######## birukee_rtl_load_ctrl ########
Fig. 1: birukee_rtl_load_ctrl, signal wires by layer
Bar = 50 µm. Only two layers are drawn.
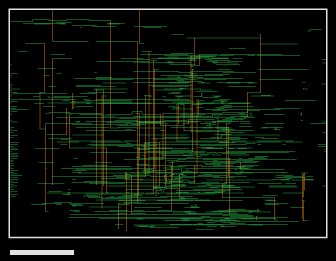

**src/rtl/birukee_pkg.sv**
```systemverilog
// Shared types and helpers for the birukee input-load stage.
package birukee_pkg;

  localparam int         BEAT_W      = 64;
  localparam logic [2:0] DMA_SIZE_64 = 3'b011;

  typedef enum logic [2:0] {
    IDLE,
    REQ_A,
    DATA_A,
    REQ_B,
    DATA_B,
    DONE
  } load_state_t;

  // Number of 64-bit beats needed to carry n 32-bit words.
  function automatic logic [31:0] beat_count(input logic [31:0] n);
    return {1'b0, n[31:1]} + {31'd0, n[0]};
  endfunction

endpackage

```
**src/rtl/birukee_beat_unpack.sv**
```systemverilog
// One-beat buffer that splits a 64-bit DMA beat into two registered words.
// Word order inside a beat is selected by BIRUKEE_LOAD_HIGH_FIRST_EN.
module birukee_beat_unpack
  import birukee_pkg::*;
#(
  parameter int WORD_W = 32
) (
  input  logic              clk,
  input  logic              rst,
  input  logic              en,
  input  logic              odd_tail,
  input  logic              beat_valid,
  output logic              beat_ready,
  input  logic [BEAT_W-1:0] beat_data,
  output logic              word_valid,
  input  logic              word_ready,
  output logic [WORD_W-1:0] word_data,
  output logic              word_fire
);

  logic              valid_reg, valid_next;
  logic [WORD_W-1:0] data_reg, data_next;
  logic [WORD_W-1:0] hold_reg, hold_next;
  logic              half_reg, half_next;
  logic              single_reg, single_next;
  logic [WORD_W-1:0] first_half;
  logic [WORD_W-1:0] second_half;
  logic              last_word;
  logic              take;

`ifdef BIRUKEE_LOAD_HIGH_FIRST_EN
  assign first_half  = beat_data[BEAT_W-1:WORD_W];
  assign second_half = beat_data[WORD_W-1:0];
`else
  assign first_half  = beat_data[WORD_W-1:0];
  assign second_half = beat_data[BEAT_W-1:WORD_W];
`endif

  // A new beat may land in the same cycle the final word of the old one leaves.
  assign last_word  = valid_reg && (half_reg || single_reg);
  assign beat_ready = en && (!valid_reg || (last_word && word_ready));
  assign take       = beat_ready && beat_valid;
  assign word_fire  = valid_reg && word_ready;
  assign word_valid = valid_reg;
  assign word_data  = data_reg;

  always_comb begin
    valid_next  = valid_reg;
    data_next   = data_reg;
    hold_next   = hold_reg;
    half_next   = half_reg;
    single_next = single_reg;
    if (take) begin
      valid_next  = 1'b1;
      data_next   = first_half;
      hold_next   = second_half;
      half_next   = 1'b0;
      single_next = odd_tail;
    end else if (word_fire) begin
      if (!half_reg && !single_reg) begin
        data_next = hold_reg;
        half_next = 1'b1;
      end else begin
        valid_next = 1'b0;
      end
    end
  end

  always_ff @(posedge clk) begin
    if (!rst) begin
      valid_reg  <= 1'b0;
      data_reg   <= '0;
      hold_reg   <= '0;
      half_reg   <= 1'b0;
      single_reg <= 1'b0;
    end else begin
      valid_reg  <= valid_next;
      data_reg   <= data_next;
      hold_reg   <= hold_next;
      half_reg   <= half_next;
      single_reg <= single_next;
    end
  end

endmodule

```
**src/rtl/birukee_rtl_load_ctrl.sv**
```systemverilog
// Input-load controller: two DMA read bursts (A then B) streamed as tagged words.
// Optional word order inside a beat: BIRUKEE_LOAD_HIGH_FIRST_EN (see birukee_beat_unpack).
module birukee_rtl_load_ctrl
  import birukee_pkg::*;
#(
  parameter int WORD_W = 32,
  parameter int CNT_W  = 32
) (
  input  logic              clk,
  input  logic              rst,
  input  logic              conf_done,
  input  logic [31:0]       conf_info_input1,
  input  logic [31:0]       conf_info_input2,
  output logic              dma_read_ctrl_valid,
  input  logic              dma_read_ctrl_ready,
  output logic [31:0]       dma_read_ctrl_data_index,
  output logic [31:0]       dma_read_ctrl_data_length,
  output logic [2:0]        dma_read_ctrl_data_size,
  input  logic              dma_read_chnl_valid,
  output logic              dma_read_chnl_ready,
  input  logic [BEAT_W-1:0] dma_read_chnl_data,
  output logic              out_valid,
  input  logic              out_ready,
  output logic [WORD_W-1:0] out_data,
  output logic              out_sel,
  output logic              out_last,
  output logic              load_done
);

  load_state_t       state_reg, state_next;
  logic              conf_done_reg;
  logic [31:0]       n1_reg, n1_next;
  logic [31:0]       n2_reg, n2_next;
  logic              ctrl_valid_reg, ctrl_valid_next;
  logic [31:0]       ctrl_index_reg, ctrl_index_next;
  logic [31:0]       ctrl_length_reg, ctrl_length_next;
  logic [CNT_W-1:0]  beats_rem_reg, beats_rem_next;
  logic [CNT_W-1:0]  words_rem_reg, words_rem_next;
  logic              odd_reg, odd_next;

  logic [31:0]       beats_a;
  logic [31:0]       beats_b;
  logic              data_state;
  logic              unpack_en;
  logic              odd_tail;
  logic              beat_take;
  logic              word_fire;
  logic              ctrl_fire;
  logic              last_fire;

  assign beats_a    = beat_count(n1_reg);
  assign beats_b    = beat_count(n2_reg);
  assign data_state = (state_reg == DATA_A) || (state_reg == DATA_B);
  assign unpack_en  = data_state && (beats_rem_reg != '0);
  assign odd_tail   = (beats_rem_reg == CNT_W'(1)) && odd_reg;
  assign beat_take  = dma_read_chnl_valid && dma_read_chnl_ready;
  assign ctrl_fire  = ctrl_valid_reg && dma_read_ctrl_ready;
  assign last_fire  = word_fire && (words_rem_reg == CNT_W'(1));

  birukee_beat_unpack #(
    .WORD_W (WORD_W)
  ) u_unpack (
    .clk        (clk),
    .rst        (rst),
    .en         (unpack_en),
    .odd_tail   (odd_tail),
    .beat_valid (dma_read_chnl_valid),
    .beat_ready (dma_read_chnl_ready),
    .beat_data  (dma_read_chnl_data),
    .word_valid (out_valid),
    .word_ready (out_ready),
    .word_data  (out_data),
    .word_fire  (word_fire)
  );

  always_comb begin
    state_next       = state_reg;
    n1_next          = n1_reg;
    n2_next          = n2_reg;
    ctrl_valid_next  = ctrl_valid_reg;
    ctrl_index_next  = ctrl_index_reg;
    ctrl_length_next = ctrl_length_reg;
    beats_rem_next   = beats_rem_reg;
    words_rem_next   = words_rem_reg;
    odd_next         = odd_reg;

    if (beat_take) begin
      beats_rem_next = beats_rem_reg - CNT_W'(1);
    end
    if (data_state && word_fire) begin
      words_rem_next = words_rem_reg - CNT_W'(1);
    end

    case (state_reg)
      IDLE: begin
        if (conf_done && !conf_done_reg) begin
          n1_next    = conf_info_input1;
          n2_next    = conf_info_input2;
          state_next = REQ_A;
        end
      end
      REQ_A: begin
        if (beats_a == '0) begin
          state_next = REQ_B;
        end else if (ctrl_fire) begin
          ctrl_valid_next = 1'b0;
          beats_rem_next  = CNT_W'(beats_a);
          words_rem_next  = CNT_W'(n1_reg);
          odd_next        = n1_reg[0];
          state_next      = DATA_A;
        end else if (!ctrl_valid_reg) begin
          ctrl_valid_next  = 1'b1;
          ctrl_index_next  = '0;
          ctrl_length_next = beats_a;
        end
      end
      DATA_A: begin
        if (last_fire) begin
          state_next = REQ_B;
        end
      end
      REQ_B: begin
        if (beats_b == '0) begin
          state_next = DONE;
        end else if (ctrl_fire) begin
          ctrl_valid_next = 1'b0;
          beats_rem_next  = CNT_W'(beats_b);
          words_rem_next  = CNT_W'(n2_reg);
          odd_next        = n2_reg[0];
          state_next      = DATA_B;
        end else if (!ctrl_valid_reg) begin
          ctrl_valid_next  = 1'b1;
          ctrl_index_next  = beats_a;
          ctrl_length_next = beats_b;
        end
      end
      DATA_B: begin
        if (last_fire) begin
          state_next = DONE;
        end
      end
      DONE: begin
        state_next = IDLE;
      end
      default: begin
        state_next = IDLE;
      end
    endcase
  end

  always_ff @(posedge clk) begin
    if (!rst) begin
      state_reg       <= IDLE;
      conf_done_reg   <= 1'b0;
      n1_reg          <= '0;
      n2_reg          <= '0;
      ctrl_valid_reg  <= 1'b0;
      ctrl_index_reg  <= '0;
      ctrl_length_reg <= '0;
      beats_rem_reg   <= '0;
      words_rem_reg   <= '0;
      odd_reg         <= 1'b0;
    end else begin
      state_reg       <= state_next;
      conf_done_reg   <= conf_done;
      n1_reg          <= n1_next;
      n2_reg          <= n2_next;
      ctrl_valid_reg  <= ctrl_valid_next;
      ctrl_index_reg  <= ctrl_index_next;
      ctrl_length_reg <= ctrl_length_next;
      beats_rem_reg   <= beats_rem_next;
      words_rem_reg   <= words_rem_next;
      odd_reg         <= odd_next;
    end
  end

  assign dma_read_ctrl_valid       = ctrl_valid_reg;
  assign dma_read_ctrl_data_index  = ctrl_index_reg;
  assign dma_read_ctrl_data_length = ctrl_length_reg;
  assign dma_read_ctrl_data_size   = DMA_SIZE_64;
  assign out_sel                   = (state_reg == DATA_B);
  assign out_last                  = out_valid && data_state && (words_rem_reg == CNT_W'(1));
  assign load_done                 = (state_reg == DONE);

endmodule

```
**config.mk**
```make
export PLATFORM = sky130hd
export DESIGN_NAME = birukee_rtl_load_ctrl
export DESIGN_NICKNAME = d
export VERILOG_FILES = /design/src/rtl/birukee_pkg.sv /design/src/rtl/birukee_beat_unpack.sv /design/src/rtl/birukee_rtl_load_ctrl.sv
export SDC_FILE = /design/constraint.sdc
export NUM_CORES = 1
export LEC_CHECK = 0
export ABC_AREA = 1
export CAP_MARGIN = 0
export CORE_AREA = 2 2 246 176
export DETAILED_ROUTE_END_ITERATION = 8
export DIE_AREA = 0 0 248 178
export HOLD_SLACK_MARGIN = 0.1
export PLACE_DENSITY = 0.63
export SYNTH_ARGS = -nofsm -noshare
export SYNTH_HDL_FRONTEND = slang
export SYNTH_SLANG_ARGS = --single-unit
```
**constraint.sdc**
```tcl
create_clock -name clk -period 5.7 [get_ports clk]
set_input_delay 1.14 -clock clk [delete_from_list [all_inputs] [get_ports clk]]
set_output_delay 1.14 -clock clk [all_outputs]
set_load 0.02 [all_outputs]
```
######## mips_multicycle_control ########
### src/rtl/mips_multicycle_control.sv
// Multicycle MIPS control: Moore FSM sequencing fetch/decode/execute/memory/writeback.
// Latency: 3-5 cycles per instruction; outputs decode the state register in the same cycle.
// Backpressure: none; the FSM free-runs, and reset gates every write-type strobe low at once.
module mips_multicycle_control #(
    parameter int N         = 32,
    parameter int ALU_CTL_W = 3
) (
    input  logic                 clk,
    input  logic                 rstb,
    input  logic [5:0]           opcode,
    input  logic [5:0]           funct,
    input  logic                 zero,
    output logic                 mem_wr_ena,
    output logic                 iord,
    output logic                 ir_write,
    output logic                 pc_en,
    output logic [1:0]           pc_src,
    output logic                 alu_src_a,
    output logic [1:0]           alu_src_b,
    output logic [ALU_CTL_W-1:0] alu_control,
    output logic                 reg_write,
    output logic                 reg_dst,
    output logic                 mem_to_reg,
    output logic [3:0]           state,
    output logic                 illegal,
    output logic [N-1:0]         instr_count
);

    typedef enum logic [3:0] {
        S_FETCH   = 4'd0,  S_DECODE = 4'd1,  S_MEMADR = 4'd2,  S_MEMRD  = 4'd3,
        S_MEMWB   = 4'd4,  S_MEMWR  = 4'd5,  S_EXECUTE = 4'd6, S_ALUWB  = 4'd7,
        S_BRANCH  = 4'd8,  S_ADDIEX = 4'd9,  S_ADDIWB = 4'd10, S_JUMP   = 4'd11
    } state_t;

    localparam logic [ALU_CTL_W-1:0] ALU_ADD = ALU_CTL_W'(3'b010);
    localparam logic [ALU_CTL_W-1:0] ALU_SUB = ALU_CTL_W'(3'b110);
    localparam logic [ALU_CTL_W-1:0] ALU_AND = ALU_CTL_W'(3'b000);
    localparam logic [ALU_CTL_W-1:0] ALU_OR  = ALU_CTL_W'(3'b001);
    localparam logic [ALU_CTL_W-1:0] ALU_SLT = ALU_CTL_W'(3'b111);

    state_t               r_state;
    state_t               w_next;
    logic                 r_illegal;
    logic [N-1:0]         r_count;
    logic                 w_bad_op;
    logic                 w_bad_funct;
    logic                 w_retire;
    logic                 w_pc_write;
    logic                 w_branch;
    logic                 w_mem_wr;
    logic                 w_ir_write;
    logic                 w_reg_write;
    logic [ALU_CTL_W-1:0] w_funct_ctl;

    always_comb begin
        w_funct_ctl = ALU_ADD;
        w_bad_funct = 1'b0;
        case (funct)
            6'b100000: w_funct_ctl = ALU_ADD;
            6'b100010: w_funct_ctl = ALU_SUB;
            6'b100100: w_funct_ctl = ALU_AND;
            6'b100101: w_funct_ctl = ALU_OR;
            6'b101010: w_funct_ctl = ALU_SLT;
            default:   w_bad_funct = 1'b1;
        endcase
    end

    always_comb begin
        w_next   = S_FETCH;
        w_bad_op = 1'b0;
        case (r_state)
            S_FETCH:   w_next = S_DECODE;
            S_DECODE: begin
                case (opcode)
                    6'b100011, 6'b101011: w_next = S_MEMADR;
                    6'b000000:            w_next = S_EXECUTE;
                    6'b000100:            w_next = S_BRANCH;
                    6'b001000:            w_next = S_ADDIEX;
                    6'b000010:            w_next = S_JUMP;
                    default:              w_bad_op = 1'b1;
                endcase
            end
            S_MEMADR:  w_next = (opcode == 6'b101011) ? S_MEMWR : S_MEMRD;
            S_MEMRD:   w_next = S_MEMWB;
            S_EXECUTE: w_next = S_ALUWB;
            S_ADDIEX:  w_next = S_ADDIWB;
            default:   w_next = S_FETCH;
        endcase
    end

    always_comb begin
        w_mem_wr    = 1'b0;
        iord        = 1'b0;
        w_ir_write  = 1'b0;
        w_pc_write  = 1'b0;
        w_branch    = 1'b0;
        pc_src      = 2'b00;
        alu_src_a   = 1'b0;
        alu_src_b   = 2'b00;
        alu_control = ALU_ADD;
        w_reg_write = 1'b0;
        reg_dst     = 1'b0;
        mem_to_reg  = 1'b0;
        w_retire    = 1'b0;
        case (r_state)
            S_FETCH: begin
                w_ir_write = 1'b1;
                w_pc_write = 1'b1;
                alu_src_b  = 2'b01;
            end
            S_DECODE:  alu_src_b = 2'b11;
            S_MEMADR: begin
                alu_src_a = 1'b1;
                alu_src_b = 2'b10;
            end
            S_MEMRD:   iord = 1'b1;
            S_MEMWB: begin
                w_reg_write = 1'b1;
                mem_to_reg  = 1'b1;
                w_retire    = 1'b1;
            end
            S_MEMWR: begin
                iord     = 1'b1;
                w_mem_wr = 1'b1;
                w_retire = 1'b1;
            end
            S_EXECUTE: begin
                alu_src_a   = 1'b1;
                alu_control = w_funct_ctl;
            end
            S_ALUWB: begin
                w_reg_write = 1'b1;
                reg_dst     = 1'b1;
                w_retire    = 1'b1;
            end
            S_BRANCH: begin
                alu_src_a   = 1'b1;
                alu_control = ALU_SUB;
                w_branch    = 1'b1;
                pc_src      = 2'b01;
                w_retire    = 1'b1;
            end
            S_ADDIEX: begin
                alu_src_a = 1'b1;
                alu_src_b = 2'b10;
            end
            S_ADDIWB: begin
                w_reg_write = 1'b1;
                w_retire    = 1'b1;
            end
            S_JUMP: begin
                pc_src     = 2'b10;
                w_pc_write = 1'b1;
                w_retire   = 1'b1;
            end
            default: ;
        endcase
    end

    // Strobes are gated by rstb so nothing commits while reset is asserted.
    assign mem_wr_ena  = w_mem_wr & rstb;
    assign ir_write    = w_ir_write & rstb;
    assign reg_write   = w_reg_write & rstb;
    assign pc_en       = (w_pc_write | (w_branch & zero)) & rstb;
    assign state       = r_state;
    assign illegal     = r_illegal;
    assign instr_count = r_count;

    always_ff @(posedge clk or negedge rstb) begin
        if (!rstb) begin
            r_state   <= S_FETCH;
            r_illegal <= 1'b0;
            r_count   <= '0;
        end else begin
            r_state <= w_next;
            if ((r_state == S_DECODE && w_bad_op) || (r_state == S_EXECUTE && w_bad_funct))
                r_illegal <= 1'b1;
            if (w_retire)
                r_count <= r_count + 1'b1;
        end
    end

endmodule

### config.mk
export PLATFORM = sky130hd
export DESIGN_NAME = mips_multicycle_control
export DESIGN_NICKNAME = d
export VERILOG_FILES = /design/src/rtl/mips_multicycle_control.sv
export SDC_FILE = /design/constraint.sdc
export NUM_CORES = 1
export LEC_CHECK = 0
export CORE_MARGIN = 2
export CORE_UTILIZATION = 49
export DETAILED_ROUTE_END_ITERATION = 8
export PLACE_DENSITY = 0.85
export SKIP_CTS_REPAIR_TIMING = 1
export SLEW_MARGIN = 5
export SYNTH_ARGS = -nofsm -noshare
export SYNTH_HDL_FRONTEND = slang
export SYNTH_SLANG_ARGS = --single-unit
### constraint.sdc
create_clock -name clk -period 3.9 [get_ports clk]
set_input_delay 0.585 -clock clk [delete_from_list [all_inputs] [get_ports clk]]
set_output_delay 0.585 -clock clk [all_outputs]
set_load 0.1 [all_outputs]
######## instr_queue ########
$ cat config.mk
export PLATFORM = sky130hd
export DESIGN_NAME = instr_queue
export DESIGN_NICKNAME = d
export VERILOG_FILES = /design/src/rtl/cpu_pkg.sv /design/src/rtl/queue_mem.sv /design/src/rtl/instr_queue.sv
export SDC_FILE = /design/constraint.sdc
export NUM_CORES = 1
export LEC_CHECK = 0
export CELL_PAD_IN_SITES_DETAIL_PLACEMENT = 1
export CELL_PAD_IN_SITES_GLOBAL_PLACEMENT = 2
export CORE_MARGIN = 2
export CORE_UTILIZATION = 30
export DETAILED_ROUTE_END_ITERATION = 8
export GPL_ROUTABILITY_DRIVEN = 0
export GPL_TIMING_DRIVEN = 0
export PLACE_DENSITY = 0.64
export SLEW_MARGIN = 20
export SYNTH_ARGS = -nofsm -noshare
export SYNTH_HDL_FRONTEND = slang
export SYNTH_SLANG_ARGS = --single-unit
$ cat constraint.sdc
create_clock -name clk -period 4.1 [get_ports clk]
set_input_delay 1.025 -clock clk [delete_from_list [all_inputs] [get_ports clk]]
set_output_delay 1.025 -clock clk [all_outputs]
set_load 0.03 [all_outputs]
$ cat src/rtl/cpu_pkg.sv
// Shared CPU types: datapath width and the fetch-to-decode queue entry.
package cpu_pkg;
  localparam int unsigned DBITS = 32;

  typedef struct packed {
    logic [DBITS-1:0] pc;
    logic [DBITS-1:0] pc_added;
    logic [DBITS-1:0] instr;
  } entry_t;
endpackage

$ cat src/rtl/queue_mem.sv
// Instruction queue storage: one synchronous write port, one combinational read port.
import cpu_pkg::*;

module queue_mem #(
  parameter int unsigned DEPTH = 4
) (
  input  logic                     clk,
  input  logic                     we,
  input  logic [$clog2(DEPTH)-1:0] waddr,
  input  entry_t                   wdata,
  input  logic [$clog2(DEPTH)-1:0] raddr,
  output entry_t                   rdata
);
  entry_t mem [DEPTH];

  always_ff @(posedge clk) begin
    if (we) mem[waddr] <= wdata;
  end

  assign rdata = mem[raddr];
endmodule

$ cat src/rtl/instr_queue.sv
// Fetch-to-decode instruction FIFO with flush; define INSTR_QUEUE_BYPASS_EN to let
// an instruction reach decode in the same cycle when the queue is empty.
import cpu_pkg::*;

module instr_queue #(
  parameter int unsigned DBITS = cpu_pkg::DBITS,
  parameter int unsigned DEPTH = 4
) (
  input  logic                     clk,
  input  logic                     reset,
  input  logic                     flush,
  input  logic                     in_valid,
  output logic                     in_ready,
  input  logic [DBITS-1:0]         in_pc,
  input  logic [DBITS-1:0]         in_pc_added,
  input  logic [DBITS-1:0]         in_instr,
  output logic                     out_valid,
  input  logic                     out_ready,
  output logic [DBITS-1:0]         out_pc,
  output logic [DBITS-1:0]         out_pc_added,
  output logic [DBITS-1:0]         out_instr,
  output logic [$clog2(DEPTH):0]   count
);
  localparam int unsigned AW = $clog2(DEPTH);
  localparam logic [AW:0] FULL = (AW+1)'(DEPTH);

  logic [AW-1:0] wr_ptr, rd_ptr;
  logic          empty, bypass, push, pop;
  entry_t        wr_entry, head;

  assign empty    = (count == '0);
  assign in_ready = (count < FULL);

`ifdef INSTR_QUEUE_BYPASS_EN
  // Gated by reset so out_valid stays low while reset is held.
  assign bypass = reset && empty && in_valid && !flush;
`else
  assign bypass = 1'b0;
`endif

  // A bypassed entry taken by decode this cycle never enters storage.
  assign push = in_valid && in_ready && !flush && !(bypass && out_ready);
  assign pop  = !empty && out_ready && !flush;

  assign out_valid = !empty || bypass;

  assign wr_entry.pc       = in_pc;
  assign wr_entry.pc_added = in_pc_added;
  assign wr_entry.instr    = in_instr;

  queue_mem #(.DEPTH(DEPTH)) u_mem (
    .clk   (clk),
    .we    (push),
    .waddr (wr_ptr),
    .wdata (wr_entry),
    .raddr (rd_ptr),
    .rdata (head)
  );

  always_comb begin
    out_pc       = '0;
    out_pc_added = '0;
    out_instr    = '0;
    if (!empty) begin
      out_pc       = head.pc;
      out_pc_added = head.pc_added;
      out_instr    = head.instr;
    end else if (bypass) begin
      out_pc       = in_pc;
      out_pc_added = in_pc_added;
      out_instr    = in_instr;
    end
  end

  always_ff @(posedge clk or negedge reset) begin
    if (!reset) begin
      count  <= '0;
      wr_ptr <= '0;
      rd_ptr <= '0;
    end else if (flush) begin
      count  <= '0;
      wr_ptr <= '0;
      rd_ptr <= '0;
    end else begin
      if (push) wr_ptr <= wr_ptr + 1'b1;
      if (pop)  rd_ptr <= rd_ptr + 1'b1;
      case ({push, pop})
        2'b10:   count <= count + 1'b1;
        2'b01:   count <= count - 1'b1;
        default: count <= count;
      endcase
    end
  end
endmodule

Fig. 2: mips_multicycle_control, signal wires by layer
Bar = 20 µm. Only two layers are drawn.
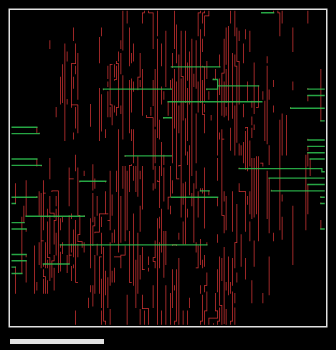
color	layer	wire length
red	M2	2290 µm
green	M3	258 µm
vias: 1712
Total GRT Usage: 22.5%
wire per inst: 14.4 µm

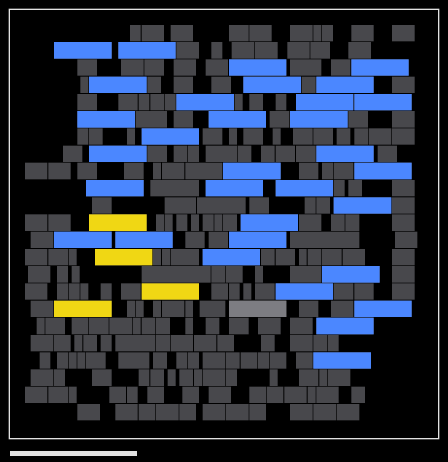
Fig. 3. Sequential cells colored by netlist name (mips_multicycle_control).
Bar = 20 µm. Other sequential cells in the stronger gray, the rest of the logic in the fainter gray.
color	signal	placed flops
yellow	state	4
blue	instr_count	32
not colored	1
Seq. cell area: 926 µm²
Seq group: 0.491 mW
Finished Core Util: 71.6%
flop share of the area: 32.8%

==> changes_impl.md, mips_multicycle_control <==
### Changed

- Area share, top type: 46.7%
- Commonest cells post-synth: dfrtp_1, xnor2_1, nand2_1
- Simple-Gate Fraction of Synth Area: 28.4%
- End of the critical path: reg_dst
- CTS tree: built
- Inverters: 3
- Reg clk slew, reported paths: 0.07 ns
- Status: finished clean
- FFs w/ async S/R, synth: 100%
- Logic area: 1050 µm²
- Overall Power: 1.67 mW
- Top logic family: simple AND/OR/NAND/NOR gates
- Die height: 67.6 µm
- Lkg Pwr: 1.20 nW
- Aoi share: 7.39%
- Cell Type Count: 38
- Synth Area in Adders: 0.632%
- TritonRoute pass-1 iters: 4
- Non-clk bufs: 67
- CP max stage cell: clkdlybuf4s50_1
- Max-cap check violation count: 0
- Via density: 5.40
- N_taps: 50
- Initial antenna violation count: 0
- Minimum clock period: 3.01 ns
- Vias in the first global route: 1627
- Final #Nets: 282
- Setup crit start kind: flop
- H-Tree Depth: 2
- Pwr dens: 593 nW/µm²
- CTS max path bufs: 2
- Placed instance area: 2690 µm²
- Worst-Margin Slew: 0.988 ns
- Reg2Reg Depth: 5
- Post-route DRC violation count: 0
- Yosys xor share: 14.6%
- Synthesized instance count: 197
- Grt total ovfl: 0
- Critical Path Fanout Max: 14
- CTS Buf Count: 5
- CP Launch Point: state[2]$_DFF_PN0_
- Clk Latency, worst-skew pair: 0.29 ns
- TritonCTS Sinks: 37
- Final Hold Violating Endpoints: 0
- Die width: 67.6 µm
- Comb/total area: 37.2%
- Setup crit end kind: output port
- Synth Seq Share: 46.7%
- Max Slew Vio Count: 0
- Flop2flop setup slack: 1.80 ns
- Total core area: 3940 µm²
- Data buffer area share: 22.6%
- CP arrival: 2.42 ns
- Die area: 4570 µm²
- Tool warnings: 27
- Antenna-violating nets left: 0
- Clock-cell share of area: 4.75%
- Setup violators final: 0
- Clk root buf: clkbuf_8
- # port buffers: 66
- Placement Setup Slack: 1.20 ns
- Slew headroom: 33.9%
- Hold Crit Class: in2async
- Commonest flop: dfrtp_1
[mips_multicycle_control: power by group]
group	switching (mW)	internal [mW]
clock network	0.137	0.254
logic	0.606	0.184
registers	0.0762	0.414
[mips_multicycle_control: flip-flops by register name, summed over array words and instances (netlist names)]
signal and flops:
instr_count 32, state 4, illegal 1
[mips_multicycle_control: routing by layer]
metal / up-vias / share of wire [%] / track usage, %
li1: 838 / - / -
met1: 820 / 43 / 29.9
met2: 47 / 50 / 36.5
met3: 7 / 5.6 / 5.83
met4: 0 / 1.0 / 5.87
met5: - / 0 / 0
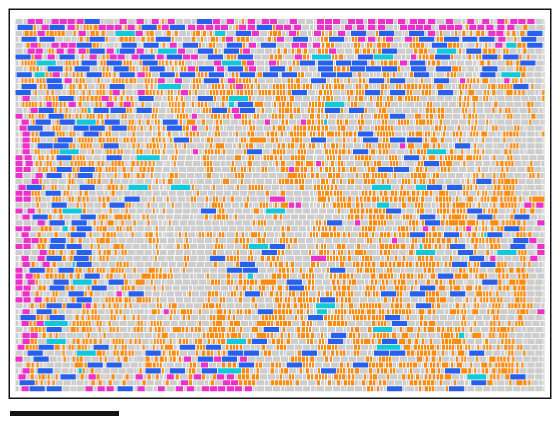
Fig. 4. Placement by cell class (birukee_rtl_load_ctrl).
Bar = 50 µm. Fill, decap, tap and diode cells in gray.
color	class	cells
blue	registers	265
cyan	clock drivers and dummy loads	50
orange	remaining logic cells	2872
magenta	remaining buffers and delay cells	259
Finished Core Util: 53.0%
final instance area: 22100 µm²

About Fig. 1:
color	layer	wire length
orange	M4	2240 µm
green	M3	10900 µm

==> changes_impl.md, birukee_rtl_load_ctrl <==
### Changed

- Status: finished clean
- Pwr top: combinational cells
- FF-to-FF Start: n1_reg[1]$_SDFFE_PN0P_
- Tool warnings: 31
- Setup crit end kind: flop
- VDD IR-drop max: 0.417 mV
- Die area: 44100 µm²
- Clk pwr share: 16.3%
- Final Hold Violating Endpoints: 0
- End of the critical path: beats_rem_reg[22]$_SDFF_PN0_
- F_max: 224 MHz
- Multiplexer share: 0.0538%
- Aoi share: 11.6%
- Die width: 248 µm
- Simple-Gate Fraction of Synth Area: 44.7%
- RSZ-0062 raised after global routing: no
- Reg clk slew, reported paths: 0.07 ns
- Crit path kind: reg2reg
- # fillers: 4298
- Comb/total area: 50.9%
- Psw: 6.59 mW
- Sw Ratio: 52.8%
- Yosys chip area: 18600 µm²
- # IOs: 239
- Clk Latency, worst-skew pair: 0.59 ns
- Minimum clock period: 4.46 ns
- Clock-cell share of area: 4.51%
- Largest stage delay on the critical path: 0.72 ns
- Top area cell types: dfxtp_1, nand2_1, nor2_1, inv_1, o21ai_0
- Worst clock skew: 0.0231 ns
- Met3 wire len: 10900 µm
- Finished Layout Cells: 3998
- Inverters: 346
- Clk root buf: clkbuf_16
- Worst-Margin Slew: 1.08 ns
- CP Launch Point: n1_reg[1]$_SDFFE_PN0P_
- N_taps: 552
- Data buffer area share: 11.6%
## birukee_rtl_load_ctrl: routing by layer
| layer | GRT usage, % | up-vias |
|---|---|---|
| met3 | 11.0 | 144 |
| li1 | - | 10600 |
| met5 | 2.04 | - |
| met2 | 48.5 | 1283 |
| met1 | 56.3 | 10100 |
| met4 | 8.86 | 2 |
## birukee_rtl_load_ctrl: worst max-delay path: cells and delay by family, from the launching register on
family,cells,cell delay [ns]
simple gates,14,2.88
fa+ha+maj,2,0.46
buf+inv,2,0.51
flops,1,0.43
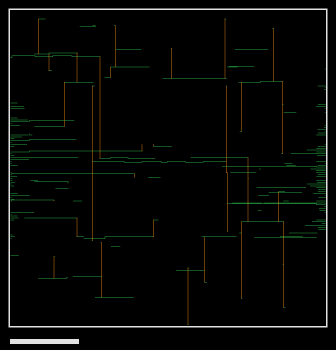
Fig. 5. Signal wires by layer (instr_queue).
Bar = 50 µm. Only two layers are drawn.
color	layer	wire length
orange	M4	958 µm
green	M3	2090 µm

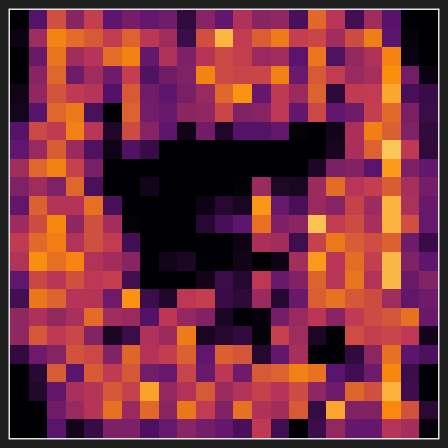
Fig. 6. Placement density heat map (instr_queue).
The die is cut into 23 by 23 equal tiles; black is low, pale yellow is high, 0 to 100% covered.
tiles over 75% full	3.4%
mean over tiles	36%
fullest tile	88%
densest ninth of the die	east

==> changes_impl.md, instr_queue <==
### Changed

- Commonest cells post-synth: edfxtp_1, and2_1, mux4_2
- FF-to-FF Start: count[0]$_DFFE_PN0P_
- Die area: 51900 µm²
- Aggregate routed wire length: 34000 µm
- # fillers: 4811
- Synthesized instance count: 670
- Worst path buffer plus inverter count: 3
- Setup violators final: 0
- Post-cts resize count: 8
- Met1 Use GR: 17.4%
- Die height: 228 µm
- Total core area: 49800 µm²
- CP Launch Point: rd_ptr[0]$_DFFE_PN0P_
- Aoi share: 0.350%
- Hold Crit Class: reg2reg
- Met3 usage: 2.97%
- H-Tree Depth: 2
- Reg-to-reg endpoint: count[2]$_DFFE_PN0P_
- Share of layout cells above drive strength 1: 21.4%
- Initial DRC count: 363
- Psw: 2.49 mW
- Hold path endpoint: wr_ptr[0]$_DFFE_PN0P_
- Worst clock skew: 0.0257 ns
- Top area cell types: edfxtp_1, mux4_2, and2_1, dfrtp_1, buf_2
- Placed instance area: 18100 µm²
- CP arrival: 2.84 ns
- Total GRT Usage: 13.4%
- Synth Seq Share: 77.9%
- Critical Path RT: 3.07 ns
- Initial antenna violation count: 3
- Area leader, netlist: edfxtp_1
- TritonCTS Sinks: 391
- Final #Nets: 1029
- Reg2Reg Depth: 11
- Clk pwr share: 37.1%
- Largest net degree at the start of global routing: 39
- # port buffers: 198
- Die width: 228 µm
- Yosys xor share: 0.291%
- Dominant logic cell type in the layout: edfxtp_1
- Sw Ratio: 25.2%
- CP max stage cell: clkdlybuf4s50_1
- TritonRoute pass-1 iters: 5
- Via density: 4.51
- Largest register FFs: 384
- Floorplan net count: 776
- Pwr top: registers
- Ys flops: 391
- VDD IR-drop max: 0.291 mV
- Area share, top type: 76.7%
- Comb. pwr: 1.65 mW
- Status: finished clean
- Simple-Gate Fraction of Synth Area: 4.85%
- Clk root buf: clkbuf_16
- Commonest flop: edfxtp_1
- CP top delay family: buffers and inverters
instr_queue: layout make-up:
cell class,count,share of cell area [%]
inverter,3,0.0579
timing repair buffer,207,11.3
clock inverter,24,0.959
tap,672,4.32
buffer,38,1.29
sequential,391,60.2
clock buffer,55,5.87
multi-input combinational,238,15.9
antenna,2,0.0257
instr_queue: stage by stage:
stage | cells | hold slack [ns] | setup slack, ns
final | 1630 | 0.609 | 0.233
after global routing | 1628 | 0.655 | 0.0174
after CTS | 1628 | 0.610 | 0.00136
after detailed placement | 1549 | 0.601 | 0.514
after global placement | 1540 | 0.573 | -0.406
after floorplan | 670 | 0.543 | 1.02

######## la_capture_buffer ########
[config.mk]
export PLATFORM = sky130hd
export DESIGN_NAME = la_capture_buffer
export DESIGN_NICKNAME = d
export VERILOG_FILES = /design/src/rtl/la_pkg.sv /design/src/rtl/la_sample_ram.sv /design/src/rtl/la_capture_buffer.sv
export SDC_FILE = /design/constraint.sdc
export NUM_CORES = 2
export LEC_CHECK = 0
export ABC_CLOCK_PERIOD_IN_PS = 53100
export CORE_ASPECT_RATIO = 1.4
export CORE_MARGIN = 2
export CORE_UTILIZATION = 45
export CTS_BUF_LIST = sky130_fd_sc_hd__clkbuf_2 sky130_fd_sc_hd__clkbuf_4 sky130_fd_sc_hd__clkbuf_8
export CTS_CLUSTER_DIAMETER = 60
export DETAILED_ROUTE_END_ITERATION = 8
export PLACE_DENSITY = 0.59
export SETUP_SLACK_MARGIN = 0.05
export SYNTH_ARGS = -nofsm -noshare
export SYNTH_HDL_FRONTEND = slang
export SYNTH_SLANG_ARGS = --single-unit
[constraint.sdc]
create_clock -name clk -period 53.1 [get_ports clk]
set_input_delay 10.62 -clock clk [delete_from_list [all_inputs] [get_ports clk]]
set_output_delay 10.62 -clock clk [all_outputs]
set_load 0.005 [all_outputs]
[src/rtl/la_pkg.sv]
// Shared constants and the capture-buffer state type for the logic-analyzer path.
package la_pkg;

  localparam int LA_DATA_W    = 128;
  localparam int LA_NUM_TEAMS = 13;
  localparam int LA_SEL_W     = 4;

  typedef enum logic [1:0] {
    IDLE    = 2'd0,
    ARMED   = 2'd1,
    CAPTURE = 2'd2,
    DRAIN   = 2'd3
  } la_cap_state_t;

endpackage

[src/rtl/la_sample_ram.sv]
// Sample storage: one synchronous write port and one asynchronous read port,
// so the reader sees the entry at its pointer in the same cycle.
module la_sample_ram #(
  parameter int DATA_W = 128,
  parameter int DEPTH  = 16
) (
  input  logic                     clk,
  input  logic                     wr_en,
  input  logic [$clog2(DEPTH)-1:0] wr_addr,
  input  logic [DATA_W-1:0]        wr_data,
  input  logic [$clog2(DEPTH)-1:0] rd_addr,
  output logic [DATA_W-1:0]        rd_data
);

  logic [DATA_W-1:0] mem_q [DEPTH];

  // Write one sample per enabled clock; contents are never cleared.
  always_ff @(posedge clk) begin
    if (wr_en) begin
      mem_q[wr_addr] <= wr_data;
    end
  end

  assign rd_data = mem_q[rd_addr];

endmodule

[src/rtl/la_capture_buffer.sv]
// Logic-analyzer capture buffer: arm, wait for a masked-match trigger, record a
// burst of consecutive samples, then drain them over a valid/ready port.
// A team-select change while waiting or capturing abandons the capture.
module la_capture_buffer
  import la_pkg::*;
#(
  parameter int DATA_W = LA_DATA_W,
  parameter int DEPTH  = 16,
  parameter int SEL_W  = LA_SEL_W
) (
  input  logic                     clk,
  input  logic                     rst,
  input  logic [DATA_W-1:0]        la_dat,
  input  logic [SEL_W-1:0]         la_sel,
  input  logic                     arm,
  input  logic [DATA_W-1:0]        trig_mask,
  input  logic [DATA_W-1:0]        trig_val,
  input  logic [$clog2(DEPTH):0]   num_samples,
  output logic [DATA_W-1:0]        rd_dat,
  output logic                     rd_valid,
  input  logic                     rd_ready,
  output logic                     busy,
  output logic                     done,
  output logic                     aborted,
  output logic [1:0]               state_o
);

  localparam int AW = $clog2(DEPTH);
  localparam int CW = AW + 1;

  la_cap_state_t     state_q, state_d;
  logic [CW-1:0]     target_q, target_d;
  logic [SEL_W-1:0]  sel_q, sel_d;
  // count_q doubles as the write pointer: samples are written densely from 0.
  logic [CW-1:0]     count_q, count_d;
  logic [CW-1:0]     rd_ptr_q, rd_ptr_d;
  logic              done_q, done_d;
  logic              aborted_q, aborted_d;

  logic              wr_en;
  logic              trig_hit;
  logic              sel_changed;
  logic              rd_fire;
  logic [DATA_W-1:0] ram_rd_dat;

  la_sample_ram #(
    .DATA_W (DATA_W),
    .DEPTH  (DEPTH)
  ) u_ram (
    .clk     (clk),
    .wr_en   (wr_en),
    .wr_addr (count_q[AW-1:0]),
    .wr_data (la_dat),
    .rd_addr (rd_ptr_q[AW-1:0]),
    .rd_data (ram_rd_dat)
  );

  assign trig_hit    = ((la_dat ^ trig_val) & trig_mask) == '0;
  assign sel_changed = (la_sel != sel_q);
  assign rd_valid    = (state_q == DRAIN) && (rd_ptr_q < count_q);
  assign rd_dat      = rd_valid ? ram_rd_dat : '0;
  assign rd_fire     = rd_valid && rd_ready;
  assign busy        = (state_q != IDLE);
  assign state_o     = state_q;
  assign done        = done_q;
  assign aborted     = aborted_q;

  // Next-state, pointer and write-enable logic for the capture sequence.
  always_comb begin
    state_d   = state_q;
    target_d  = target_q;
    sel_d     = sel_q;
    count_d   = count_q;
    rd_ptr_d  = rd_ptr_q;
    done_d    = 1'b0;
    aborted_d = 1'b0;
    wr_en     = 1'b0;
    case (state_q)
      IDLE: begin
        if (arm) begin
          // Zero or oversize requests fill the whole buffer.
          if ((num_samples == '0) || (num_samples > CW'(DEPTH))) begin
            target_d = CW'(DEPTH);
          end else begin
            target_d = num_samples;
          end
          sel_d    = la_sel;
          count_d  = '0;
          rd_ptr_d = '0;
          state_d  = ARMED;
        end
      end
      ARMED: begin
        if (sel_changed) begin
          aborted_d = 1'b1;
          state_d   = IDLE;
        end else if (trig_hit) begin
          wr_en   = 1'b1;
          count_d = CW'(1);
          state_d = (target_q == CW'(1)) ? DRAIN : CAPTURE;
        end
      end
      CAPTURE: begin
        if (sel_changed) begin
          aborted_d = 1'b1;
          state_d   = IDLE;
        end else begin
          wr_en   = 1'b1;
          count_d = count_q + CW'(1);
          if (count_d == target_q) begin
            state_d = DRAIN;
          end
        end
      end
      DRAIN: begin
        if (rd_fire) begin
          rd_ptr_d = rd_ptr_q + CW'(1);
          if (rd_ptr_d == count_q) begin
            done_d  = 1'b1;
            state_d = IDLE;
          end
        end
      end
      default: state_d = IDLE;
    endcase
  end

  // State and pointer registers with synchronous reset.
  always_ff @(posedge clk) begin
    if (rst) begin
      state_q   <= IDLE;
      target_q  <= '0;
      sel_q     <= '0;
      count_q   <= '0;
      rd_ptr_q  <= '0;
      done_q    <= 1'b0;
      aborted_q <= 1'b0;
    end else begin
      state_q   <= state_d;
      target_q  <= target_d;
      sel_q     <= sel_d;
      count_q   <= count_d;
      rd_ptr_q  <= rd_ptr_d;
      done_q    <= done_d;
      aborted_q <= aborted_d;
    end
  end

endmodule

######## counter_ctrl ########
`config.mk`:
```
export PLATFORM = sky130hd
export DESIGN_NAME = counter_ctrl
export DESIGN_NICKNAME = d
export VERILOG_FILES = /design/src/rtl/counter_ctrl.sv
export SDC_FILE = /design/constraint.sdc
export NUM_CORES = 1
export LEC_CHECK = 0
export ABC_AREA = 1
export CAP_MARGIN = 20
export CORE_MARGIN = 3
export CORE_UTILIZATION = 25
export DETAILED_ROUTE_END_ITERATION = 12
export PLACE_DENSITY = 0.58
export SLEW_MARGIN = 25
export SYNTH_ARGS = -nofsm -noshare
export SYNTH_HDL_FRONTEND = slang
export SYNTH_SLANG_ARGS = --single-unit
```
`constraint.sdc`:
```
create_clock -name clk -period 3.4 [get_ports clk]
set_input_delay 0.68 -clock clk [delete_from_list [all_inputs] [get_ports clk]]
set_output_delay 0.68 -clock clk [all_outputs]
set_load 0.01 [all_outputs]
```
`src/rtl/counter_ctrl.sv`:
```
// counter_ctrl
//   Control stage that sits in front of the interval counter. It turns the
//   start/stop/clear command levels into the counter's 8-bit state code. It
//   latches the requested terminal count and watches the value the counter
//   returns. When that value reaches the terminal count, it flags completion
//   and, if configured, restarts the counter automatically.
//
// Parameters
//   AUTO_RELOAD  1: completion restarts counting via a one-cycle RELOAD
//                0: completion parks the block in DONE
//   WRAP_W       width of the saturating completed-interval tally
//
// Ports
//   clk          system clock, rising edge
//   rst          synchronous, active-high reset
//   start        command level, rising edge = start / resume
//   stop         command level, rising edge = pause
//   clear        command level, rising edge = abort and zero
//   interval_in  requested terminal count, sampled when a start is accepted
//   counter_in   current value returned by the counter
//   state        state code to the counter: 0 RESET, 1 RUN, 2 HALT (registered)
//   interval     latched terminal count to the counter (registered)
//   done         high while parked in DONE
//   done_pulse   one-cycle strobe per completed interval
//   wrap_count   completed intervals since clear/reset, saturating

module counter_ctrl #(
  parameter int AUTO_RELOAD = 0,
  parameter int WRAP_W      = 16
) (
  input  logic              clk,
  input  logic              rst,
  input  logic              start,
  input  logic              stop,
  input  logic              clear,
  input  logic [31:0]       interval_in,
  input  logic [31:0]       counter_in,
  output logic [7:0]        state,
  output logic [31:0]       interval,
  output logic              done,
  output logic              done_pulse,
  output logic [WRAP_W-1:0] wrap_count
);

  localparam logic [7:0] CODE_RESET = 8'd0;
  localparam logic [7:0] CODE_RUN   = 8'd1;
  localparam logic [7:0] CODE_HALT  = 8'd2;

  localparam int CMD_START = 0;
  localparam int CMD_STOP  = 1;
  localparam int CMD_CLEAR = 2;

  typedef enum logic [2:0] {
    S_IDLE   = 3'd0,
    S_RUN    = 3'd1,
    S_HALT   = 3'd2,
    S_DONE   = 3'd3,
    S_RELOAD = 3'd4
  } fsm_t;

  fsm_t fsm, fsm_nxt;

  // ------------------------------------------------------------------
  // Command edge detection
  // ------------------------------------------------------------------
  logic [2:0] cmd_s1;
  logic [2:0] cmd_s2;
  logic [2:0] cmd_edge;

  // The detected edge is registered once more. This makes the FSM and its
  // registered outputs move together, two edges after a command level is
  // first sampled. The state code therefore changes on the same edge as the
  // FSM, so RELOAD's zero reaches the counter before RUN resumes comparing.
  always_ff @(posedge clk) begin
    if (rst) begin
      cmd_s1   <= '0;
      cmd_s2   <= '0;
      cmd_edge <= '0;
    end else begin
      cmd_s1   <= {clear, stop, start};
      cmd_s2   <= cmd_s1;
      cmd_edge <= cmd_s1 & ~cmd_s2;
    end
  end

  // Coincident edges resolve as clear > stop > start. A winning edge that
  // the current state ignores still suppresses the lower-priority ones.
  logic go_clear;
  logic go_stop;
  logic go_start;

  always_comb begin
    go_clear = cmd_edge[CMD_CLEAR];
    go_stop  = cmd_edge[CMD_STOP]  & ~cmd_edge[CMD_CLEAR];
    go_start = cmd_edge[CMD_START] & ~cmd_edge[CMD_STOP] & ~cmd_edge[CMD_CLEAR];
  end

  // ------------------------------------------------------------------
  // Next-state and next-output logic
  // ------------------------------------------------------------------
  logic [31:0]       interval_nxt;
  logic [WRAP_W-1:0] wrap_nxt;
  logic [WRAP_W-1:0] wrap_inc;
  logic              pulse_nxt;
  logic [7:0]        state_nxt;
  logic              start_ok;
  logic              reached;

  always_comb begin
    start_ok = go_start && (interval_in != '0);
    reached  = (counter_in >= interval);
    wrap_inc = (wrap_count == '1) ? wrap_count : wrap_count + WRAP_W'(1);
  end

  always_comb begin
    fsm_nxt      = fsm;
    interval_nxt = interval;
    wrap_nxt     = wrap_count;
    pulse_nxt    = 1'b0;

    case (fsm)
      S_IDLE: begin
        if (start_ok) begin
          interval_nxt = interval_in;
          fsm_nxt      = S_RUN;
        end
      end

      S_RUN: begin
        if (go_clear) begin
          fsm_nxt  = S_IDLE;
          wrap_nxt = '0;
        end else if (go_stop) begin
          fsm_nxt = S_HALT;
        end else if (reached) begin
          fsm_nxt   = (AUTO_RELOAD != 0) ? S_RELOAD : S_DONE;
          pulse_nxt = 1'b1;
          wrap_nxt  = wrap_inc;
        end
      end

      S_HALT: begin
        if (go_clear) begin
          fsm_nxt  = S_IDLE;
          wrap_nxt = '0;
        end else if (go_start) begin
          fsm_nxt = S_RUN;
        end
      end

      S_DONE: begin
        if (go_clear) begin
          fsm_nxt  = S_IDLE;
          wrap_nxt = '0;
        end else if (start_ok) begin
          interval_nxt = interval_in;
          fsm_nxt      = S_RELOAD;
        end
      end

      S_RELOAD: begin
        if (go_clear) begin
          fsm_nxt  = S_IDLE;
          wrap_nxt = '0;
        end else begin
          fsm_nxt = S_RUN;
        end
      end

      default: begin
        fsm_nxt      = S_IDLE;
        interval_nxt = '0;
        wrap_nxt     = '0;
      end
    endcase
  end

  always_comb begin
    state_nxt = CODE_RESET;
    case (fsm_nxt)
      S_RUN:            state_nxt = CODE_RUN;
      S_HALT, S_DONE:   state_nxt = CODE_HALT;
      default:          state_nxt = CODE_RESET;
    endcase
  end

  // ------------------------------------------------------------------
  // State and output registers
  // ------------------------------------------------------------------
  always_ff @(posedge clk) begin
    if (rst) begin
      fsm        <= S_IDLE;
      state      <= CODE_RESET;
      interval   <= '0;
      done       <= 1'b0;
      done_pulse <= 1'b0;
      wrap_count <= '0;
    end else begin
      fsm        <= fsm_nxt;
      state      <= state_nxt;
      interval   <= interval_nxt;
      done       <= (fsm_nxt == S_DONE);
      done_pulse <= pulse_nxt;
      wrap_count <= wrap_nxt;
    end
  end

endmodule

```
######## i2c_target_regs ########
### src/rtl/i2c_target_pkg.sv
// Shared types and constants for the I2C target register block.
package i2c_target_pkg;

    localparam int unsigned BYTE_W    = 8;
    localparam int unsigned BIT_CNT_W = 3;

    // Level the target leaves on SDA during an acknowledge slot
    localparam logic SDA_ACK  = 1'b0;
    localparam logic SDA_NACK = 1'b1;

    typedef enum logic [3:0] {
        ST_IDLE,
        ST_ADDR,
        ST_ADDR_ACK,
        ST_PTR,
        ST_PTR_ACK,
        ST_WR_DATA,
        ST_WR_ACK,
        ST_RD_DATA,
        ST_RD_ACK,
        ST_WAIT
    } state_e;

endpackage

### src/rtl/i2c_target_sync.sv
// Synchronises SCL/SDA and turns them into one-cycle bus event pulses.
module i2c_target_sync (
    input  logic clk_i,
    input  logic rst_ni,
    input  logic scl_i,
    input  logic sda_i,
    output logic sda_lvl_o,
    output logic scl_rise_o,
    output logic scl_fall_o,
    output logic start_o,
    output logic stop_o
);

    // [0],[1] form the synchroniser, [2] is the delayed copy for edge detection
    logic [2:0] scl_q;
    logic [2:0] sda_q;

    // Shift pins through the synchroniser; idle bus is high on both lines
    always_ff @(posedge clk_i or negedge rst_ni) begin
        if (!rst_ni) begin
            scl_q <= 3'b111;
            sda_q <= 3'b111;
        end else begin
            scl_q <= {scl_q[1:0], scl_i};
            sda_q <= {sda_q[1:0], sda_i};
        end
    end

    // Registered event pulses, aligned with the sampled SDA level
    always_ff @(posedge clk_i or negedge rst_ni) begin
        if (!rst_ni) begin
            sda_lvl_o  <= 1'b1;
            scl_rise_o <= 1'b0;
            scl_fall_o <= 1'b0;
            start_o    <= 1'b0;
            stop_o     <= 1'b0;
        end else begin
            sda_lvl_o  <= sda_q[1];
            scl_rise_o <= scl_q[1] & ~scl_q[2];
            scl_fall_o <= ~scl_q[1] & scl_q[2];
            start_o    <= scl_q[1] & scl_q[2] & ~sda_q[1] & sda_q[2];
            stop_o     <= scl_q[1] & scl_q[2] & sda_q[1] & ~sda_q[2];
        end
    end

endmodule

### src/rtl/i2c_target_regs.sv
// I2C target with a small 8-bit register file: pointer write, burst write, burst read.
module i2c_target_regs
    import i2c_target_pkg::*;
#(
    parameter logic [6:0]  TargetAddr = 7'h50,
    parameter int unsigned NumRegs    = 16,
    parameter int unsigned HoldCycles = 4
) (
    input  logic                       clk_i,
    input  logic                       rst_ni,
    input  logic                       scl_i,
    input  logic                       sda_i,
    output logic                       sda_o,
    output logic                       sda_en_o,
    input  logic [$clog2(NumRegs)-1:0] dbg_addr_i,
    output logic [7:0]                 dbg_data_o,
    output logic                       wr_pulse_o,
    output logic                       busy_o
);

    localparam int unsigned AW = $clog2(NumRegs);
    localparam int unsigned HW = (HoldCycles < 1) ? 1 : $clog2(HoldCycles + 1);
    localparam logic [BIT_CNT_W-1:0] BIT_MSB = 3'd7;

    logic sda_lvl, scl_rise, scl_fall, start_ev, stop_ev;

    i2c_target_sync u_sync (
        .clk_i      (clk_i),
        .rst_ni     (rst_ni),
        .scl_i      (scl_i),
        .sda_i      (sda_i),
        .sda_lvl_o  (sda_lvl),
        .scl_rise_o (scl_rise),
        .scl_fall_o (scl_fall),
        .start_o    (start_ev),
        .stop_o     (stop_ev)
    );

    state_e                state_q, state_d;
    logic [BIT_CNT_W-1:0]  bitcnt_q, bitcnt_d;
    logic [BYTE_W-1:0]     shift_q, shift_d;
    logic [AW-1:0]         ptr_q, ptr_d;
    logic                  rw_q, rw_d;
    logic                  busy_q, busy_d;
    logic                  pend_q, pend_d;
    logic                  hold_load_c, rel_now_c, wr_en_c;
    logic [BYTE_W-1:0]     rx_byte_c;

    logic [HW-1:0]         hold_cnt_q;
    logic                  hold_act_q;
    logic                  sda_en_q;
    logic                  wr_pulse_q;
    logic [BYTE_W-1:0]     regs_q [NumRegs];

    assign rx_byte_c = {shift_q[BYTE_W-2:0], sda_lvl};

    // FSM state and datapath registers
    always_ff @(posedge clk_i or negedge rst_ni) begin
        if (!rst_ni) begin
            state_q  <= ST_IDLE;
            bitcnt_q <= BIT_MSB;
            shift_q  <= '0;
            ptr_q    <= '0;
            rw_q     <= 1'b0;
            busy_q   <= 1'b0;
            pend_q   <= 1'b0;
        end else begin
            state_q  <= state_d;
            bitcnt_q <= bitcnt_d;
            shift_q  <= shift_d;
            ptr_q    <= ptr_d;
            rw_q     <= rw_d;
            busy_q   <= busy_d;
            pend_q   <= pend_d;
        end
    end

    // Next state: START/STOP win over bit events; drive targets are staged in pend_d
    always_comb begin
        state_d     = state_q;
        bitcnt_d    = bitcnt_q;
        shift_d     = shift_q;
        ptr_d       = ptr_q;
        rw_d        = rw_q;
        busy_d      = busy_q;
        pend_d      = pend_q;
        hold_load_c = 1'b0;
        rel_now_c   = 1'b0;
        wr_en_c     = 1'b0;

        if (stop_ev) begin
            state_d   = ST_IDLE;
            busy_d    = 1'b0;
            pend_d    = 1'b0;
            rel_now_c = 1'b1;
        end else if (start_ev) begin
            state_d     = ST_ADDR;
            bitcnt_d    = BIT_MSB;
            pend_d      = 1'b0;
            hold_load_c = 1'b1;
        end else if (scl_fall) begin
            hold_load_c = 1'b1;
            case (state_q)
                ST_ADDR_ACK, ST_PTR_ACK, ST_WR_ACK: pend_d = 1'b1;
                ST_RD_DATA: begin
                    if (bitcnt_q == BIT_MSB) begin
                        shift_d = regs_q[ptr_q];
                        pend_d  = ~regs_q[ptr_q][BYTE_W-1];
                    end else begin
                        pend_d  = ~shift_q[bitcnt_q];
                    end
                end
                default: pend_d = 1'b0;
            endcase
        end else if (scl_rise) begin
            case (state_q)
                ST_ADDR: begin
                    shift_d = rx_byte_c;
                    if (bitcnt_q == '0) begin
                        if (rx_byte_c[7:1] == TargetAddr) begin
                            state_d = ST_ADDR_ACK;
                            busy_d  = 1'b1;
                            rw_d    = rx_byte_c[0];
                        end else begin
                            state_d = ST_WAIT;
                        end
                    end else begin
                        bitcnt_d = bitcnt_q - 3'd1;
                    end
                end
                ST_ADDR_ACK: begin
                    state_d  = rw_q ? ST_RD_DATA : ST_PTR;
                    bitcnt_d = BIT_MSB;
                end
                ST_PTR: begin
                    shift_d = rx_byte_c;
                    if (bitcnt_q == '0) begin
                        if ({1'b0, rx_byte_c} < 9'(NumRegs)) begin
                            ptr_d   = AW'(rx_byte_c);
                            state_d = ST_PTR_ACK;
                        end else begin
                            state_d = ST_WAIT;
                        end
                    end else begin
                        bitcnt_d = bitcnt_q - 3'd1;
                    end
                end
                ST_PTR_ACK, ST_WR_ACK: begin
                    state_d  = ST_WR_DATA;
                    bitcnt_d = BIT_MSB;
                end
                ST_WR_DATA: begin
                    shift_d = rx_byte_c;
                    if (bitcnt_q == '0) begin
                        wr_en_c = 1'b1;
                        ptr_d   = ptr_q + AW'(1);
                        state_d = ST_WR_ACK;
                    end else begin
                        bitcnt_d = bitcnt_q - 3'd1;
                    end
                end
                ST_RD_DATA: begin
                    if (bitcnt_q == '0) begin
                        ptr_d   = ptr_q + AW'(1);
                        state_d = ST_RD_ACK;
                    end else begin
                        bitcnt_d = bitcnt_q - 3'd1;
                    end
                end
                ST_RD_ACK: begin
                    if (sda_lvl == SDA_ACK) begin
                        state_d  = ST_RD_DATA;
                        bitcnt_d = BIT_MSB;
                    end else begin
                        state_d  = ST_WAIT;
                    end
                end
                default: ;
            endcase
        end
    end

    // Hold timer: apply the staged SDA drive HoldCycles after the event; STOP releases at once
    always_ff @(posedge clk_i or negedge rst_ni) begin
        if (!rst_ni) begin
            hold_cnt_q <= '0;
            hold_act_q <= 1'b0;
            sda_en_q   <= 1'b0;
        end else if (rel_now_c) begin
            hold_cnt_q <= '0;
            hold_act_q <= 1'b0;
            sda_en_q   <= 1'b0;
        end else if (hold_load_c) begin
            hold_cnt_q <= HW'(HoldCycles);
            hold_act_q <= 1'b1;
        end else if (hold_act_q) begin
            if (hold_cnt_q == '0) begin
                sda_en_q   <= pend_q;
                hold_act_q <= 1'b0;
            end else begin
                hold_cnt_q <= hold_cnt_q - HW'(1);
            end
        end
    end

    // Register file write port and write strobe
    always_ff @(posedge clk_i or negedge rst_ni) begin
        if (!rst_ni) begin
            for (int i = 0; i < NumRegs; i++) begin
                regs_q[i] <= '0;
            end
            wr_pulse_q <= 1'b0;
        end else begin
            wr_pulse_q <= wr_en_c;
            if (wr_en_c) begin
                regs_q[ptr_q] <= rx_byte_c;
            end
        end
    end

    assign sda_o      = 1'b0;
    assign sda_en_o   = sda_en_q;
    assign wr_pulse_o = wr_pulse_q;
    assign busy_o     = busy_q;
    assign dbg_data_o = regs_q[dbg_addr_i];

endmodule

### config.mk
export PLATFORM = sky130hd
export DESIGN_NAME = i2c_target_regs
export DESIGN_NICKNAME = d
export VERILOG_FILES = /design/src/rtl/i2c_target_pkg.sv /design/src/rtl/i2c_target_sync.sv /design/src/rtl/i2c_target_regs.sv
export SDC_FILE = /design/constraint.sdc
export NUM_CORES = 1
export LEC_CHECK = 0
export ABC_AREA = 1
export CAP_MARGIN = 40
export CORE_MARGIN = 4
export CORE_UTILIZATION = 42
export DETAILED_ROUTE_END_ITERATION = 10
export PLACE_DENSITY = 0.55
export SLEW_MARGIN = 40
export SYNTH_ARGS = -nofsm -noshare
export SYNTH_HDL_FRONTEND = slang
export SYNTH_HIERARCHICAL = 1
export SYNTH_SLANG_ARGS = --single-unit
### constraint.sdc
create_clock -name clk_i -period 7.2 [get_ports clk_i]
set_input_delay 1.44 -clock clk_i [delete_from_list [all_inputs] [get_ports clk_i]]
set_output_delay 1.44 -clock clk_i [all_outputs]
set_load 0.01 [all_outputs]
Fig. 7: counter_ctrl, placement density heat map
The die is cut into 13 by 13 equal tiles; black is low, pale yellow is high, 0 to 100% covered.
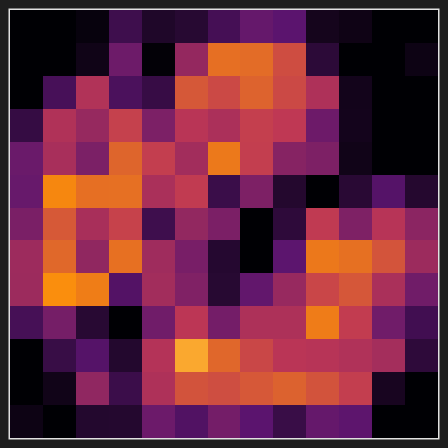
fullest tile	81%
nearly empty tiles	15%
mean over tiles	31%
emptiest ninth of the die	north-east

==> changes_impl.md, counter_ctrl <==
### Changed

- Status: finished clean
- Tool warnings: 26
- Met1 wire length: 4970 µm
- Die width: 131 µm
- # hold bufs at CTS: 0
- Top Layout Cells: nand2_1, clkdlybuf4s50_1, nor2_1
- CP arrival: 2.91 ns
- Crit-path cells: clkdlybuf4s50_1 > ha_1 > nand2_1 > nor2_1 > nand2_1 > nor2_1 > nor2_1 > nand2_1 > nand2_1 > nand2_1 > nand2_2 > nand2_4 > nand2_1 > nand2_1 > nor2_1
- Min-delay src: cmd_s2[2]$_SDFF_PP0_
- Initial DRC count: 157
- Crit path kind: in2reg
- Clock Buffer Count: 11
- Logic pwr share: 22.9%
- Synth Area in Adders: 10.5%
- Aggregate routed wire length: 11100 µm
- Final Cycle Share: 78.7%
- Sequential group share of total power: 34.1%
- FF-to-FF Start: interval[15]$_SDFFE_PP0P_
- Final Hold Violating Endpoints: 0
- Worst clock skew: 0.0120 ns
- DP HPWL: 8480 µm
- Logic area: 2170 µm²
- Met3 usage: 4.90%
- CP top delay family: simple AND/OR/NAND/NOR gates
- Post-route DRC violation count: 0
- GP Congestion: 0.782
- Setup TNS: 0 ns
- Clk pwr share: 43.0%
- Finished Layout Cells: 934
- # IOs: 127
- CP Launch Point: counter_in[15]
- Comb/total area: 38.4%
- VDD IR-drop max: 0.246 mV
- Cell Type Count: 33
- RSZ-0062 raised after global routing: no
- GR peak layer: met2
- Cell with the most instances after synthesis: nand2_1
- CP max stage cell: clkdlybuf4s50_1
- Commonest flop: dfxtp_1
## counter_ctrl: power groups by stage
stage	clock, mW	sequential, mW	combinational, mW
2_1_floorplan	0	0.885	0.313
3_3_place_gp	0	0.873	0.577
3_5_place_dp	0	0.873	0.581
4_1_cts	1.11	0.857	0.584
5_1_grt	1.15	0.866	0.664
6_report	1.08	0.856	0.574
## counter_ctrl: state kept, by name, indices dropped and copies added (netlist names)
signal / cells
done: 1
state: 2
interval: 32
fsm: 3
cmd_s2: 3
done_pulse: 1
cmd_edge: 3
wrap_count: 16
cmd_s1: 3
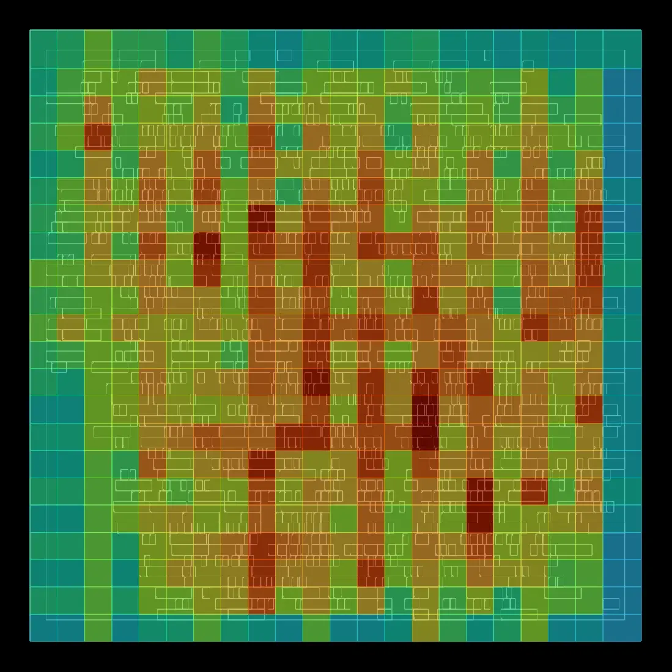
Fig. 8. Congestion heat map (i2c_target_regs).
GR peak layer: met2
met3 usage: 6.02%
Finished Core Util: 46.7%
met1 Use GR: 33.9%

==> changes_impl.md, i2c_target_regs <==
### Changed

- Synth Seq Share: 46.1%
- CP arrival: 3.81 ns
- DP HPWL: 17900 µm
- Status: finished clean
- Largest class: registers
- Critical Path Fanout Max: 23
- Sequential group share of total power: 36.1%
- Comb. pwr: 0.936 mW
- Lkg Pwr: 4.22 nW
- Post-route DRC violation count: 0
- Seq. cell area: 4170 µm²
- Comb/total area: 42.0%
- Commonest flop: dfrtp_1
- Via density: 5.63
- TritonRoute pass-1 iters: 5
- Worst hold path depth: 0
- Ys flops: 166
- Commonest cells post-synth: o21ai_0, nand2_1, dfrtp_1
- Total core area: 21100 µm²
- Cell with the most instances after synthesis: o21ai_0
- Setup violators final: 0
- Non-clk bufs: 31
- FFs & Latches: 166
- Crit path kind: in2out
- Clk power: 0.949 mW
- Grt total ovfl: 0
- Max Slew Vio Count: 0
- FFs w/ async S/R, synth: 100%
- Hold Crit Class: reg2reg
- Die height: 155 µm
- FF-to-FF Start: ptr_q[0]$_DFFE_PN0P_
- Initial antenna violation count: 0
- Layout area overhead: 9.11%
- Overall Power: 2.95 mW
- Critical Path RT: 5.76 ns
- Placement Setup Slack: 1.97 ns
- Cell area after synthesis: 9030 µm²
- Final setup margin: 1.95 ns
- Worst clock skew: 0.0143 ns
- Vias in the first global route: 7754
- Crit-path cells: clkdlybuf4s50_1 > inv_1 > nand2_1 > o221ai_1 > o21ai_0 > clkdlybuf4s50_1
- CTS tree: built
- Min-delay src: u_sync/sda_q[0]$_DFF_PN1_
- Largest net degree at the start of global routing: 94
- Minimum clock period: 5.25 ns
- Dominant logic cell type in the layout: o21ai_0
- Seq group: 1.07 mW
- Die width: 155 µm
- Total GRT Usage: 23.8%
- Clock-cell share of area: 6.16%
- Max layer used: met4
- Yosys warnings: 6
- Most common cell on crit path: clkdlybuf4s50_1
- Top Layout Cells: o21ai_0, nand2_1, dfrtp_1
- Yosys cell count: 1181
- Routed length on met2: 12600 µm
- Pwr top: registers
## i2c_target_regs: cells by family (layout without fill, tap and decap cells)
logic type / count (synthesis) / count (layout) / share of synthesized area, %
simple gates: 413 / 413 / 19.9
fa+ha+maj: 9 / 9 / 1.25
compound gates: 424 / 424 / 24.6
xor+xnor: 1 / 1 / 0.0970
other cells: 1 / 1 / 0.0415
flops: 166 / 166 / 46.1
buf+inv: 167 / 147 / 8.03
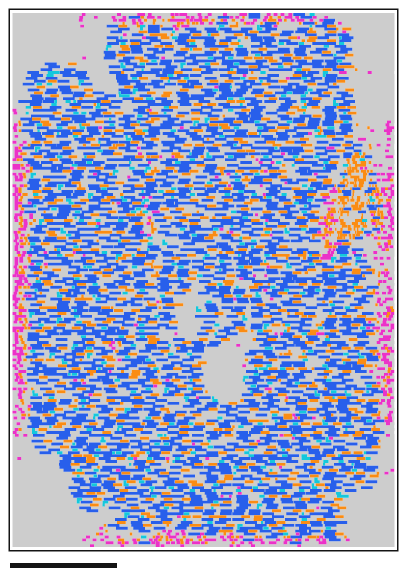
Fig. 9. Placement by cell class (la_capture_buffer).
Bar = 100 µm. Fill, decap, tap and diode cells in gray.
color	class	cells
orange	remaining logic cells	1168
cyan	clock drivers and dummy loads	526
magenta	remaining buffers and delay cells	602
blue	registers	2075

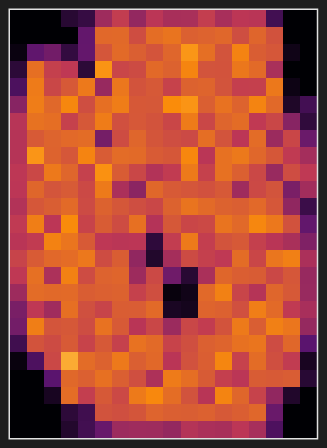
Fig. 10. Placement density heat map (la_capture_buffer).
The die is cut into 18 by 25 equal tiles; black is low, pale yellow is high, 0 to 100% covered.
nearly empty tiles	6.7%
mean over tiles	50%
fullest tile	82%

==> changes_impl.md, la_capture_buffer <==
### Changed

- Synth Seq Share: 76.6%
- Post-route DRC violation count: 0
- Worst path buffer plus inverter count: 4
- Internal: 2.50 mW
- Crit. path cell count: 11
- Top area cell types: edfxtp_1, mux4_2, xor2_1, and2_1, dfxtp_1
- Most common cell on crit path: buf_4
- Grt total ovfl: 0
- Setup TNS: 0 ns
- Cell area after synthesis: 81000 µm²
- Antenna-violating nets left: 0
- Post-cts resize count: 0
- VDD IR-drop max: 0.0272 mV
- Post-CTS setup buffers: 0
- Finished Layout Cells: 6711
- Met1 wire length: 93700 µm
- Crit path kind: in2reg
- GR peak layer: met2
- CP arrival: 18.26 ns
- Lkg Pwr: 28.9 nW
- Critical Path RT: 53.70 ns
- Layout area overhead: 17.4%
- Final instance area: 95100 µm²
- Logic pwr share: 3.1%
- Share of layout cells above drive strength 1: 27.8%
- Final setup margin: 35.44 ns
- Psw: 0.653 mW
- Top logic family: multiplexers
- Met3 wire len: 18400 µm
- Comb. pwr: 0.0962 mW
- Flop2flop setup slack: 48.73 ns
- Post-Syn Area per Cell: 23.8 µm²
- Placement Setup Slack: 34.51 ns
- CP Launch Point: la_dat[89]
- Wire per inst: 33.0 µm
- RSZ-0062 raised after global routing: no
- Max-cap check violation count: 0
- Synth Area in Adders: 0.232%
- Area share, top type: 75.9%
- Clk root buf: clkbuf_8
- Yosys cell count: 3411
- Placed instance area: 89300 µm²
- Pwr dens: 33.1 nW/µm²
- Die height: 506 µm
- Die area: 183000 µm²
- Commonest cells post-synth: edfxtp_1, mux4_2, xor2_1
- Clk pwr share: 39.8%
- Status: finished clean
- Sw Ratio: 20.7%
- FF-to-FF Start: sel_q[1]$_SDFFE_PP0P_
- Sequential group share of total power: 57.1%
- H-Tree Depth: 5
- Total core area: 179000 µm²
[la_capture_buffer: area by class of cell]
| cell class | count | area [µm²] | share of cell area [%] |
|---|---|---|---|
| sequential | 2075 | 62100 | 65.2 |
| multi-input combinational | 1152 | 18200 | 19.2 |
| timing repair buffer | 602 | 6010 | 6.32 |
| clock buffer | 434 | 5350 | 5.62 |
| tap | 2325 | 2910 | 3.06 |
| clock inverter | 92 | 500 | 0.526 |
| inverter | 16 | 60.1 | 0.0631 |
| antenna | 15 | 37.5 | 0.0395 |

######## eta_error_evaluator_flat ########
Fig. 11: eta_error_evaluator_flat, sequential cells colored by netlist name
Bar = 50 µm. Other sequential cells in the stronger gray, the rest of the logic in the fainter gray.
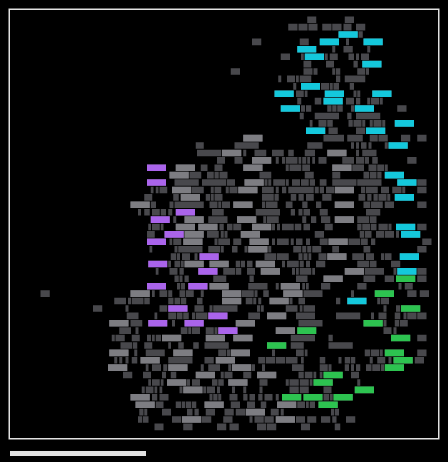

File: config.mk
export PLATFORM = sky130hd
export DESIGN_NAME = eta_error_evaluator_flat
export DESIGN_NICKNAME = d
export VERILOG_FILES = /design/src/rtl/eta_eval_pkg.sv /design/src/rtl/eta_error_evaluator_if.sv /design/src/rtl/eta_adder_param.sv /design/src/rtl/eta_error_evaluator.sv /design/src/flat_wrapper.sv
export SDC_FILE = /design/constraint.sdc
export NUM_CORES = 1
export LEC_CHECK = 0
export CORE_MARGIN = 2
export CORE_UTILIZATION = 25
export DETAILED_ROUTE_END_ITERATION = 8
export SLEW_MARGIN = 5
export SYNTH_ARGS = -nofsm -noshare
export SYNTH_HDL_FRONTEND = slang
export SYNTH_SLANG_ARGS = --single-unit
File: constraint.sdc
create_clock -name clk -period 2.5 [get_ports clk]
set_input_delay 0.25 -clock clk [delete_from_list [all_inputs] [get_ports clk]]
set_output_delay 0.25 -clock clk [all_outputs]
set_load 0.01 [all_outputs]
File: src/rtl/eta_eval_pkg.sv
// rtl/eta_eval_pkg.sv - shared FSM state and drain constant for the ETA sweep engine
package eta_eval_pkg;

  typedef enum logic [1:0] {
    IDLE  = 2'd0,
    SWEEP = 2'd1,
    DRAIN = 2'd2,
    DONE  = 2'd3
  } state_t;

  localparam int DRAIN_CYCLES = 3;

endpackage

File: src/rtl/eta_error_evaluator_if.sv
// rtl/eta_error_evaluator_if.sv - control/result bundle of the ETA sweep engine
// ETA_EVAL_MAXERR_EN adds the max-error result signals.
interface eta_error_evaluator_if #(
  parameter int WIDTH = 8
);

  logic               start;
  logic               busy;
  logic               done;
  logic [2*WIDTH:0]   total_cases;
  logic [2*WIDTH:0]   error_cases;
  logic [3*WIDTH:0]   total_err_dist;
`ifdef ETA_EVAL_MAXERR_EN
  logic [WIDTH:0]     max_err_dist;
  logic [WIDTH-1:0]   max_err_a;
  logic [WIDTH-1:0]   max_err_b;

  modport master (
    output start,
    input  busy, done, total_cases, error_cases, total_err_dist,
    input  max_err_dist, max_err_a, max_err_b
  );

  modport slave (
    input  start,
    output busy, done, total_cases, error_cases, total_err_dist,
    output max_err_dist, max_err_a, max_err_b
  );
`else
  modport master (
    output start,
    input  busy, done, total_cases, error_cases, total_err_dist
  );

  modport slave (
    input  start,
    output busy, done, total_cases, error_cases, total_err_dist
  );
`endif

endinterface

File: src/rtl/eta_adder_param.sv
// rtl/eta_adder_param.sv - combinational error-tolerant adder, SPLIT-bit inexact lower part
module eta_adder_param #(
  parameter int WIDTH = 8,
  parameter int SPLIT = 4
) (
  input  logic [WIDTH-1:0] a,
  input  logic [WIDTH-1:0] b,
  output logic [WIDTH:0]   sum
);

  logic [WIDTH:0] upper;
  logic           force_ones;

  always_comb begin
    upper      = ({1'b0, a} >> SPLIT) + ({1'b0, b} >> SPLIT);
    sum        = upper << SPLIT;
    force_ones = 1'b0;
    // Scan the lower part MSB-first; the first generate position saturates everything below it.
    for (int i = WIDTH - 1; i >= 0; i--) begin
      if (i < SPLIT) begin
        if (a[i] & b[i]) begin
          force_ones = 1'b1;
        end
        sum[i] = force_ones | (a[i] ^ b[i]);
      end
    end
  end

endmodule

File: src/rtl/eta_error_evaluator.sv
// rtl/eta_error_evaluator.sv - exhaustive ETA-vs-exact sweep engine with error accumulators
// ETA_EVAL_MAXERR_EN adds max-error tracking with the operands of its earliest occurrence.
module eta_error_evaluator
  import eta_eval_pkg::*;
#(
  parameter int WIDTH = 8,
  parameter int SPLIT = 4
) (
  input  logic                  clk,
  input  logic                  rst,
  eta_error_evaluator_if.slave  bus
);

  localparam int CW = 2 * WIDTH;
  localparam int TW = 2 * WIDTH + 1;
  localparam int DW = 3 * WIDTH + 1;

  state_t          state, state_nx;
  logic            accept;
  logic [CW-1:0]   cnt;
  logic            last_issued;
  logic [1:0]      drain_cnt;

  logic            v1, v2, v3;
  logic [WIDTH-1:0] a1, b1;
  logic [WIDTH:0]  approx_c, approx2, exact2;
  logic [WIDTH:0]  diff3;
  logic            nz3;

  logic [TW-1:0]   total_cases, error_cases;
  logic [DW-1:0]   total_err_dist;

  always_comb begin
    state_nx = state;
    accept   = 1'b0;
    unique case (state)
      IDLE:  if (bus.start) begin
               state_nx = SWEEP;
               accept   = 1'b1;
             end
      SWEEP: if (last_issued) state_nx = DRAIN;
      DRAIN: if (drain_cnt == 2'(DRAIN_CYCLES - 1)) state_nx = DONE;
      DONE:  state_nx = IDLE;
      default: state_nx = IDLE;
    endcase
  end

  always_ff @(posedge clk) begin
    if (rst) begin
      state       <= IDLE;
      cnt         <= '0;
      last_issued <= 1'b0;
      drain_cnt   <= '0;
    end else begin
      state <= state_nx;
      if (accept) begin
        cnt         <= '0;
        last_issued <= 1'b0;
      end else if (state == SWEEP && !last_issued) begin
        cnt         <= cnt + CW'(1);
        last_issued <= (cnt == '1);
      end
      drain_cnt <= (state == DRAIN) ? drain_cnt + 2'd1 : 2'd0;
    end
  end

  eta_adder_param #(.WIDTH(WIDTH), .SPLIT(SPLIT)) u_eta (
    .a   (a1),
    .b   (b1),
    .sum (approx_c)
  );

  always_ff @(posedge clk) begin
    if (rst) begin
      v1 <= 1'b0;
      v2 <= 1'b0;
      v3 <= 1'b0;
    end else begin
      v1 <= (state == SWEEP) && !last_issued;
      v2 <= v1;
      v3 <= v2;
    end
    a1      <= cnt[CW-1:WIDTH];
    b1      <= cnt[WIDTH-1:0];
    approx2 <= approx_c;
    exact2  <= {1'b0, a1} + {1'b0, b1};
    diff3   <= (exact2 >= approx2) ? exact2 - approx2 : approx2 - exact2;
    nz3     <= (exact2 != approx2);
  end

  always_ff @(posedge clk) begin
    if (rst || accept) begin
      total_cases    <= '0;
      error_cases    <= '0;
      total_err_dist <= '0;
    end else if (v3) begin
      total_cases    <= total_cases + TW'(1);
      error_cases    <= error_cases + TW'(nz3);
      total_err_dist <= total_err_dist + DW'(diff3);
    end
  end

  assign bus.busy           = (state == SWEEP) || (state == DRAIN);
  assign bus.done           = (state == DONE);
  assign bus.total_cases    = total_cases;
  assign bus.error_cases    = error_cases;
  assign bus.total_err_dist = total_err_dist;

`ifdef ETA_EVAL_MAXERR_EN
  logic [WIDTH-1:0] a2, b2, a3, b3;
  logic [WIDTH:0]   max_err_dist;
  logic [WIDTH-1:0] max_err_a, max_err_b;

  always_ff @(posedge clk) begin
    a2 <= a1;
    b2 <= b1;
    a3 <= a2;
    b3 <= b2;
  end

  // Strictly-greater update keeps the earliest pair on ties.
  always_ff @(posedge clk) begin
    if (rst || accept) begin
      max_err_dist <= '0;
      max_err_a    <= '0;
      max_err_b    <= '0;
    end else if (v3 && (diff3 > max_err_dist)) begin
      max_err_dist <= diff3;
      max_err_a    <= a3;
      max_err_b    <= b3;
    end
  end

  assign bus.max_err_dist = max_err_dist;
  assign bus.max_err_a    = max_err_a;
  assign bus.max_err_b    = max_err_b;
`endif

endmodule
File: src/flat_wrapper.sv
// flat-port wrapper written by rule: the top's interface ports become plain ports
module eta_error_evaluator_flat import eta_eval_pkg::*;
#(
  parameter int WIDTH = 8,
  parameter int SPLIT = 4
)
  (clk, rst, bus_start, bus_busy, bus_done, bus_total_cases, bus_error_cases, bus_total_err_dist);
  eta_error_evaluator_if #(.WIDTH(WIDTH)) bus_i ();
  input  logic clk;
  input  logic rst;
  input wire logic [$bits(bus_i.start)-1:0] bus_start;
  output wire logic [$bits(bus_i.busy)-1:0] bus_busy;
  output wire logic [$bits(bus_i.done)-1:0] bus_done;
  output wire logic [$bits(bus_i.total_cases)-1:0] bus_total_cases;
  output wire logic [$bits(bus_i.error_cases)-1:0] bus_error_cases;
  output wire logic [$bits(bus_i.total_err_dist)-1:0] bus_total_err_dist;
  assign bus_i.start = bus_start;
  assign bus_busy = bus_i.busy;
  assign bus_done = bus_i.done;
  assign bus_total_cases = bus_i.total_cases;
  assign bus_error_cases = bus_i.error_cases;
  assign bus_total_err_dist = bus_i.total_err_dist;
  eta_error_evaluator #(.WIDTH(WIDTH), .SPLIT(SPLIT)) u_core (.clk(clk), .rst(rst), .bus(bus_i));
endmodule
######## pico_sim ########
## config.mk

```make
export PLATFORM = sky130hd
export DESIGN_NAME = pico_sim
export DESIGN_NICKNAME = d
export VERILOG_FILES = /design/src/rtl/pico_sim.sv
export SDC_FILE = /design/constraint.sdc
export NUM_CORES = 2
export LEC_CHECK = 0
export CORE_MARGIN = 2
export CORE_UTILIZATION = 45
export DETAILED_ROUTE_END_ITERATION = 8
export PLACE_DENSITY = 0.59
export SYNTH_ARGS = -nofsm -noshare
export SYNTH_HDL_FRONTEND = slang
export SYNTH_SLANG_ARGS = --single-unit
```

## constraint.sdc

```tcl
create_clock -name clk -period 25.5 [get_ports clk]
set_input_delay 5.1 -clock clk [delete_from_list [all_inputs] [get_ports clk]]
set_output_delay 5.1 -clock clk [all_outputs]
set_load 0.01 [all_outputs]
```

## src/rtl/pico_sim.sv

```systemverilog
// Stream classifier: words whose low-bit key is divisible by a bus-programmable divisor go to
// stream 2, all others to stream 1, each through a first-word-fall-through FIFO.

module pico_sim_fifo #(
   parameter int W     = 8,
   parameter int DEPTH = 16
) (
   input  logic         clk,
   input  logic         rst,
   input  logic         push_i,
   input  logic [W-1:0] push_dat_i,
   output logic         full_o,
   output logic         pop_vld_o,
   input  logic         pop_rdy_i,
   output logic [W-1:0] pop_dat_o
);
   localparam int AW = $clog2(DEPTH);

   logic [W-1:0] mem_q [DEPTH];
   logic [AW:0]  wptr_q, rptr_q;
   logic         pop, do_push;

   // Extra pointer bit distinguishes full from empty when the indices match.
   assign full_o    = (wptr_q[AW] != rptr_q[AW]) && (wptr_q[AW-1:0] == rptr_q[AW-1:0]);
   assign pop_vld_o = (wptr_q != rptr_q);
   assign pop_dat_o = mem_q[rptr_q[AW-1:0]];
   assign pop       = pop_vld_o & pop_rdy_i;
   assign do_push   = push_i & (~full_o | pop);

   always_ff @(posedge clk or posedge rst) begin
      if (rst) begin
         wptr_q <= '0;
         rptr_q <= '0;
      end else begin
         if (do_push) wptr_q <= wptr_q + {{AW{1'b0}}, 1'b1};
         if (pop)     rptr_q <= rptr_q + {{AW{1'b0}}, 1'b1};
      end
   end

   always_ff @(posedge clk) begin
      if (do_push) mem_q[wptr_q[AW-1:0]] <= push_dat_i;
   end
endmodule

module pico_sim #(
   parameter int DATA_W     = 128,
   parameter int NUM_BITS   = 4,
   parameter int FIFO_DEPTH = 16,
   parameter int DIV_RESET  = 2
) (
   input  logic              clk,
   input  logic              rst,
   input  logic              pb_wr,
   input  logic              pb_rd,
   input  logic [31:0]       pb_addr,
   input  logic [31:0]       pb_din,
   output logic [31:0]       pb_dout,
   output logic              pb_dout_valid,
   input  logic              s1i_valid,
   output logic              s1i_rdy,
   input  logic [DATA_W-1:0] s1i_data,
   output logic              s1o_valid,
   input  logic              s1o_rdy,
   output logic [DATA_W-1:0] s1o_data,
   output logic              s2o_valid,
   input  logic              s2o_rdy,
   output logic [DATA_W-1:0] s2o_data
);
   localparam logic [31:0] ADDR_DIV  = 32'h00;
   localparam logic [31:0] ADDR_DCNT = 32'h10;
   localparam logic [31:0] ADDR_NCNT = 32'h14;

   logic [31:0] divisor_q, divisor_d;
   logic [31:0] div_cnt_q, div_cnt_d;
   logic [31:0] ndiv_cnt_q, ndiv_cnt_d;
   logic [31:0] dout_q, dout_d;
   logic        dout_vld_q;
   logic        rdy_en_q;
   logic        full1, full2;
   logic        accept, is_div;
   logic [31:0] key;

   assign s1i_rdy       = rdy_en_q & ~full1 & ~full2;
   assign accept        = s1i_valid & s1i_rdy;
   assign pb_dout       = dout_q;
   assign pb_dout_valid = dout_vld_q;

   // A divisor wider than the key can only divide zero, so the remainder is only
   // ever computed at key width.
   always_comb begin
      key                 = '0;
      key[NUM_BITS-1:0]   = s1i_data[NUM_BITS-1:0];
      is_div              = 1'b0;
      if (divisor_q == '0)
         is_div = 1'b0;
      else if (divisor_q > key)
         is_div = (key == '0);
      else
         is_div = ((key[NUM_BITS-1:0] % divisor_q[NUM_BITS-1:0]) == '0);
   end

   always_comb begin
      divisor_d  = divisor_q;
      div_cnt_d  = div_cnt_q;
      ndiv_cnt_d = ndiv_cnt_q;
      dout_d     = dout_q;
      if (pb_wr && pb_addr == ADDR_DIV) divisor_d = pb_din;
      if (accept && is_div)  div_cnt_d  = div_cnt_q + 32'd1;
      if (accept && !is_div) ndiv_cnt_d = ndiv_cnt_q + 32'd1;
      if (pb_rd) begin
         case (pb_addr)
            ADDR_DIV:  dout_d = divisor_q;
            ADDR_DCNT: dout_d = div_cnt_q;
            ADDR_NCNT: dout_d = ndiv_cnt_q;
            default:   dout_d = '0;
         endcase
      end
   end

   always_ff @(posedge clk or posedge rst) begin
      if (rst) begin
         divisor_q  <= 32'(DIV_RESET);
         div_cnt_q  <= '0;
         ndiv_cnt_q <= '0;
         dout_q     <= '0;
         dout_vld_q <= 1'b0;
         rdy_en_q   <= 1'b0;
      end else begin
         divisor_q  <= divisor_d;
         div_cnt_q  <= div_cnt_d;
         ndiv_cnt_q <= ndiv_cnt_d;
         dout_q     <= dout_d;
         dout_vld_q <= pb_rd;
         rdy_en_q   <= 1'b1;
      end
   end

   pico_sim_fifo #(.W(DATA_W), .DEPTH(FIFO_DEPTH)) u_fifo1 (
      .clk        (clk),
      .rst        (rst),
      .push_i     (accept & ~is_div),
      .push_dat_i (s1i_data),
      .full_o     (full1),
      .pop_vld_o  (s1o_valid),
      .pop_rdy_i  (s1o_rdy),
      .pop_dat_o  (s1o_data)
   );

   pico_sim_fifo #(.W(DATA_W), .DEPTH(FIFO_DEPTH)) u_fifo2 (
      .clk        (clk),
      .rst        (rst),
      .push_i     (accept & is_div),
      .push_dat_i (s1i_data),
      .full_o     (full2),
      .pop_vld_o  (s2o_valid),
      .pop_rdy_i  (s2o_rdy),
      .pop_dat_o  (s2o_data)
   );
endmodule

```

######## pipe_hazard_ctrl ########
==> src/rtl/pipe_hazard_ctrl.sv <==
// Hazard controller for the branch-predicting MIPS pipeline: mispredict redirect/flush and load-use stall.
// Optional saturating performance counters are built when PERF_CNT_EN is defined.
module pipe_hazard_ctrl #(
   parameter int PC_WIDTH       = 32,
   parameter int REG_ADDR_WIDTH = 5,
   parameter int FLUSH_CYCLES   = 2,
   parameter int CNT_WIDTH      = 16
) (
   input  logic                      clk,
   input  logic                      reset,
   input  logic                      ex_branch_valid,
   input  logic                      ex_prediction,
   input  logic                      ex_taken,
   input  logic [PC_WIDTH-1:0]       ex_target,
   input  logic [PC_WIDTH-1:0]       ex_save_pc,
   input  logic                      ex_mem_read,
   input  logic [REG_ADDR_WIDTH-1:0] ex_rd_addr,
   input  logic [REG_ADDR_WIDTH-1:0] id_rs1_addr,
   input  logic [REG_ADDR_WIDTH-1:0] id_rs2_addr,
   input  logic                      perf_clr,
   output logic                      redirect_valid,
   output logic [PC_WIDTH-1:0]       redirect_pc,
   output logic                      stall_pc,
   output logic                      stall_if_id,
   output logic                      flush_if_id,
   output logic                      flush_id_ex,
   output logic [CNT_WIDTH-1:0]      mispredict_cnt,
   output logic [CNT_WIDTH-1:0]      branch_cnt,
   output logic [CNT_WIDTH-1:0]      stall_cnt
);

   typedef enum logic [0:0] {
      IDLE  = 1'b0,
      FLUSH = 1'b1
   } state_t;

   state_t     state_r;
   logic [3:0] flush_left_r;
   logic       mispredict_s;
   logic       load_use_s;

   if (FLUSH_CYCLES < 1 || FLUSH_CYCLES > 15) begin : g_bad_flush_cycles
      initial $error("pipe_hazard_ctrl: FLUSH_CYCLES=%0d outside 1..15", FLUSH_CYCLES);
   end

   assign mispredict_s = ex_branch_valid & (ex_prediction != ex_taken);
   assign load_use_s   = ex_mem_read & (ex_rd_addr != {REG_ADDR_WIDTH{1'b0}}) &
                         ((ex_rd_addr == id_rs1_addr) | (ex_rd_addr == id_rs2_addr));

   // Flush sequencer: extra flush cycles after the mispredict cycle itself
   always_ff @(posedge clk) begin
      if (reset) begin
         state_r      <= IDLE;
         flush_left_r <= 4'd0;
      end else begin
         case (state_r)
            IDLE: begin
               if (mispredict_s && (FLUSH_CYCLES > 1)) begin
                  state_r      <= FLUSH;
                  flush_left_r <= 4'(FLUSH_CYCLES - 1);
               end else begin
                  state_r      <= IDLE;
                  flush_left_r <= 4'd0;
               end
            end
            FLUSH: begin
               if (flush_left_r <= 4'd1) begin
                  state_r      <= IDLE;
                  flush_left_r <= 4'd0;
               end else begin
                  state_r      <= FLUSH;
                  flush_left_r <= flush_left_r - 4'd1;
               end
            end
            default: begin
               state_r      <= IDLE;
               flush_left_r <= 4'd0;
            end
         endcase
      end
   end

   // Pipeline control decode; mispredict outranks the load-use stall
   always_comb begin
      redirect_valid = 1'b0;
      redirect_pc    = {PC_WIDTH{1'b0}};
      stall_pc       = 1'b0;
      stall_if_id    = 1'b0;
      flush_if_id    = 1'b0;
      flush_id_ex    = 1'b0;
      if (reset) begin
         redirect_valid = 1'b0;
      end else begin
         case (state_r)
            IDLE: begin
               if (mispredict_s) begin
                  redirect_valid = 1'b1;
                  redirect_pc    = ex_taken ? ex_target : ex_save_pc;
                  flush_if_id    = 1'b1;
                  flush_id_ex    = 1'b1;
               end else if (load_use_s) begin
                  stall_pc       = 1'b1;
                  stall_if_id    = 1'b1;
                  flush_id_ex    = 1'b1;
               end else begin
                  redirect_valid = 1'b0;
               end
            end
            FLUSH: begin
               flush_if_id = 1'b1;
               flush_id_ex = 1'b1;
            end
            default: begin
               redirect_valid = 1'b0;
            end
         endcase
      end
   end

`ifdef PERF_CNT_EN
   logic [CNT_WIDTH-1:0] mispredict_cnt_r;
   logic [CNT_WIDTH-1:0] branch_cnt_r;
   logic [CNT_WIDTH-1:0] stall_cnt_r;

   function automatic logic [CNT_WIDTH-1:0] sat_inc(input logic [CNT_WIDTH-1:0] v);
      if (&v) begin
         sat_inc = v;
      end else begin
         sat_inc = v + {{(CNT_WIDTH-1){1'b0}}, 1'b1};
      end
   endfunction

   // Saturating event counters, only sampled while not flushing
   always_ff @(posedge clk) begin
      if (reset || perf_clr) begin
         mispredict_cnt_r <= {CNT_WIDTH{1'b0}};
         branch_cnt_r     <= {CNT_WIDTH{1'b0}};
         stall_cnt_r      <= {CNT_WIDTH{1'b0}};
      end else if (state_r == IDLE) begin
         if (ex_branch_valid) begin
            branch_cnt_r <= sat_inc(branch_cnt_r);
         end
         if (mispredict_s) begin
            mispredict_cnt_r <= sat_inc(mispredict_cnt_r);
         end
         if (load_use_s && !mispredict_s) begin
            stall_cnt_r <= sat_inc(stall_cnt_r);
         end
      end
   end

   assign mispredict_cnt = reset ? {CNT_WIDTH{1'b0}} : mispredict_cnt_r;
   assign branch_cnt     = reset ? {CNT_WIDTH{1'b0}} : branch_cnt_r;
   assign stall_cnt      = reset ? {CNT_WIDTH{1'b0}} : stall_cnt_r;
`else
   logic unused_perf_clr_s;

   assign unused_perf_clr_s = perf_clr;
   assign mispredict_cnt    = {CNT_WIDTH{1'b0}};
   assign branch_cnt        = {CNT_WIDTH{1'b0}};
   assign stall_cnt         = {CNT_WIDTH{1'b0}};
`endif

endmodule

==> config.mk <==
export PLATFORM = sky130hd
export DESIGN_NAME = pipe_hazard_ctrl
export DESIGN_NICKNAME = d
export VERILOG_FILES = /design/src/rtl/pipe_hazard_ctrl.sv
export SDC_FILE = /design/constraint.sdc
export NUM_CORES = 1
export LEC_CHECK = 0
export CAP_MARGIN = 20
export CORE_ASPECT_RATIO = 1.4
export CORE_MARGIN = 3
export CORE_UTILIZATION = 26
export CTS_BUF_LIST = sky130_fd_sc_hd__clkbuf_8
export CTS_CLUSTER_DIAMETER = 150
export CTS_CLUSTER_SIZE = 40
export DETAILED_ROUTE_END_ITERATION = 12
export PLACE_DENSITY_LB_ADDON = 0.12
export REMOVE_ABC_BUFFERS = 1
export SLEW_MARGIN = 20
export SYNTH_ARGS = -nofsm -noshare
export SYNTH_HDL_FRONTEND = slang
export SYNTH_SLANG_ARGS = --single-unit
==> constraint.sdc <==
create_clock -name clk -period 1.8 [get_ports clk]
set_input_delay 0.36 -clock clk [delete_from_list [all_inputs] [get_ports clk]]
set_output_delay 0.36 -clock clk [all_outputs]
set_load 0.1 [all_outputs]
######## instr_fetch ########
$ cat src/rtl/cpu_pkg.sv
// Shared CPU types: widths, HALT opcode and fetch FSM encoding.
// HALT state exists only with INSTR_FETCH_HALT_DETECT_EN defined.
package cpu_pkg;

  localparam int PC_W = 16;
  localparam int INSTR_W = 16;
  localparam logic [4:0] OPC_HALT = 5'b00000;

  typedef enum logic [1:0] {
    FETCH = 2'd0,
    HOLD  = 2'd1,
    DRAIN = 2'd2
`ifdef INSTR_FETCH_HALT_DETECT_EN
    ,
    HALT  = 2'd3
`endif
  } fetchState_e;

endpackage

$ cat src/rtl/pc_incr.sv
// Fixed +2 program counter incrementer, wraps modulo 2^PC_W.
module pc_incr
  import cpu_pkg::*;
(
  input  logic [PC_W-1:0] pc,
  output logic [PC_W-1:0] pcInc
);

  assign pcInc = pc + PC_W'(2);

endmodule

$ cat src/rtl/instr_fetch.sv
// Instruction fetch stage: imem handshake, 1-entry skid, redirect drain.
// Optional HALT detection via INSTR_FETCH_HALT_DETECT_EN.
module instr_fetch
  import cpu_pkg::*;
#(
  parameter logic [PC_W-1:0] RESET_PC = 16'h0000
) (
  input  logic               clk,
  input  logic               rst_n,
  output logic               imem_req,
  output logic [PC_W-1:0]    imem_addr,
  input  logic               imem_ready,
  input  logic [INSTR_W-1:0] imem_rdata,
  input  logic               stall_i,
  input  logic               redirect_valid,
  input  logic [PC_W-1:0]    redirect_pc,
  output logic               if_valid,
  output logic [INSTR_W-1:0] if_instr,
  output logic [PC_W-1:0]    if_pc,
  output logic [PC_W-1:0]    if_pc_inc,
  output logic               halted_o
);

  fetchState_e state, stateD;

  logic [PC_W-1:0]    pc, pcD, pcNext;
  logic [PC_W-1:0]    tgt, tgtD;
  logic [PC_W-1:0]    ifPc, ifPcD;
  logic [PC_W-1:0]    ifPcInc, ifPcIncD;
  logic [PC_W-1:0]    holdPc, holdPcD;
  logic [INSTR_W-1:0] ifInstr, ifInstrD;
  logic [INSTR_W-1:0] holdInstr, holdInstrD;
  logic               ifValid, ifValidD;
  logic               slotFree;
`ifdef INSTR_FETCH_HALT_DETECT_EN
  logic               haltHit;
`endif

  pc_incr uPcIncr (
    .pc    (pc),
    .pcInc (pcNext)
  );

  assign slotFree = !ifValid || !stall_i;
`ifdef INSTR_FETCH_HALT_DETECT_EN
  assign haltHit = ifValid && !stall_i &&
                   (ifInstr[15:11] == OPC_HALT);
`endif

  always_comb begin
    stateD     = state;
    pcD        = pc;
    tgtD       = tgt;
    ifValidD   = ifValid;
    ifInstrD   = ifInstr;
    ifPcD      = ifPc;
    ifPcIncD   = ifPcInc;
    holdInstrD = holdInstr;
    holdPcD    = holdPc;
    if (redirect_valid) begin
      ifValidD   = 1'b0;
      holdInstrD = '0;
      holdPcD    = '0;
      // An unanswered request must complete before refetching
      if (state == FETCH && !imem_ready) begin
        stateD = DRAIN;
        tgtD   = redirect_pc;
      end else if (state == DRAIN && !imem_ready) begin
        tgtD = redirect_pc;
      end else begin
        stateD = FETCH;
        pcD    = redirect_pc;
      end
    end else begin
      unique case (state)
        FETCH: begin
`ifdef INSTR_FETCH_HALT_DETECT_EN
          if (haltHit) begin
            stateD   = HALT;
            ifValidD = 1'b0;
          end else
`endif
          if (imem_ready && slotFree) begin
            ifValidD = 1'b1;
            ifInstrD = imem_rdata;
            ifPcD    = pc;
            ifPcIncD = pcNext;
            pcD      = pcNext;
          end else if (imem_ready) begin
            holdInstrD = imem_rdata;
            holdPcD    = pc;
            pcD        = pcNext;
            stateD     = HOLD;
          end else if (slotFree) begin
            ifValidD = 1'b0;
          end
        end
        HOLD: begin
`ifdef INSTR_FETCH_HALT_DETECT_EN
          if (haltHit) begin
            stateD     = HALT;
            ifValidD   = 1'b0;
            holdInstrD = '0;
            holdPcD    = '0;
          end else
`endif
          if (!stall_i) begin
            // pc already sits one word past holdPc
            ifValidD   = 1'b1;
            ifInstrD   = holdInstr;
            ifPcD      = holdPc;
            ifPcIncD   = pc;
            holdInstrD = '0;
            holdPcD    = '0;
            stateD     = FETCH;
          end
        end
        DRAIN: begin
          if (imem_ready) begin
            stateD = FETCH;
            pcD    = tgt;
          end
        end
`ifdef INSTR_FETCH_HALT_DETECT_EN
        HALT: begin
          ifValidD = 1'b0;
        end
`endif
        default: begin
          stateD = FETCH;
        end
      endcase
    end
  end

  always_ff @(posedge clk) begin
    if (!rst_n) begin
      state     <= FETCH;
      pc        <= RESET_PC;
      tgt       <= '0;
      ifValid   <= 1'b0;
      ifInstr   <= '0;
      ifPc      <= '0;
      ifPcInc   <= '0;
      holdInstr <= '0;
      holdPc    <= '0;
    end else begin
      state     <= stateD;
      pc        <= pcD;
      tgt       <= tgtD;
      ifValid   <= ifValidD;
      ifInstr   <= ifInstrD;
      ifPc      <= ifPcD;
      ifPcInc   <= ifPcIncD;
      holdInstr <= holdInstrD;
      holdPc    <= holdPcD;
    end
  end

  // No request while reset is asserted
  assign imem_req  = rst_n && (state == FETCH || state == DRAIN);
  assign imem_addr = pc;
  assign if_valid  = ifValid;
  assign if_instr  = ifInstr;
  assign if_pc     = ifPc;
  assign if_pc_inc = ifPcInc;

`ifdef INSTR_FETCH_HALT_DETECT_EN
  assign halted_o = (state == HALT);
`else
  assign halted_o = 1'b0;
`endif

endmodule

$ cat config.mk
export PLATFORM = sky130hd
export DESIGN_NAME = instr_fetch
export DESIGN_NICKNAME = d
export VERILOG_FILES = /design/src/rtl/cpu_pkg.sv /design/src/rtl/pc_incr.sv /design/src/rtl/instr_fetch.sv
export SDC_FILE = /design/constraint.sdc
export NUM_CORES = 1
export LEC_CHECK = 0
export ABC_AREA = 1
export CORE_ASPECT_RATIO = 1.1
export CORE_MARGIN = 2
export CORE_UTILIZATION = 51
export CTS_CLUSTER_DIAMETER = 60
export DETAILED_ROUTE_END_ITERATION = 8
export PLACE_DENSITY = 0.79
export SKIP_CTS_REPAIR_TIMING = 1
export SLEW_MARGIN = 15
export SYNTH_ARGS = -nofsm -noshare
export SYNTH_HDL_FRONTEND = slang
export SYNTH_SLANG_ARGS = --single-unit
$ cat constraint.sdc
create_clock -name clk -period 1.7 [get_ports clk]
set_input_delay 0.425 -clock clk [delete_from_list [all_inputs] [get_ports clk]]
set_output_delay 0.425 -clock clk [all_outputs]
set_load 0.01 [all_outputs]

==> screenshots <==
Placement density heat map.
panel A
The die is cut into 30 by 30 equal tiles; black is low, pale yellow is high, 0 to 100% covered.
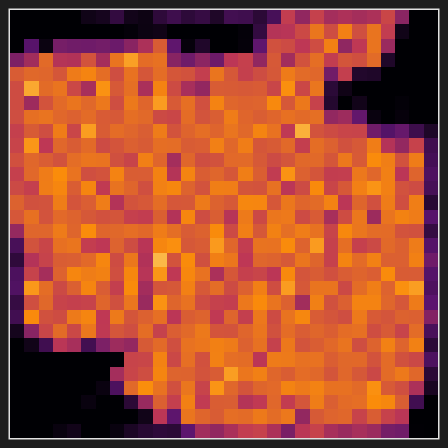
panel B
The die is cut into 10 by 11 equal tiles; black is low, pale yellow is high, 0 to 100% covered.
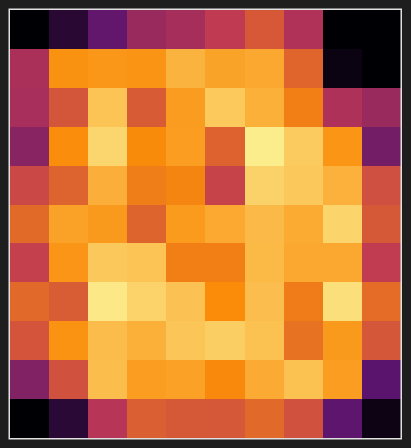
panel C
The die is cut into 16 by 16 equal tiles; black is low, pale yellow is high, 0 to 100% covered.
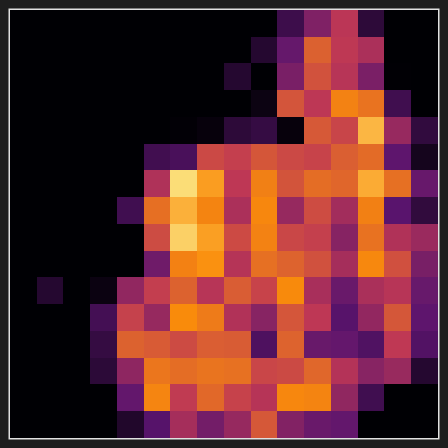
panel D
The die is cut into 6 by 9 equal tiles; black is low, pale yellow is high, 0 to 100% covered.
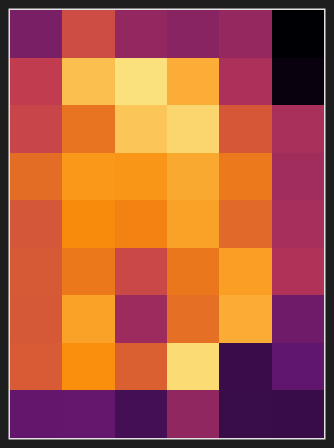
The one with the lowest utilization is panel C.
eta_error_evaluator_flat -> panel C
pico_sim -> panel A
instr_fetch -> panel B
pipe_hazard_ctrl -> panel D

Fig. 12: pipe_hazard_ctrl, I/O pins on the die edge
Bar = 20 µm. Pins as bars across the die edge, other pins in gray.
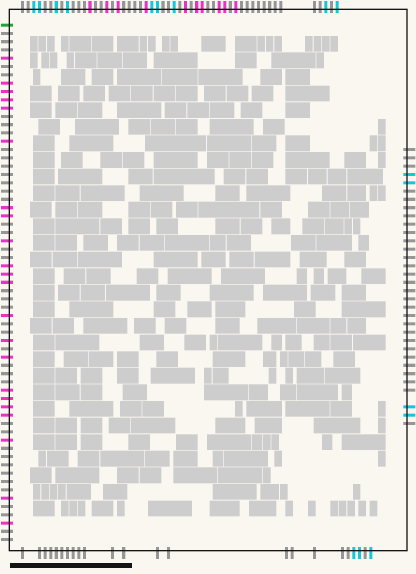
color	port	pins	direction	edge
cyan	mispredict_cnt	16	output	9 north, 4 east, 3 south
green	ex_taken	1	input	west
magenta	ex_target	32	input	22 west, 10 north

==> changes_impl.md, pipe_hazard_ctrl <==
### Changed

- Final Cycle Share: 106%
- Final Hold Violating Endpoints: 0
- Sequential group share of total power: 7.3%
- Seq. cell area: 100 µm²
- Finished Layout Cells: 361
- Comb/total area: 37.1%
- Flop2flop setup slack: 0.49 ns
- Post-cts resize count: 114
- Final setup margin: -0.106 ns
- Core Rows: 29
- Synthesized instance count: 166
- Cell area after synthesis: 1260 µm²
- FP Util: 27.4%
- Hold path endpoint: flush_left_r[0]$_SDFF_PP0_
- Comb. pwr: 1.30 mW
- Status: finished with violations
- Inverters: 4
- Max Slew Vio Count: 0
- Clock Buffer Count: 3
- Placed instance area: 2740 µm²
- Worst clock skew: 0.00371 ns
- Post-Syn Area per Cell: 7.61 µm²
- Initial antenna violation count: 0
- FFs & Latches: 5
- # fillers: 372
- Post-CTS setup buffers: 6
- Failing checks: negative setup slack
- Setup crit end kind: output port
- Commonest cells post-synth: buf_4, nor2_1, mux2i_1
- Vias: 1482
- Multi-input logic cell count: 148
- RSZ-0062 raised after global routing: yes
- DP HPWL: 4160 µm
- Placed cells: 348
- H-Tree Depth: 1
- Setup violators final: 23
- Via density: 4.11
- Overall Power: 1.62 mW
- Min-delay src: flush_left_r[0]$_SDFF_PP0_
- Vias in the first global route: 1630
- Data buffer area share: 55.2%
- Clk power: 0.204 mW
- Total core area: 4610 µm²
- Clock-cell share of area: 1.38%
- CP arrival: 1.55 ns
- Worst hold slack: 0.505 ns
- Reg clk slew, reported paths: 0.03 ns
- Psw: 0.949 mW
- Minimum clock period: 1.91 ns
- TritonCTS Sinks: 5
- Seq group: 0.118 mW
- Share of layout cells above drive strength 1: 38.8%
- Ys flops: 5
## pipe_hazard_ctrl: worst max-delay path, delay by kind of cell
kind            cells  cell delay (ns)
compound gates      2             0.35
simple gates        1             0.55
buf+inv             2             0.28
## pipe_hazard_ctrl: state kept, by name, summed over array words and instances, names as in the netlist
name	count
state_r	1
flush_left_r	4
## pipe_hazard_ctrl: layer usage
metal | track usage [%] | share of wire (%) | vias up
met5 | 0 | 0 | -
met4 | 4.62 | 0.88 | 0
met3 | 8.26 | 12 | 5
met2 | 32.5 | 55 | 99
met1 | 16.2 | 32 | 666
li1 | - | - | 712
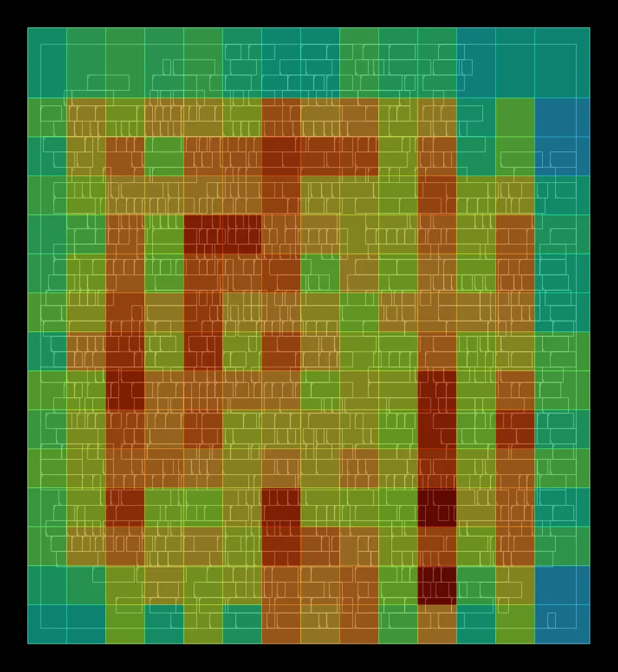
Fig. 13. Congestion heat map (instr_fetch).
Finished Core Util: 73.0%
met3 usage: 6.22%
met1 Use GR: 36.2%

==> changes_impl.md, instr_fetch <==
### Changed

- Cell with the most instances after synthesis: nand2_1
- Reg clk slew, reported paths: 0.06 ns
- Synth Seq Share: 45.0%
- Routed length on met2: 7350 µm
- Final Cycle Share: 95.6%
- Total GRT Usage: 27.5%
- Yosys warnings: 0
- Simple-Gate Fraction of Synth Area: 18.2%
- Pwr top: clock
- H-Tree Depth: 4
- Final #Nets: 841
- F_max: 615 MHz
- Crit path kind: reg2out
- Final setup margin: 0.0742 ns
- Total core area: 9790 µm²
- Area leader, netlist: dfxtp_1
- Internal: 5.62 mW
- Sw Ratio: 26.7%
- Area share, top type: 45.0%
- Met1 wire length: 6230 µm
- # port buffers: 102
- Reg-to-reg endpoint: imem_addr[7]$_SDFFE_PN0P_
- Final instance area: 7150 µm²
- First-pass GRT wire length: 23600 µm
- Clk pwr share: 43.7%
- Dominant logic cell type in the layout: nand2_1
- Clk root buf: clkbuf_8
- Psw: 2.05 mW
- Critical Path Fanout Max: 4
- Comb. pwr: 1.26 mW
- Placement Setup Slack: -0.284 ns
- Post-Syn Area per Cell: 7.44 µm²
- Status: finished clean
- Setup crit end kind: output port
-- instr_fetch: final cells by class --
| cell class | instances | area (µm²) |
|---|---|---|
| clock inverters | 10 | 110 |
| inverters | 48 | 188 |
| clock buffers | 20 | 445 |
| fillers | 736 | 2650 |
| repair buffers | 144 | 1580 |
| flip-flops and latches | 115 | 2330 |
| well taps | 120 | 150 |
| multi-input cells | 476 | 2350 |
-- instr_fetch: worst max-delay path, stage by stage, from the launching register on --
cell            delay, ns
dfxtp_1              0.34
nor2_1               0.16
dlymetal6s2s_1       0.19
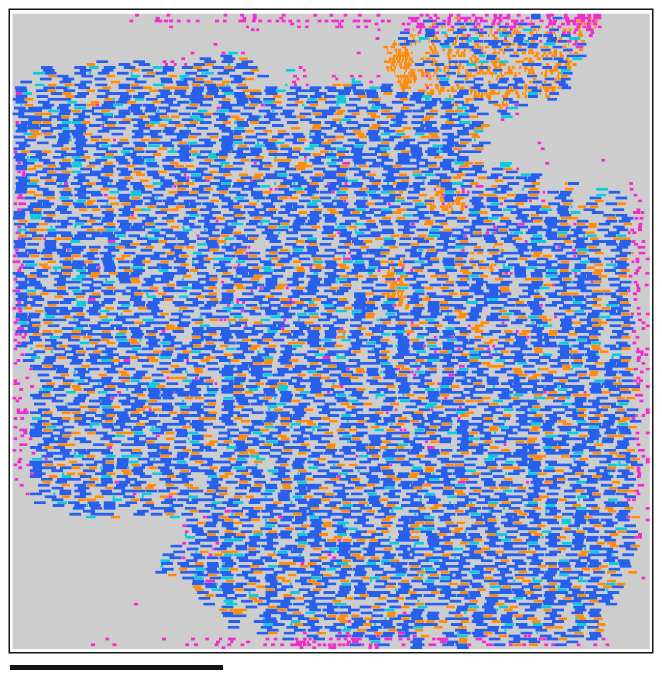
Fig. 14. Placement by cell class (pico_sim).
Bar = 200 µm. Fill, decap, tap and diode cells in gray.
color	class	cells
cyan	clock drivers and dummy loads	801
orange	remaining logic cells	1864
blue	registers	4246
magenta	remaining buffers and delay cells	686

==> changes_impl.md, pico_sim <==
### Changed

- Status: finished clean
- Area leader, netlist: edfxtp_1
- Hold Crit Class: reg2reg
- CP max stage cell: buf_4
- Wire per inst: 32.4 µm
- Simple-Gate Fraction of Synth Area: 0.907%
- Met3 wire len: 24300 µm
- Met2 Usage GRT: 36.7%
- Yosys cell count: 6438
- Aoi share: 0.426%
- Ys flops: 4246
- Max Slew Vio Count: 0
- GP Congestion: 0.788
- Slew headroom: 9.39%
- CTS tree: built
- # hold bufs at CTS: 0
- Die height: 602 µm
- Finished Core Util: 52.3%
- H-Tree Depth: 5
- Multiplexer share: 18.3%
- Critical Path RT: 26.06 ns
- Post-Syn Area per Cell: 25.0 µm²
- Total GRT Usage: 22.0%
- Flop2flop setup slack: 17.18 ns
- Met1 wire length: 168000 µm
- # fillers: 27100
- Synthesized instance count: 6438
- Commonest cells post-synth: edfxtp_1, mux4_2, clkbuf_1
- Share of layout cells above drive strength 1: 28.6%
- Final setup margin: 12.89 ns
- Cell area after synthesis: 161000 µm²
- Hold path endpoint: ndiv_cnt_q[31]$_DFFE_PP0P_
- Layout area overhead: 15.6%
- Post-CTS setup buffers: 0
- Clk root buf: clkbuf_16
- Placement Setup Slack: 11.95 ns
- Vias: 73400
- Via density: 5.94
- Setup crit end kind: flop
- Met1 Use GR: 31.5%
- Die area: 362000 µm²
- Cell with the most instances after synthesis: edfxtp_1
- Antenna-violating nets left: 0
- Worst path buffer plus inverter count: 5
[pico_sim: report_power, final]
| part | internal [mW] | total (mW) | switching [mW] |
|---|---|---|---|
| clock network | 3.50 | 6.11 | 2.61 |
| registers | 7.86 | 8.03 | 0.171 |
| logic | 2.87 | 5.99 | 3.11 |
| total | 14.2 | 20.1 | 5.89 |
[pico_sim: final cells by class]
cell class / count / share of cell area (%)
inverters: 25 / 0.0531
clock buffers: 568 / 6.31
well taps: 4751 / 3.20
repair buffers: 686 / 3.48
multi-input cells: 1839 / 17.7
flip-flops and latches: 4246 / 68.2
clock inverters: 233 / 1.05
diodes: 12 / 0.0161
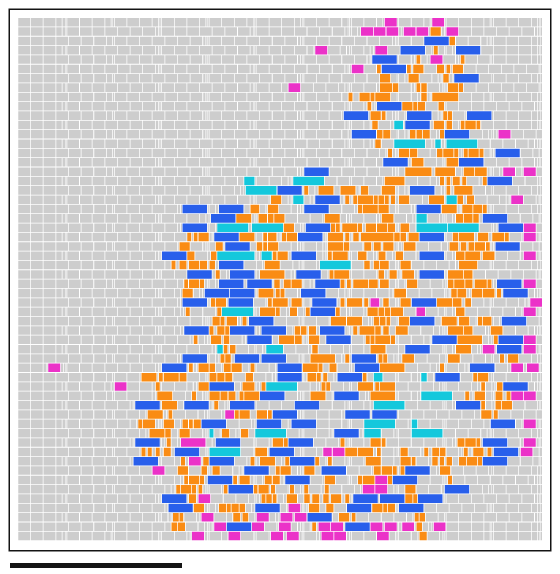
Fig. 15. Placement by cell class (eta_error_evaluator_flat).
Bar = 50 µm. Fill, decap, tap and diode cells in gray.
color	class	cells
blue	registers	127
magenta	remaining buffers and delay cells	68
cyan	clock drivers and dummy loads	32
orange	remaining logic cells	473
Finished Core Util: 32.0%
final instance area: 7440 µm²

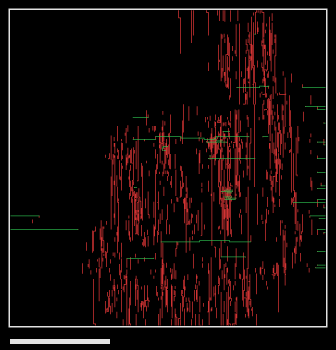
Fig. 16. Signal wires by layer (eta_error_evaluator_flat).
Bar = 50 µm. Only two layers are drawn.
color	layer	wire length
red	M2	5150 µm
green	M3	370 µm
wire per inst: 10.6 µm
aggregate routed wire length: 10800 µm
vias: 4231

About Fig. 11:
color	signal	placed flops
purple	u_core.cnt	16
green	u_core.bus.error_cases	17
cyan	u_core.bus.total_err_dist	25
not colored	69

==> changes_impl.md, eta_error_evaluator_flat <==
### Changed

- Area leader, netlist: dfxtp_1
- Post-CTS setup buffers: 0
- Status: finished clean
- Initial DRC count: 130
- First-pass GRT wire length: 18800 µm
- Non-clk bufs: 68
- Finished Layout Cells: 1019
- Largest net degree at the start of global routing: 77
- Seq group: 2.21 mW
- Clk Latency, worst-skew pair: 0.41 ns
- Vias in the first global route: 4061
- Min-delay src: u_core.cnt[14]$_SDFFE_PP0P_
- TritonRoute pass-1 iters: 4
- Setup crit start kind: flop
- Layout area overhead: 26.8%
- Max Slew Vio Count: 0
- Multiplexer share: 3.43%
- Grt total ovfl: 0
- VDD IR-drop max: 0.480 mV
- Cell with the most instances after synthesis: dfxtp_1
- Floorplan net count: 669
- Clk power: 2.33 mW
- Clock Buffer Count: 20
- Worst clock skew: 0.00834 ns
- End of the critical path: u_core.bus.total_err_dist[14]$_SDFFE_PP0P_
- FFs w/ async S/R, synth: 0%
- Synth Seq Share: 43.3%
- Core Rows: 56
- Internal: 3.99 mW
- Top logic family: simple AND/OR/NAND/NOR gates
- Initial antenna violation count: 0
- Clk root buf: clkbuf_16
- Clk pwr share: 42.5%
- Worst hold path depth: 0
==> eta_error_evaluator_flat: routing by layer <==
metal,track usage [%],up-vias,part of all wire [%]
met3,2.67,10,3.4
li1,-,2232,-
met5,0,-,0
met2,15.7,66,48
met4,3.90,0,1.6
met1,11.2,1923,47
==> eta_error_evaluator_flat: worst max-delay path, stage by stage, from the launching register on <==
cell and delay (ns):
dfxtp_1 0.32, ha_1 0.22, fa_1 0.42, a211oi_1 0.35, o21ai_1 0.20, a41o_1 0.33
nand4_1 0.12, xor2_1 0.14, nor2_1 0.05

######## bcd4_counter ########
**config.mk**
```make
export PLATFORM = sky130hd
export DESIGN_NAME = bcd4_counter
export DESIGN_NICKNAME = d
export VERILOG_FILES = /design/src/rtl/bcd4_counter_pkg.sv /design/src/rtl/bcd_digit.sv /design/src/rtl/bcd4_counter.sv
export SDC_FILE = /design/constraint.sdc
export NUM_CORES = 1
export LEC_CHECK = 0
export CAP_MARGIN = 20
export CORE_MARGIN = 8
export CORE_UTILIZATION = 58
export CTS_BUF_LIST = sky130_fd_sc_hd__clkbuf_16
export CTS_CLUSTER_SIZE = 25
export DETAILED_ROUTE_END_ITERATION = 10
export PLACE_DENSITY = 0.85
export SLEW_MARGIN = 20
export SYNTH_ARGS = -nofsm -noshare
export SYNTH_HDL_FRONTEND = slang
export SYNTH_SLANG_ARGS = --single-unit
```
**constraint.sdc**
```tcl
create_clock -name clk -period 4 [get_ports clk]
set_input_delay 0.6 -clock clk [delete_from_list [all_inputs] [get_ports clk]]
set_output_delay 0.6 -clock clk [all_outputs]
set_load 0.01 [all_outputs]
```
**src/rtl/bcd4_counter_pkg.sv**
```systemverilog
// Shared BCD constants, digit type and a load-sanitising helper for the counter.
// The constant values are the same ones the x7seg display stage uses.
package bcd4_counter_pkg;

    localparam logic [3:0] BCD_MAX  = 4'd9;
    localparam logic [3:0] BCD_ZERO = 4'd0;
    localparam int         DIGITS   = 4;
    localparam int         DIG_W    = 4;

    typedef logic [DIG_W-1:0] bcd_t;

    // A nibble that is not a decimal digit is loaded as zero.
    function automatic bcd_t bcd_sanitize(input bcd_t n);
        return (n > BCD_MAX) ? BCD_ZERO : n;
    endfunction

endpackage

```
**src/rtl/bcd_digit.sv**
```systemverilog
// One BCD decade with parallel load and carry/borrow out. Decades are chained
// by feeding co into the next decade's en. Down counting exists only with BCD_DOWN_EN.
module bcd_digit
    import bcd4_counter_pkg::*;
(
    input  logic clk,
    input  logic clr,
    input  logic en,
    input  logic up,
    input  logic ld,
    input  bcd_t d,
    output bcd_t q,
    output logic co
);

    bcd_t q_q;
    bcd_t q_d;

`ifdef BCD_DOWN_EN
    assign co = en & (up ? (q_q == BCD_MAX) : (q_q == BCD_ZERO));

    always_comb begin
        q_d = q_q;
        if (ld) begin
            q_d = d;
        end else if (en) begin
            if (up) begin
                q_d = (q_q == BCD_MAX) ? BCD_ZERO : q_q + 4'd1;
            end else begin
                q_d = (q_q == BCD_ZERO) ? BCD_MAX : q_q - 4'd1;
            end
        end
    end
`else
    logic unused_up;
    assign unused_up = up;

    assign co = en & (q_q == BCD_MAX);

    always_comb begin
        q_d = q_q;
        if (ld) begin
            q_d = d;
        end else if (en) begin
            q_d = (q_q == BCD_MAX) ? BCD_ZERO : q_q + 4'd1;
        end
    end
`endif

    always_ff @(posedge clk or posedge clr) begin
        if (clr) begin
            q_q <= BCD_ZERO;
        end else begin
            q_q <= q_d;
        end
    end

    assign q = q_q;

endmodule

```
**src/rtl/bcd4_counter.sv**
```systemverilog
// 4-digit BCD counter stepped by a clk prescaler, with parallel load and a wrap pulse.
// Define BCD_DOWN_EN to let up_dn select down counting; otherwise up_dn is ignored.
module bcd4_counter
    import bcd4_counter_pkg::*;
#(
    parameter int TICK_DIV = 50_000_000
) (
    input  logic        clk,
    input  logic        clr,
    input  logic        run,
    input  logic        load,
    input  logic [15:0] din,
    input  logic        up_dn,
    output logic [15:0] x,
    output logic        tick,
    output logic        cout
);

    localparam int            PW       = $clog2(TICK_DIV);
    localparam logic [PW-1:0] PSC_LAST = PW'(TICK_DIV - 1);

    logic [PW-1:0]     psc_q;
    logic [PW-1:0]     psc_d;
    logic              cout_q;
    logic              dir_up;
    logic [DIGITS:0]   en_chain;
    logic [15:0]       din_clean;
    logic [15:0]       x_digits;

`ifdef BCD_DOWN_EN
    assign dir_up = up_dn;
`else
    logic unused_up_dn;
    assign unused_up_dn = up_dn;
    assign dir_up       = 1'b1;
`endif

    assign tick = run & (psc_q == PSC_LAST);

    always_comb begin
        psc_d = psc_q;
        if (load) begin
            psc_d = '0;
        end else if (run) begin
            psc_d = (psc_q == PSC_LAST) ? '0 : psc_q + PW'(1);
        end
    end

    // A load in the tick cycle swallows that tick, so the chain is never enabled.
    assign en_chain[0] = tick & ~load;

    generate
        for (genvar gi = 0; gi < DIGITS; gi++) begin : g_digit
            assign din_clean[gi*DIG_W +: DIG_W] = bcd_sanitize(din[gi*DIG_W +: DIG_W]);

            bcd_digit u_digit (
                .clk (clk),
                .clr (clr),
                .en  (en_chain[gi]),
                .up  (dir_up),
                .ld  (load),
                .d   (din_clean[gi*DIG_W +: DIG_W]),
                .q   (x_digits[gi*DIG_W +: DIG_W]),
                .co  (en_chain[gi+1])
            );
        end
    endgenerate

    always_ff @(posedge clk or posedge clr) begin
        if (clr) begin
            psc_q  <= '0;
            cout_q <= 1'b0;
        end else begin
            psc_q  <= psc_d;
            cout_q <= en_chain[DIGITS];
        end
    end

    assign x    = x_digits;
    assign cout = cout_q;

endmodule

```
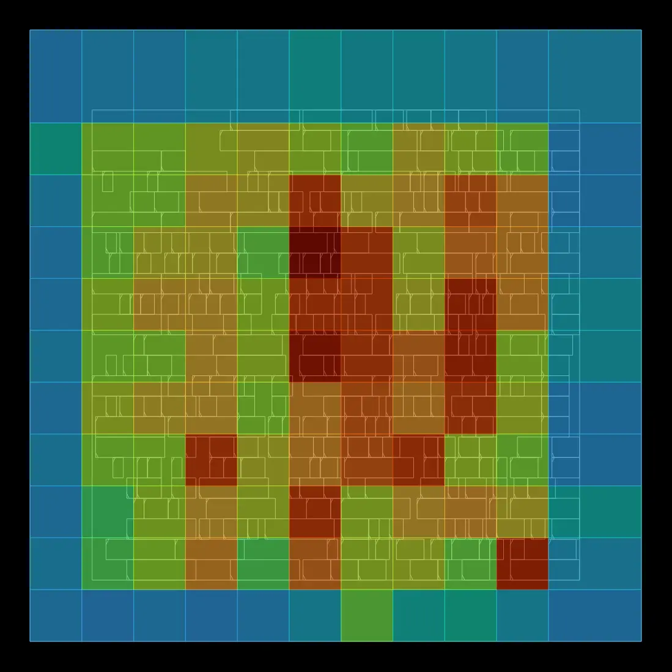
Fig. 17. Congestion heat map (bcd4_counter).
Total GRT Usage: 17.8%
wire per inst: 16.0 µm
Finished Core Util: 75.2%
met3 usage: 5.19%

==> changes_impl.md <==
### Changed

- FP Util: 61.1%
- Clk pwr share: 43.2%
- Cell area after synthesis: 2480 µm²
- Yosys xor share: 11.3%
- CP top delay family: simple AND/OR/NAND/NOR gates
- CTS tree: built
- CP arrival: 2.94 ns
- Post-Syn Area per Cell: 9.15 µm²
- Status: finished clean
- Grt total ovfl: 0
- Commonest flop: dfrtp_1
- Commonest cells post-synth: dfrtp_1, nor2_1, nand2_1
- Logic pwr share: 12.0%
- Sw Ratio: 23.6%
- Clk Latency, worst-skew pair: 0.28 ns
- Largest register FFs: 26
- Final #Nets: 330
- Initial DRC count: 126
- Met1 Use GR: 20.0%
- Final instance area: 3050 µm²
- Tool warnings: 27
- H-Tree Depth: 2
- Clk root buf: clkbuf_16
- Dominant logic cell type in the layout: dfrtp_1
- Largest stage delay on the critical path: 0.72 ns
- Yosys chip area: 2480 µm²
- Setup TNS: 0 ns
- Final Hold Violating Endpoints: 0
- Final setup margin: 0.457 ns
power by group through the flow:
stage               clock (mW)  sequential (mW)  combinational, mW
CTS                      0.464            0.473              0.128
floorplan                    0            0.482             0.0578
global route             0.481            0.477              0.139
finish                   0.457            0.474              0.127
detailed placement           0            0.481              0.127
global placement             0            0.480              0.123
area by class of cell:
class / count / area, µm² / area share (%)
flip-flops and latches: 43 / 1080 / 35.2
clock buffers: 5 / 125 / 4.10
multi-input cells: 207 / 1310 / 43.0
repair buffers: 41 / 400 / 13.1
inverters: 10 / 37.5 / 1.23
clock inverters: 2 / 37.5 / 1.23
well taps: 50 / 62.6 / 2.05


==> gallery <==
Placement by cell class.
picture 1
Bar = 20 µm. Fill, decap, tap and diode cells in gray.
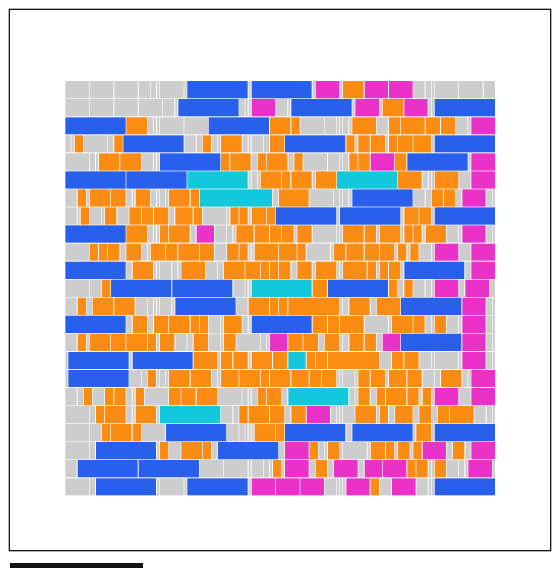
picture 2
Bar = 20 µm. Fill, decap, tap and diode cells in gray.
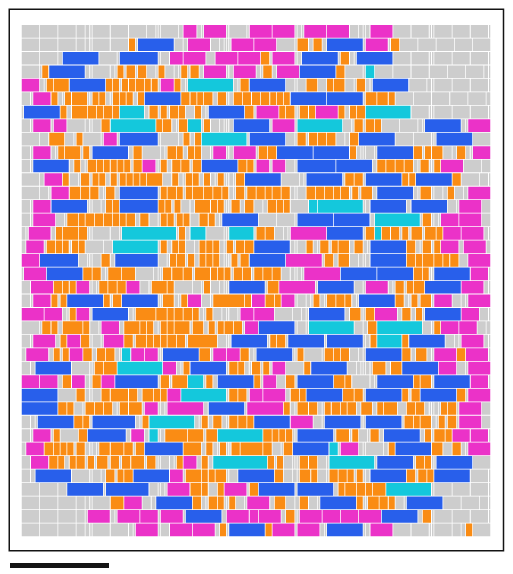
picture 3
Bar = 50 µm. Fill, decap, tap and diode cells in gray.
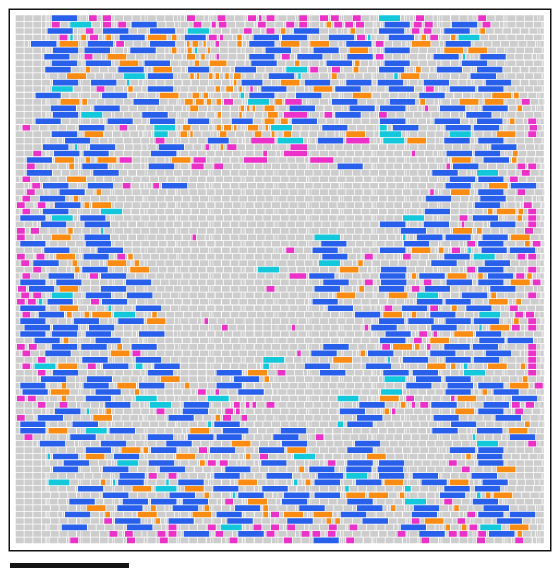
picture 4
Bar = 20 µm. Fill, decap, tap and diode cells in gray.
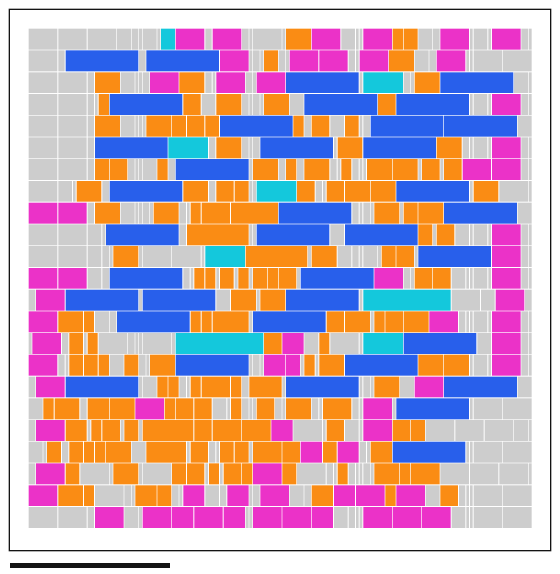
picture 5
Bar = 20 µm. Fill, decap, tap and diode cells in gray.
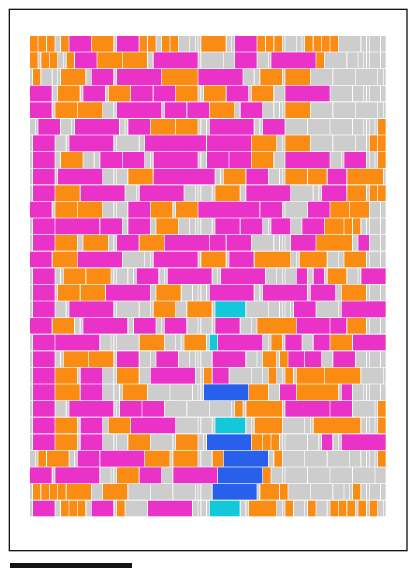
picture 6
Bar = 50 µm. Fill, decap, tap and diode cells in gray.
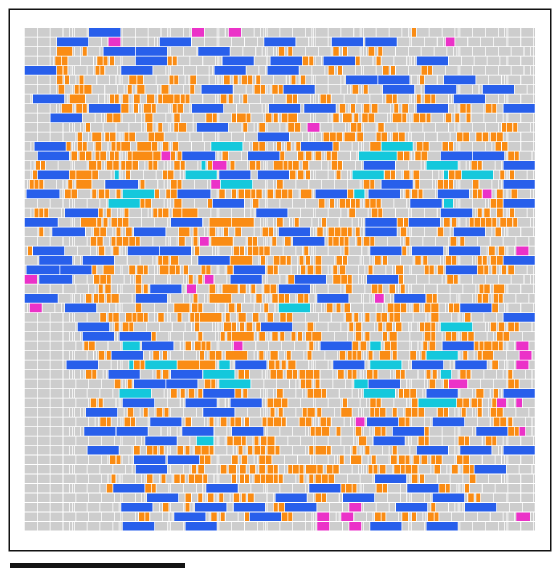
- mips_multicycle_control = picture 4
- i2c_target_regs = picture 6
- pipe_hazard_ctrl = picture 5
- instr_fetch = picture 2
- bcd4_counter = picture 1
- instr_queue = picture 3


==> screenshots <==
Signal wires by layer.
image #1
Bar = 50 µm. Only two layers are drawn.
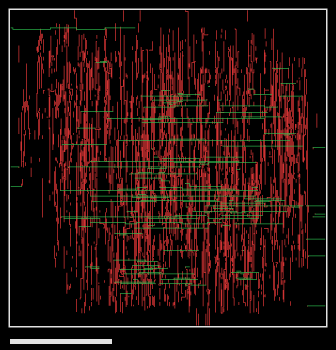
image #2
Bar = 200 µm. Only two layers are drawn.
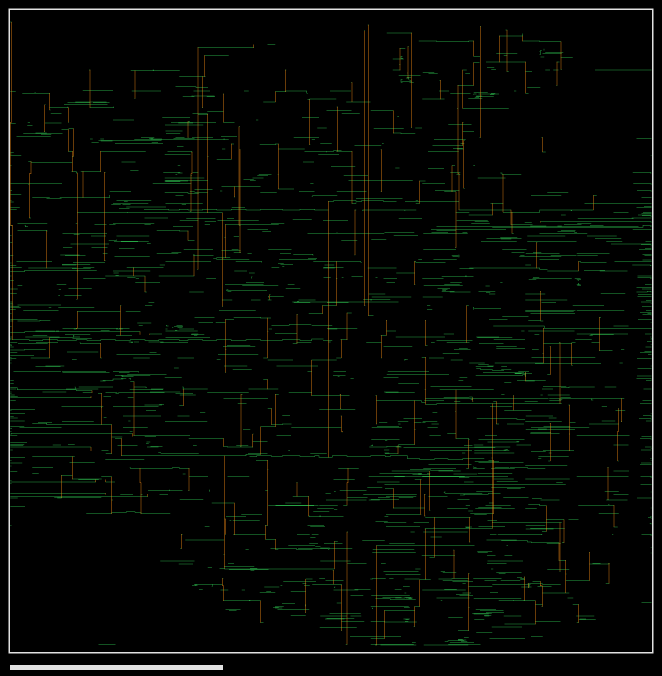
image #3
Bar = 20 µm. Only two layers are drawn.
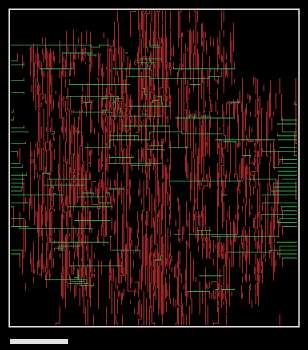
image #4
Bar = 50 µm. Only two layers are drawn.
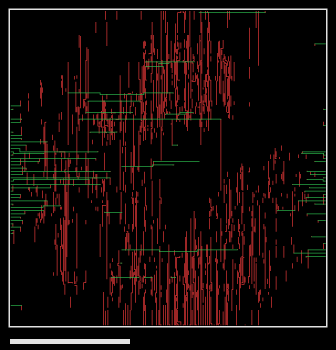
image #5
Bar = 20 µm. Only two layers are drawn.
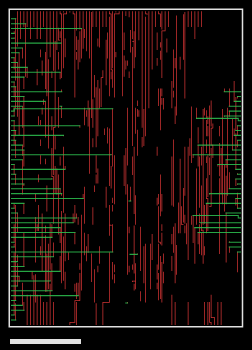
image #6
Bar = 100 µm. Only two layers are drawn.
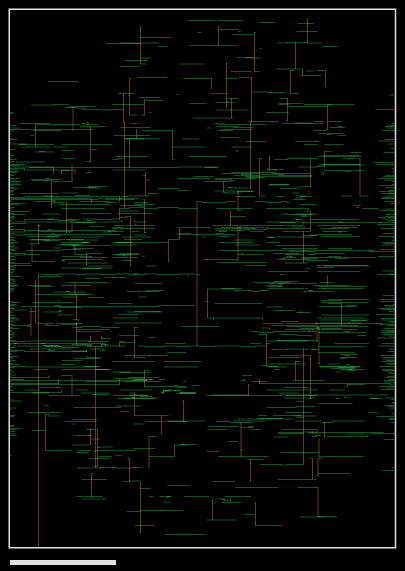
image #2: pico_sim
image #4: counter_ctrl
image #6: la_capture_buffer
image #1: i2c_target_regs
image #5: pipe_hazard_ctrl
image #3: instr_fetch

Power figures rest on the tool's default switching activity, not on a simulated workload.
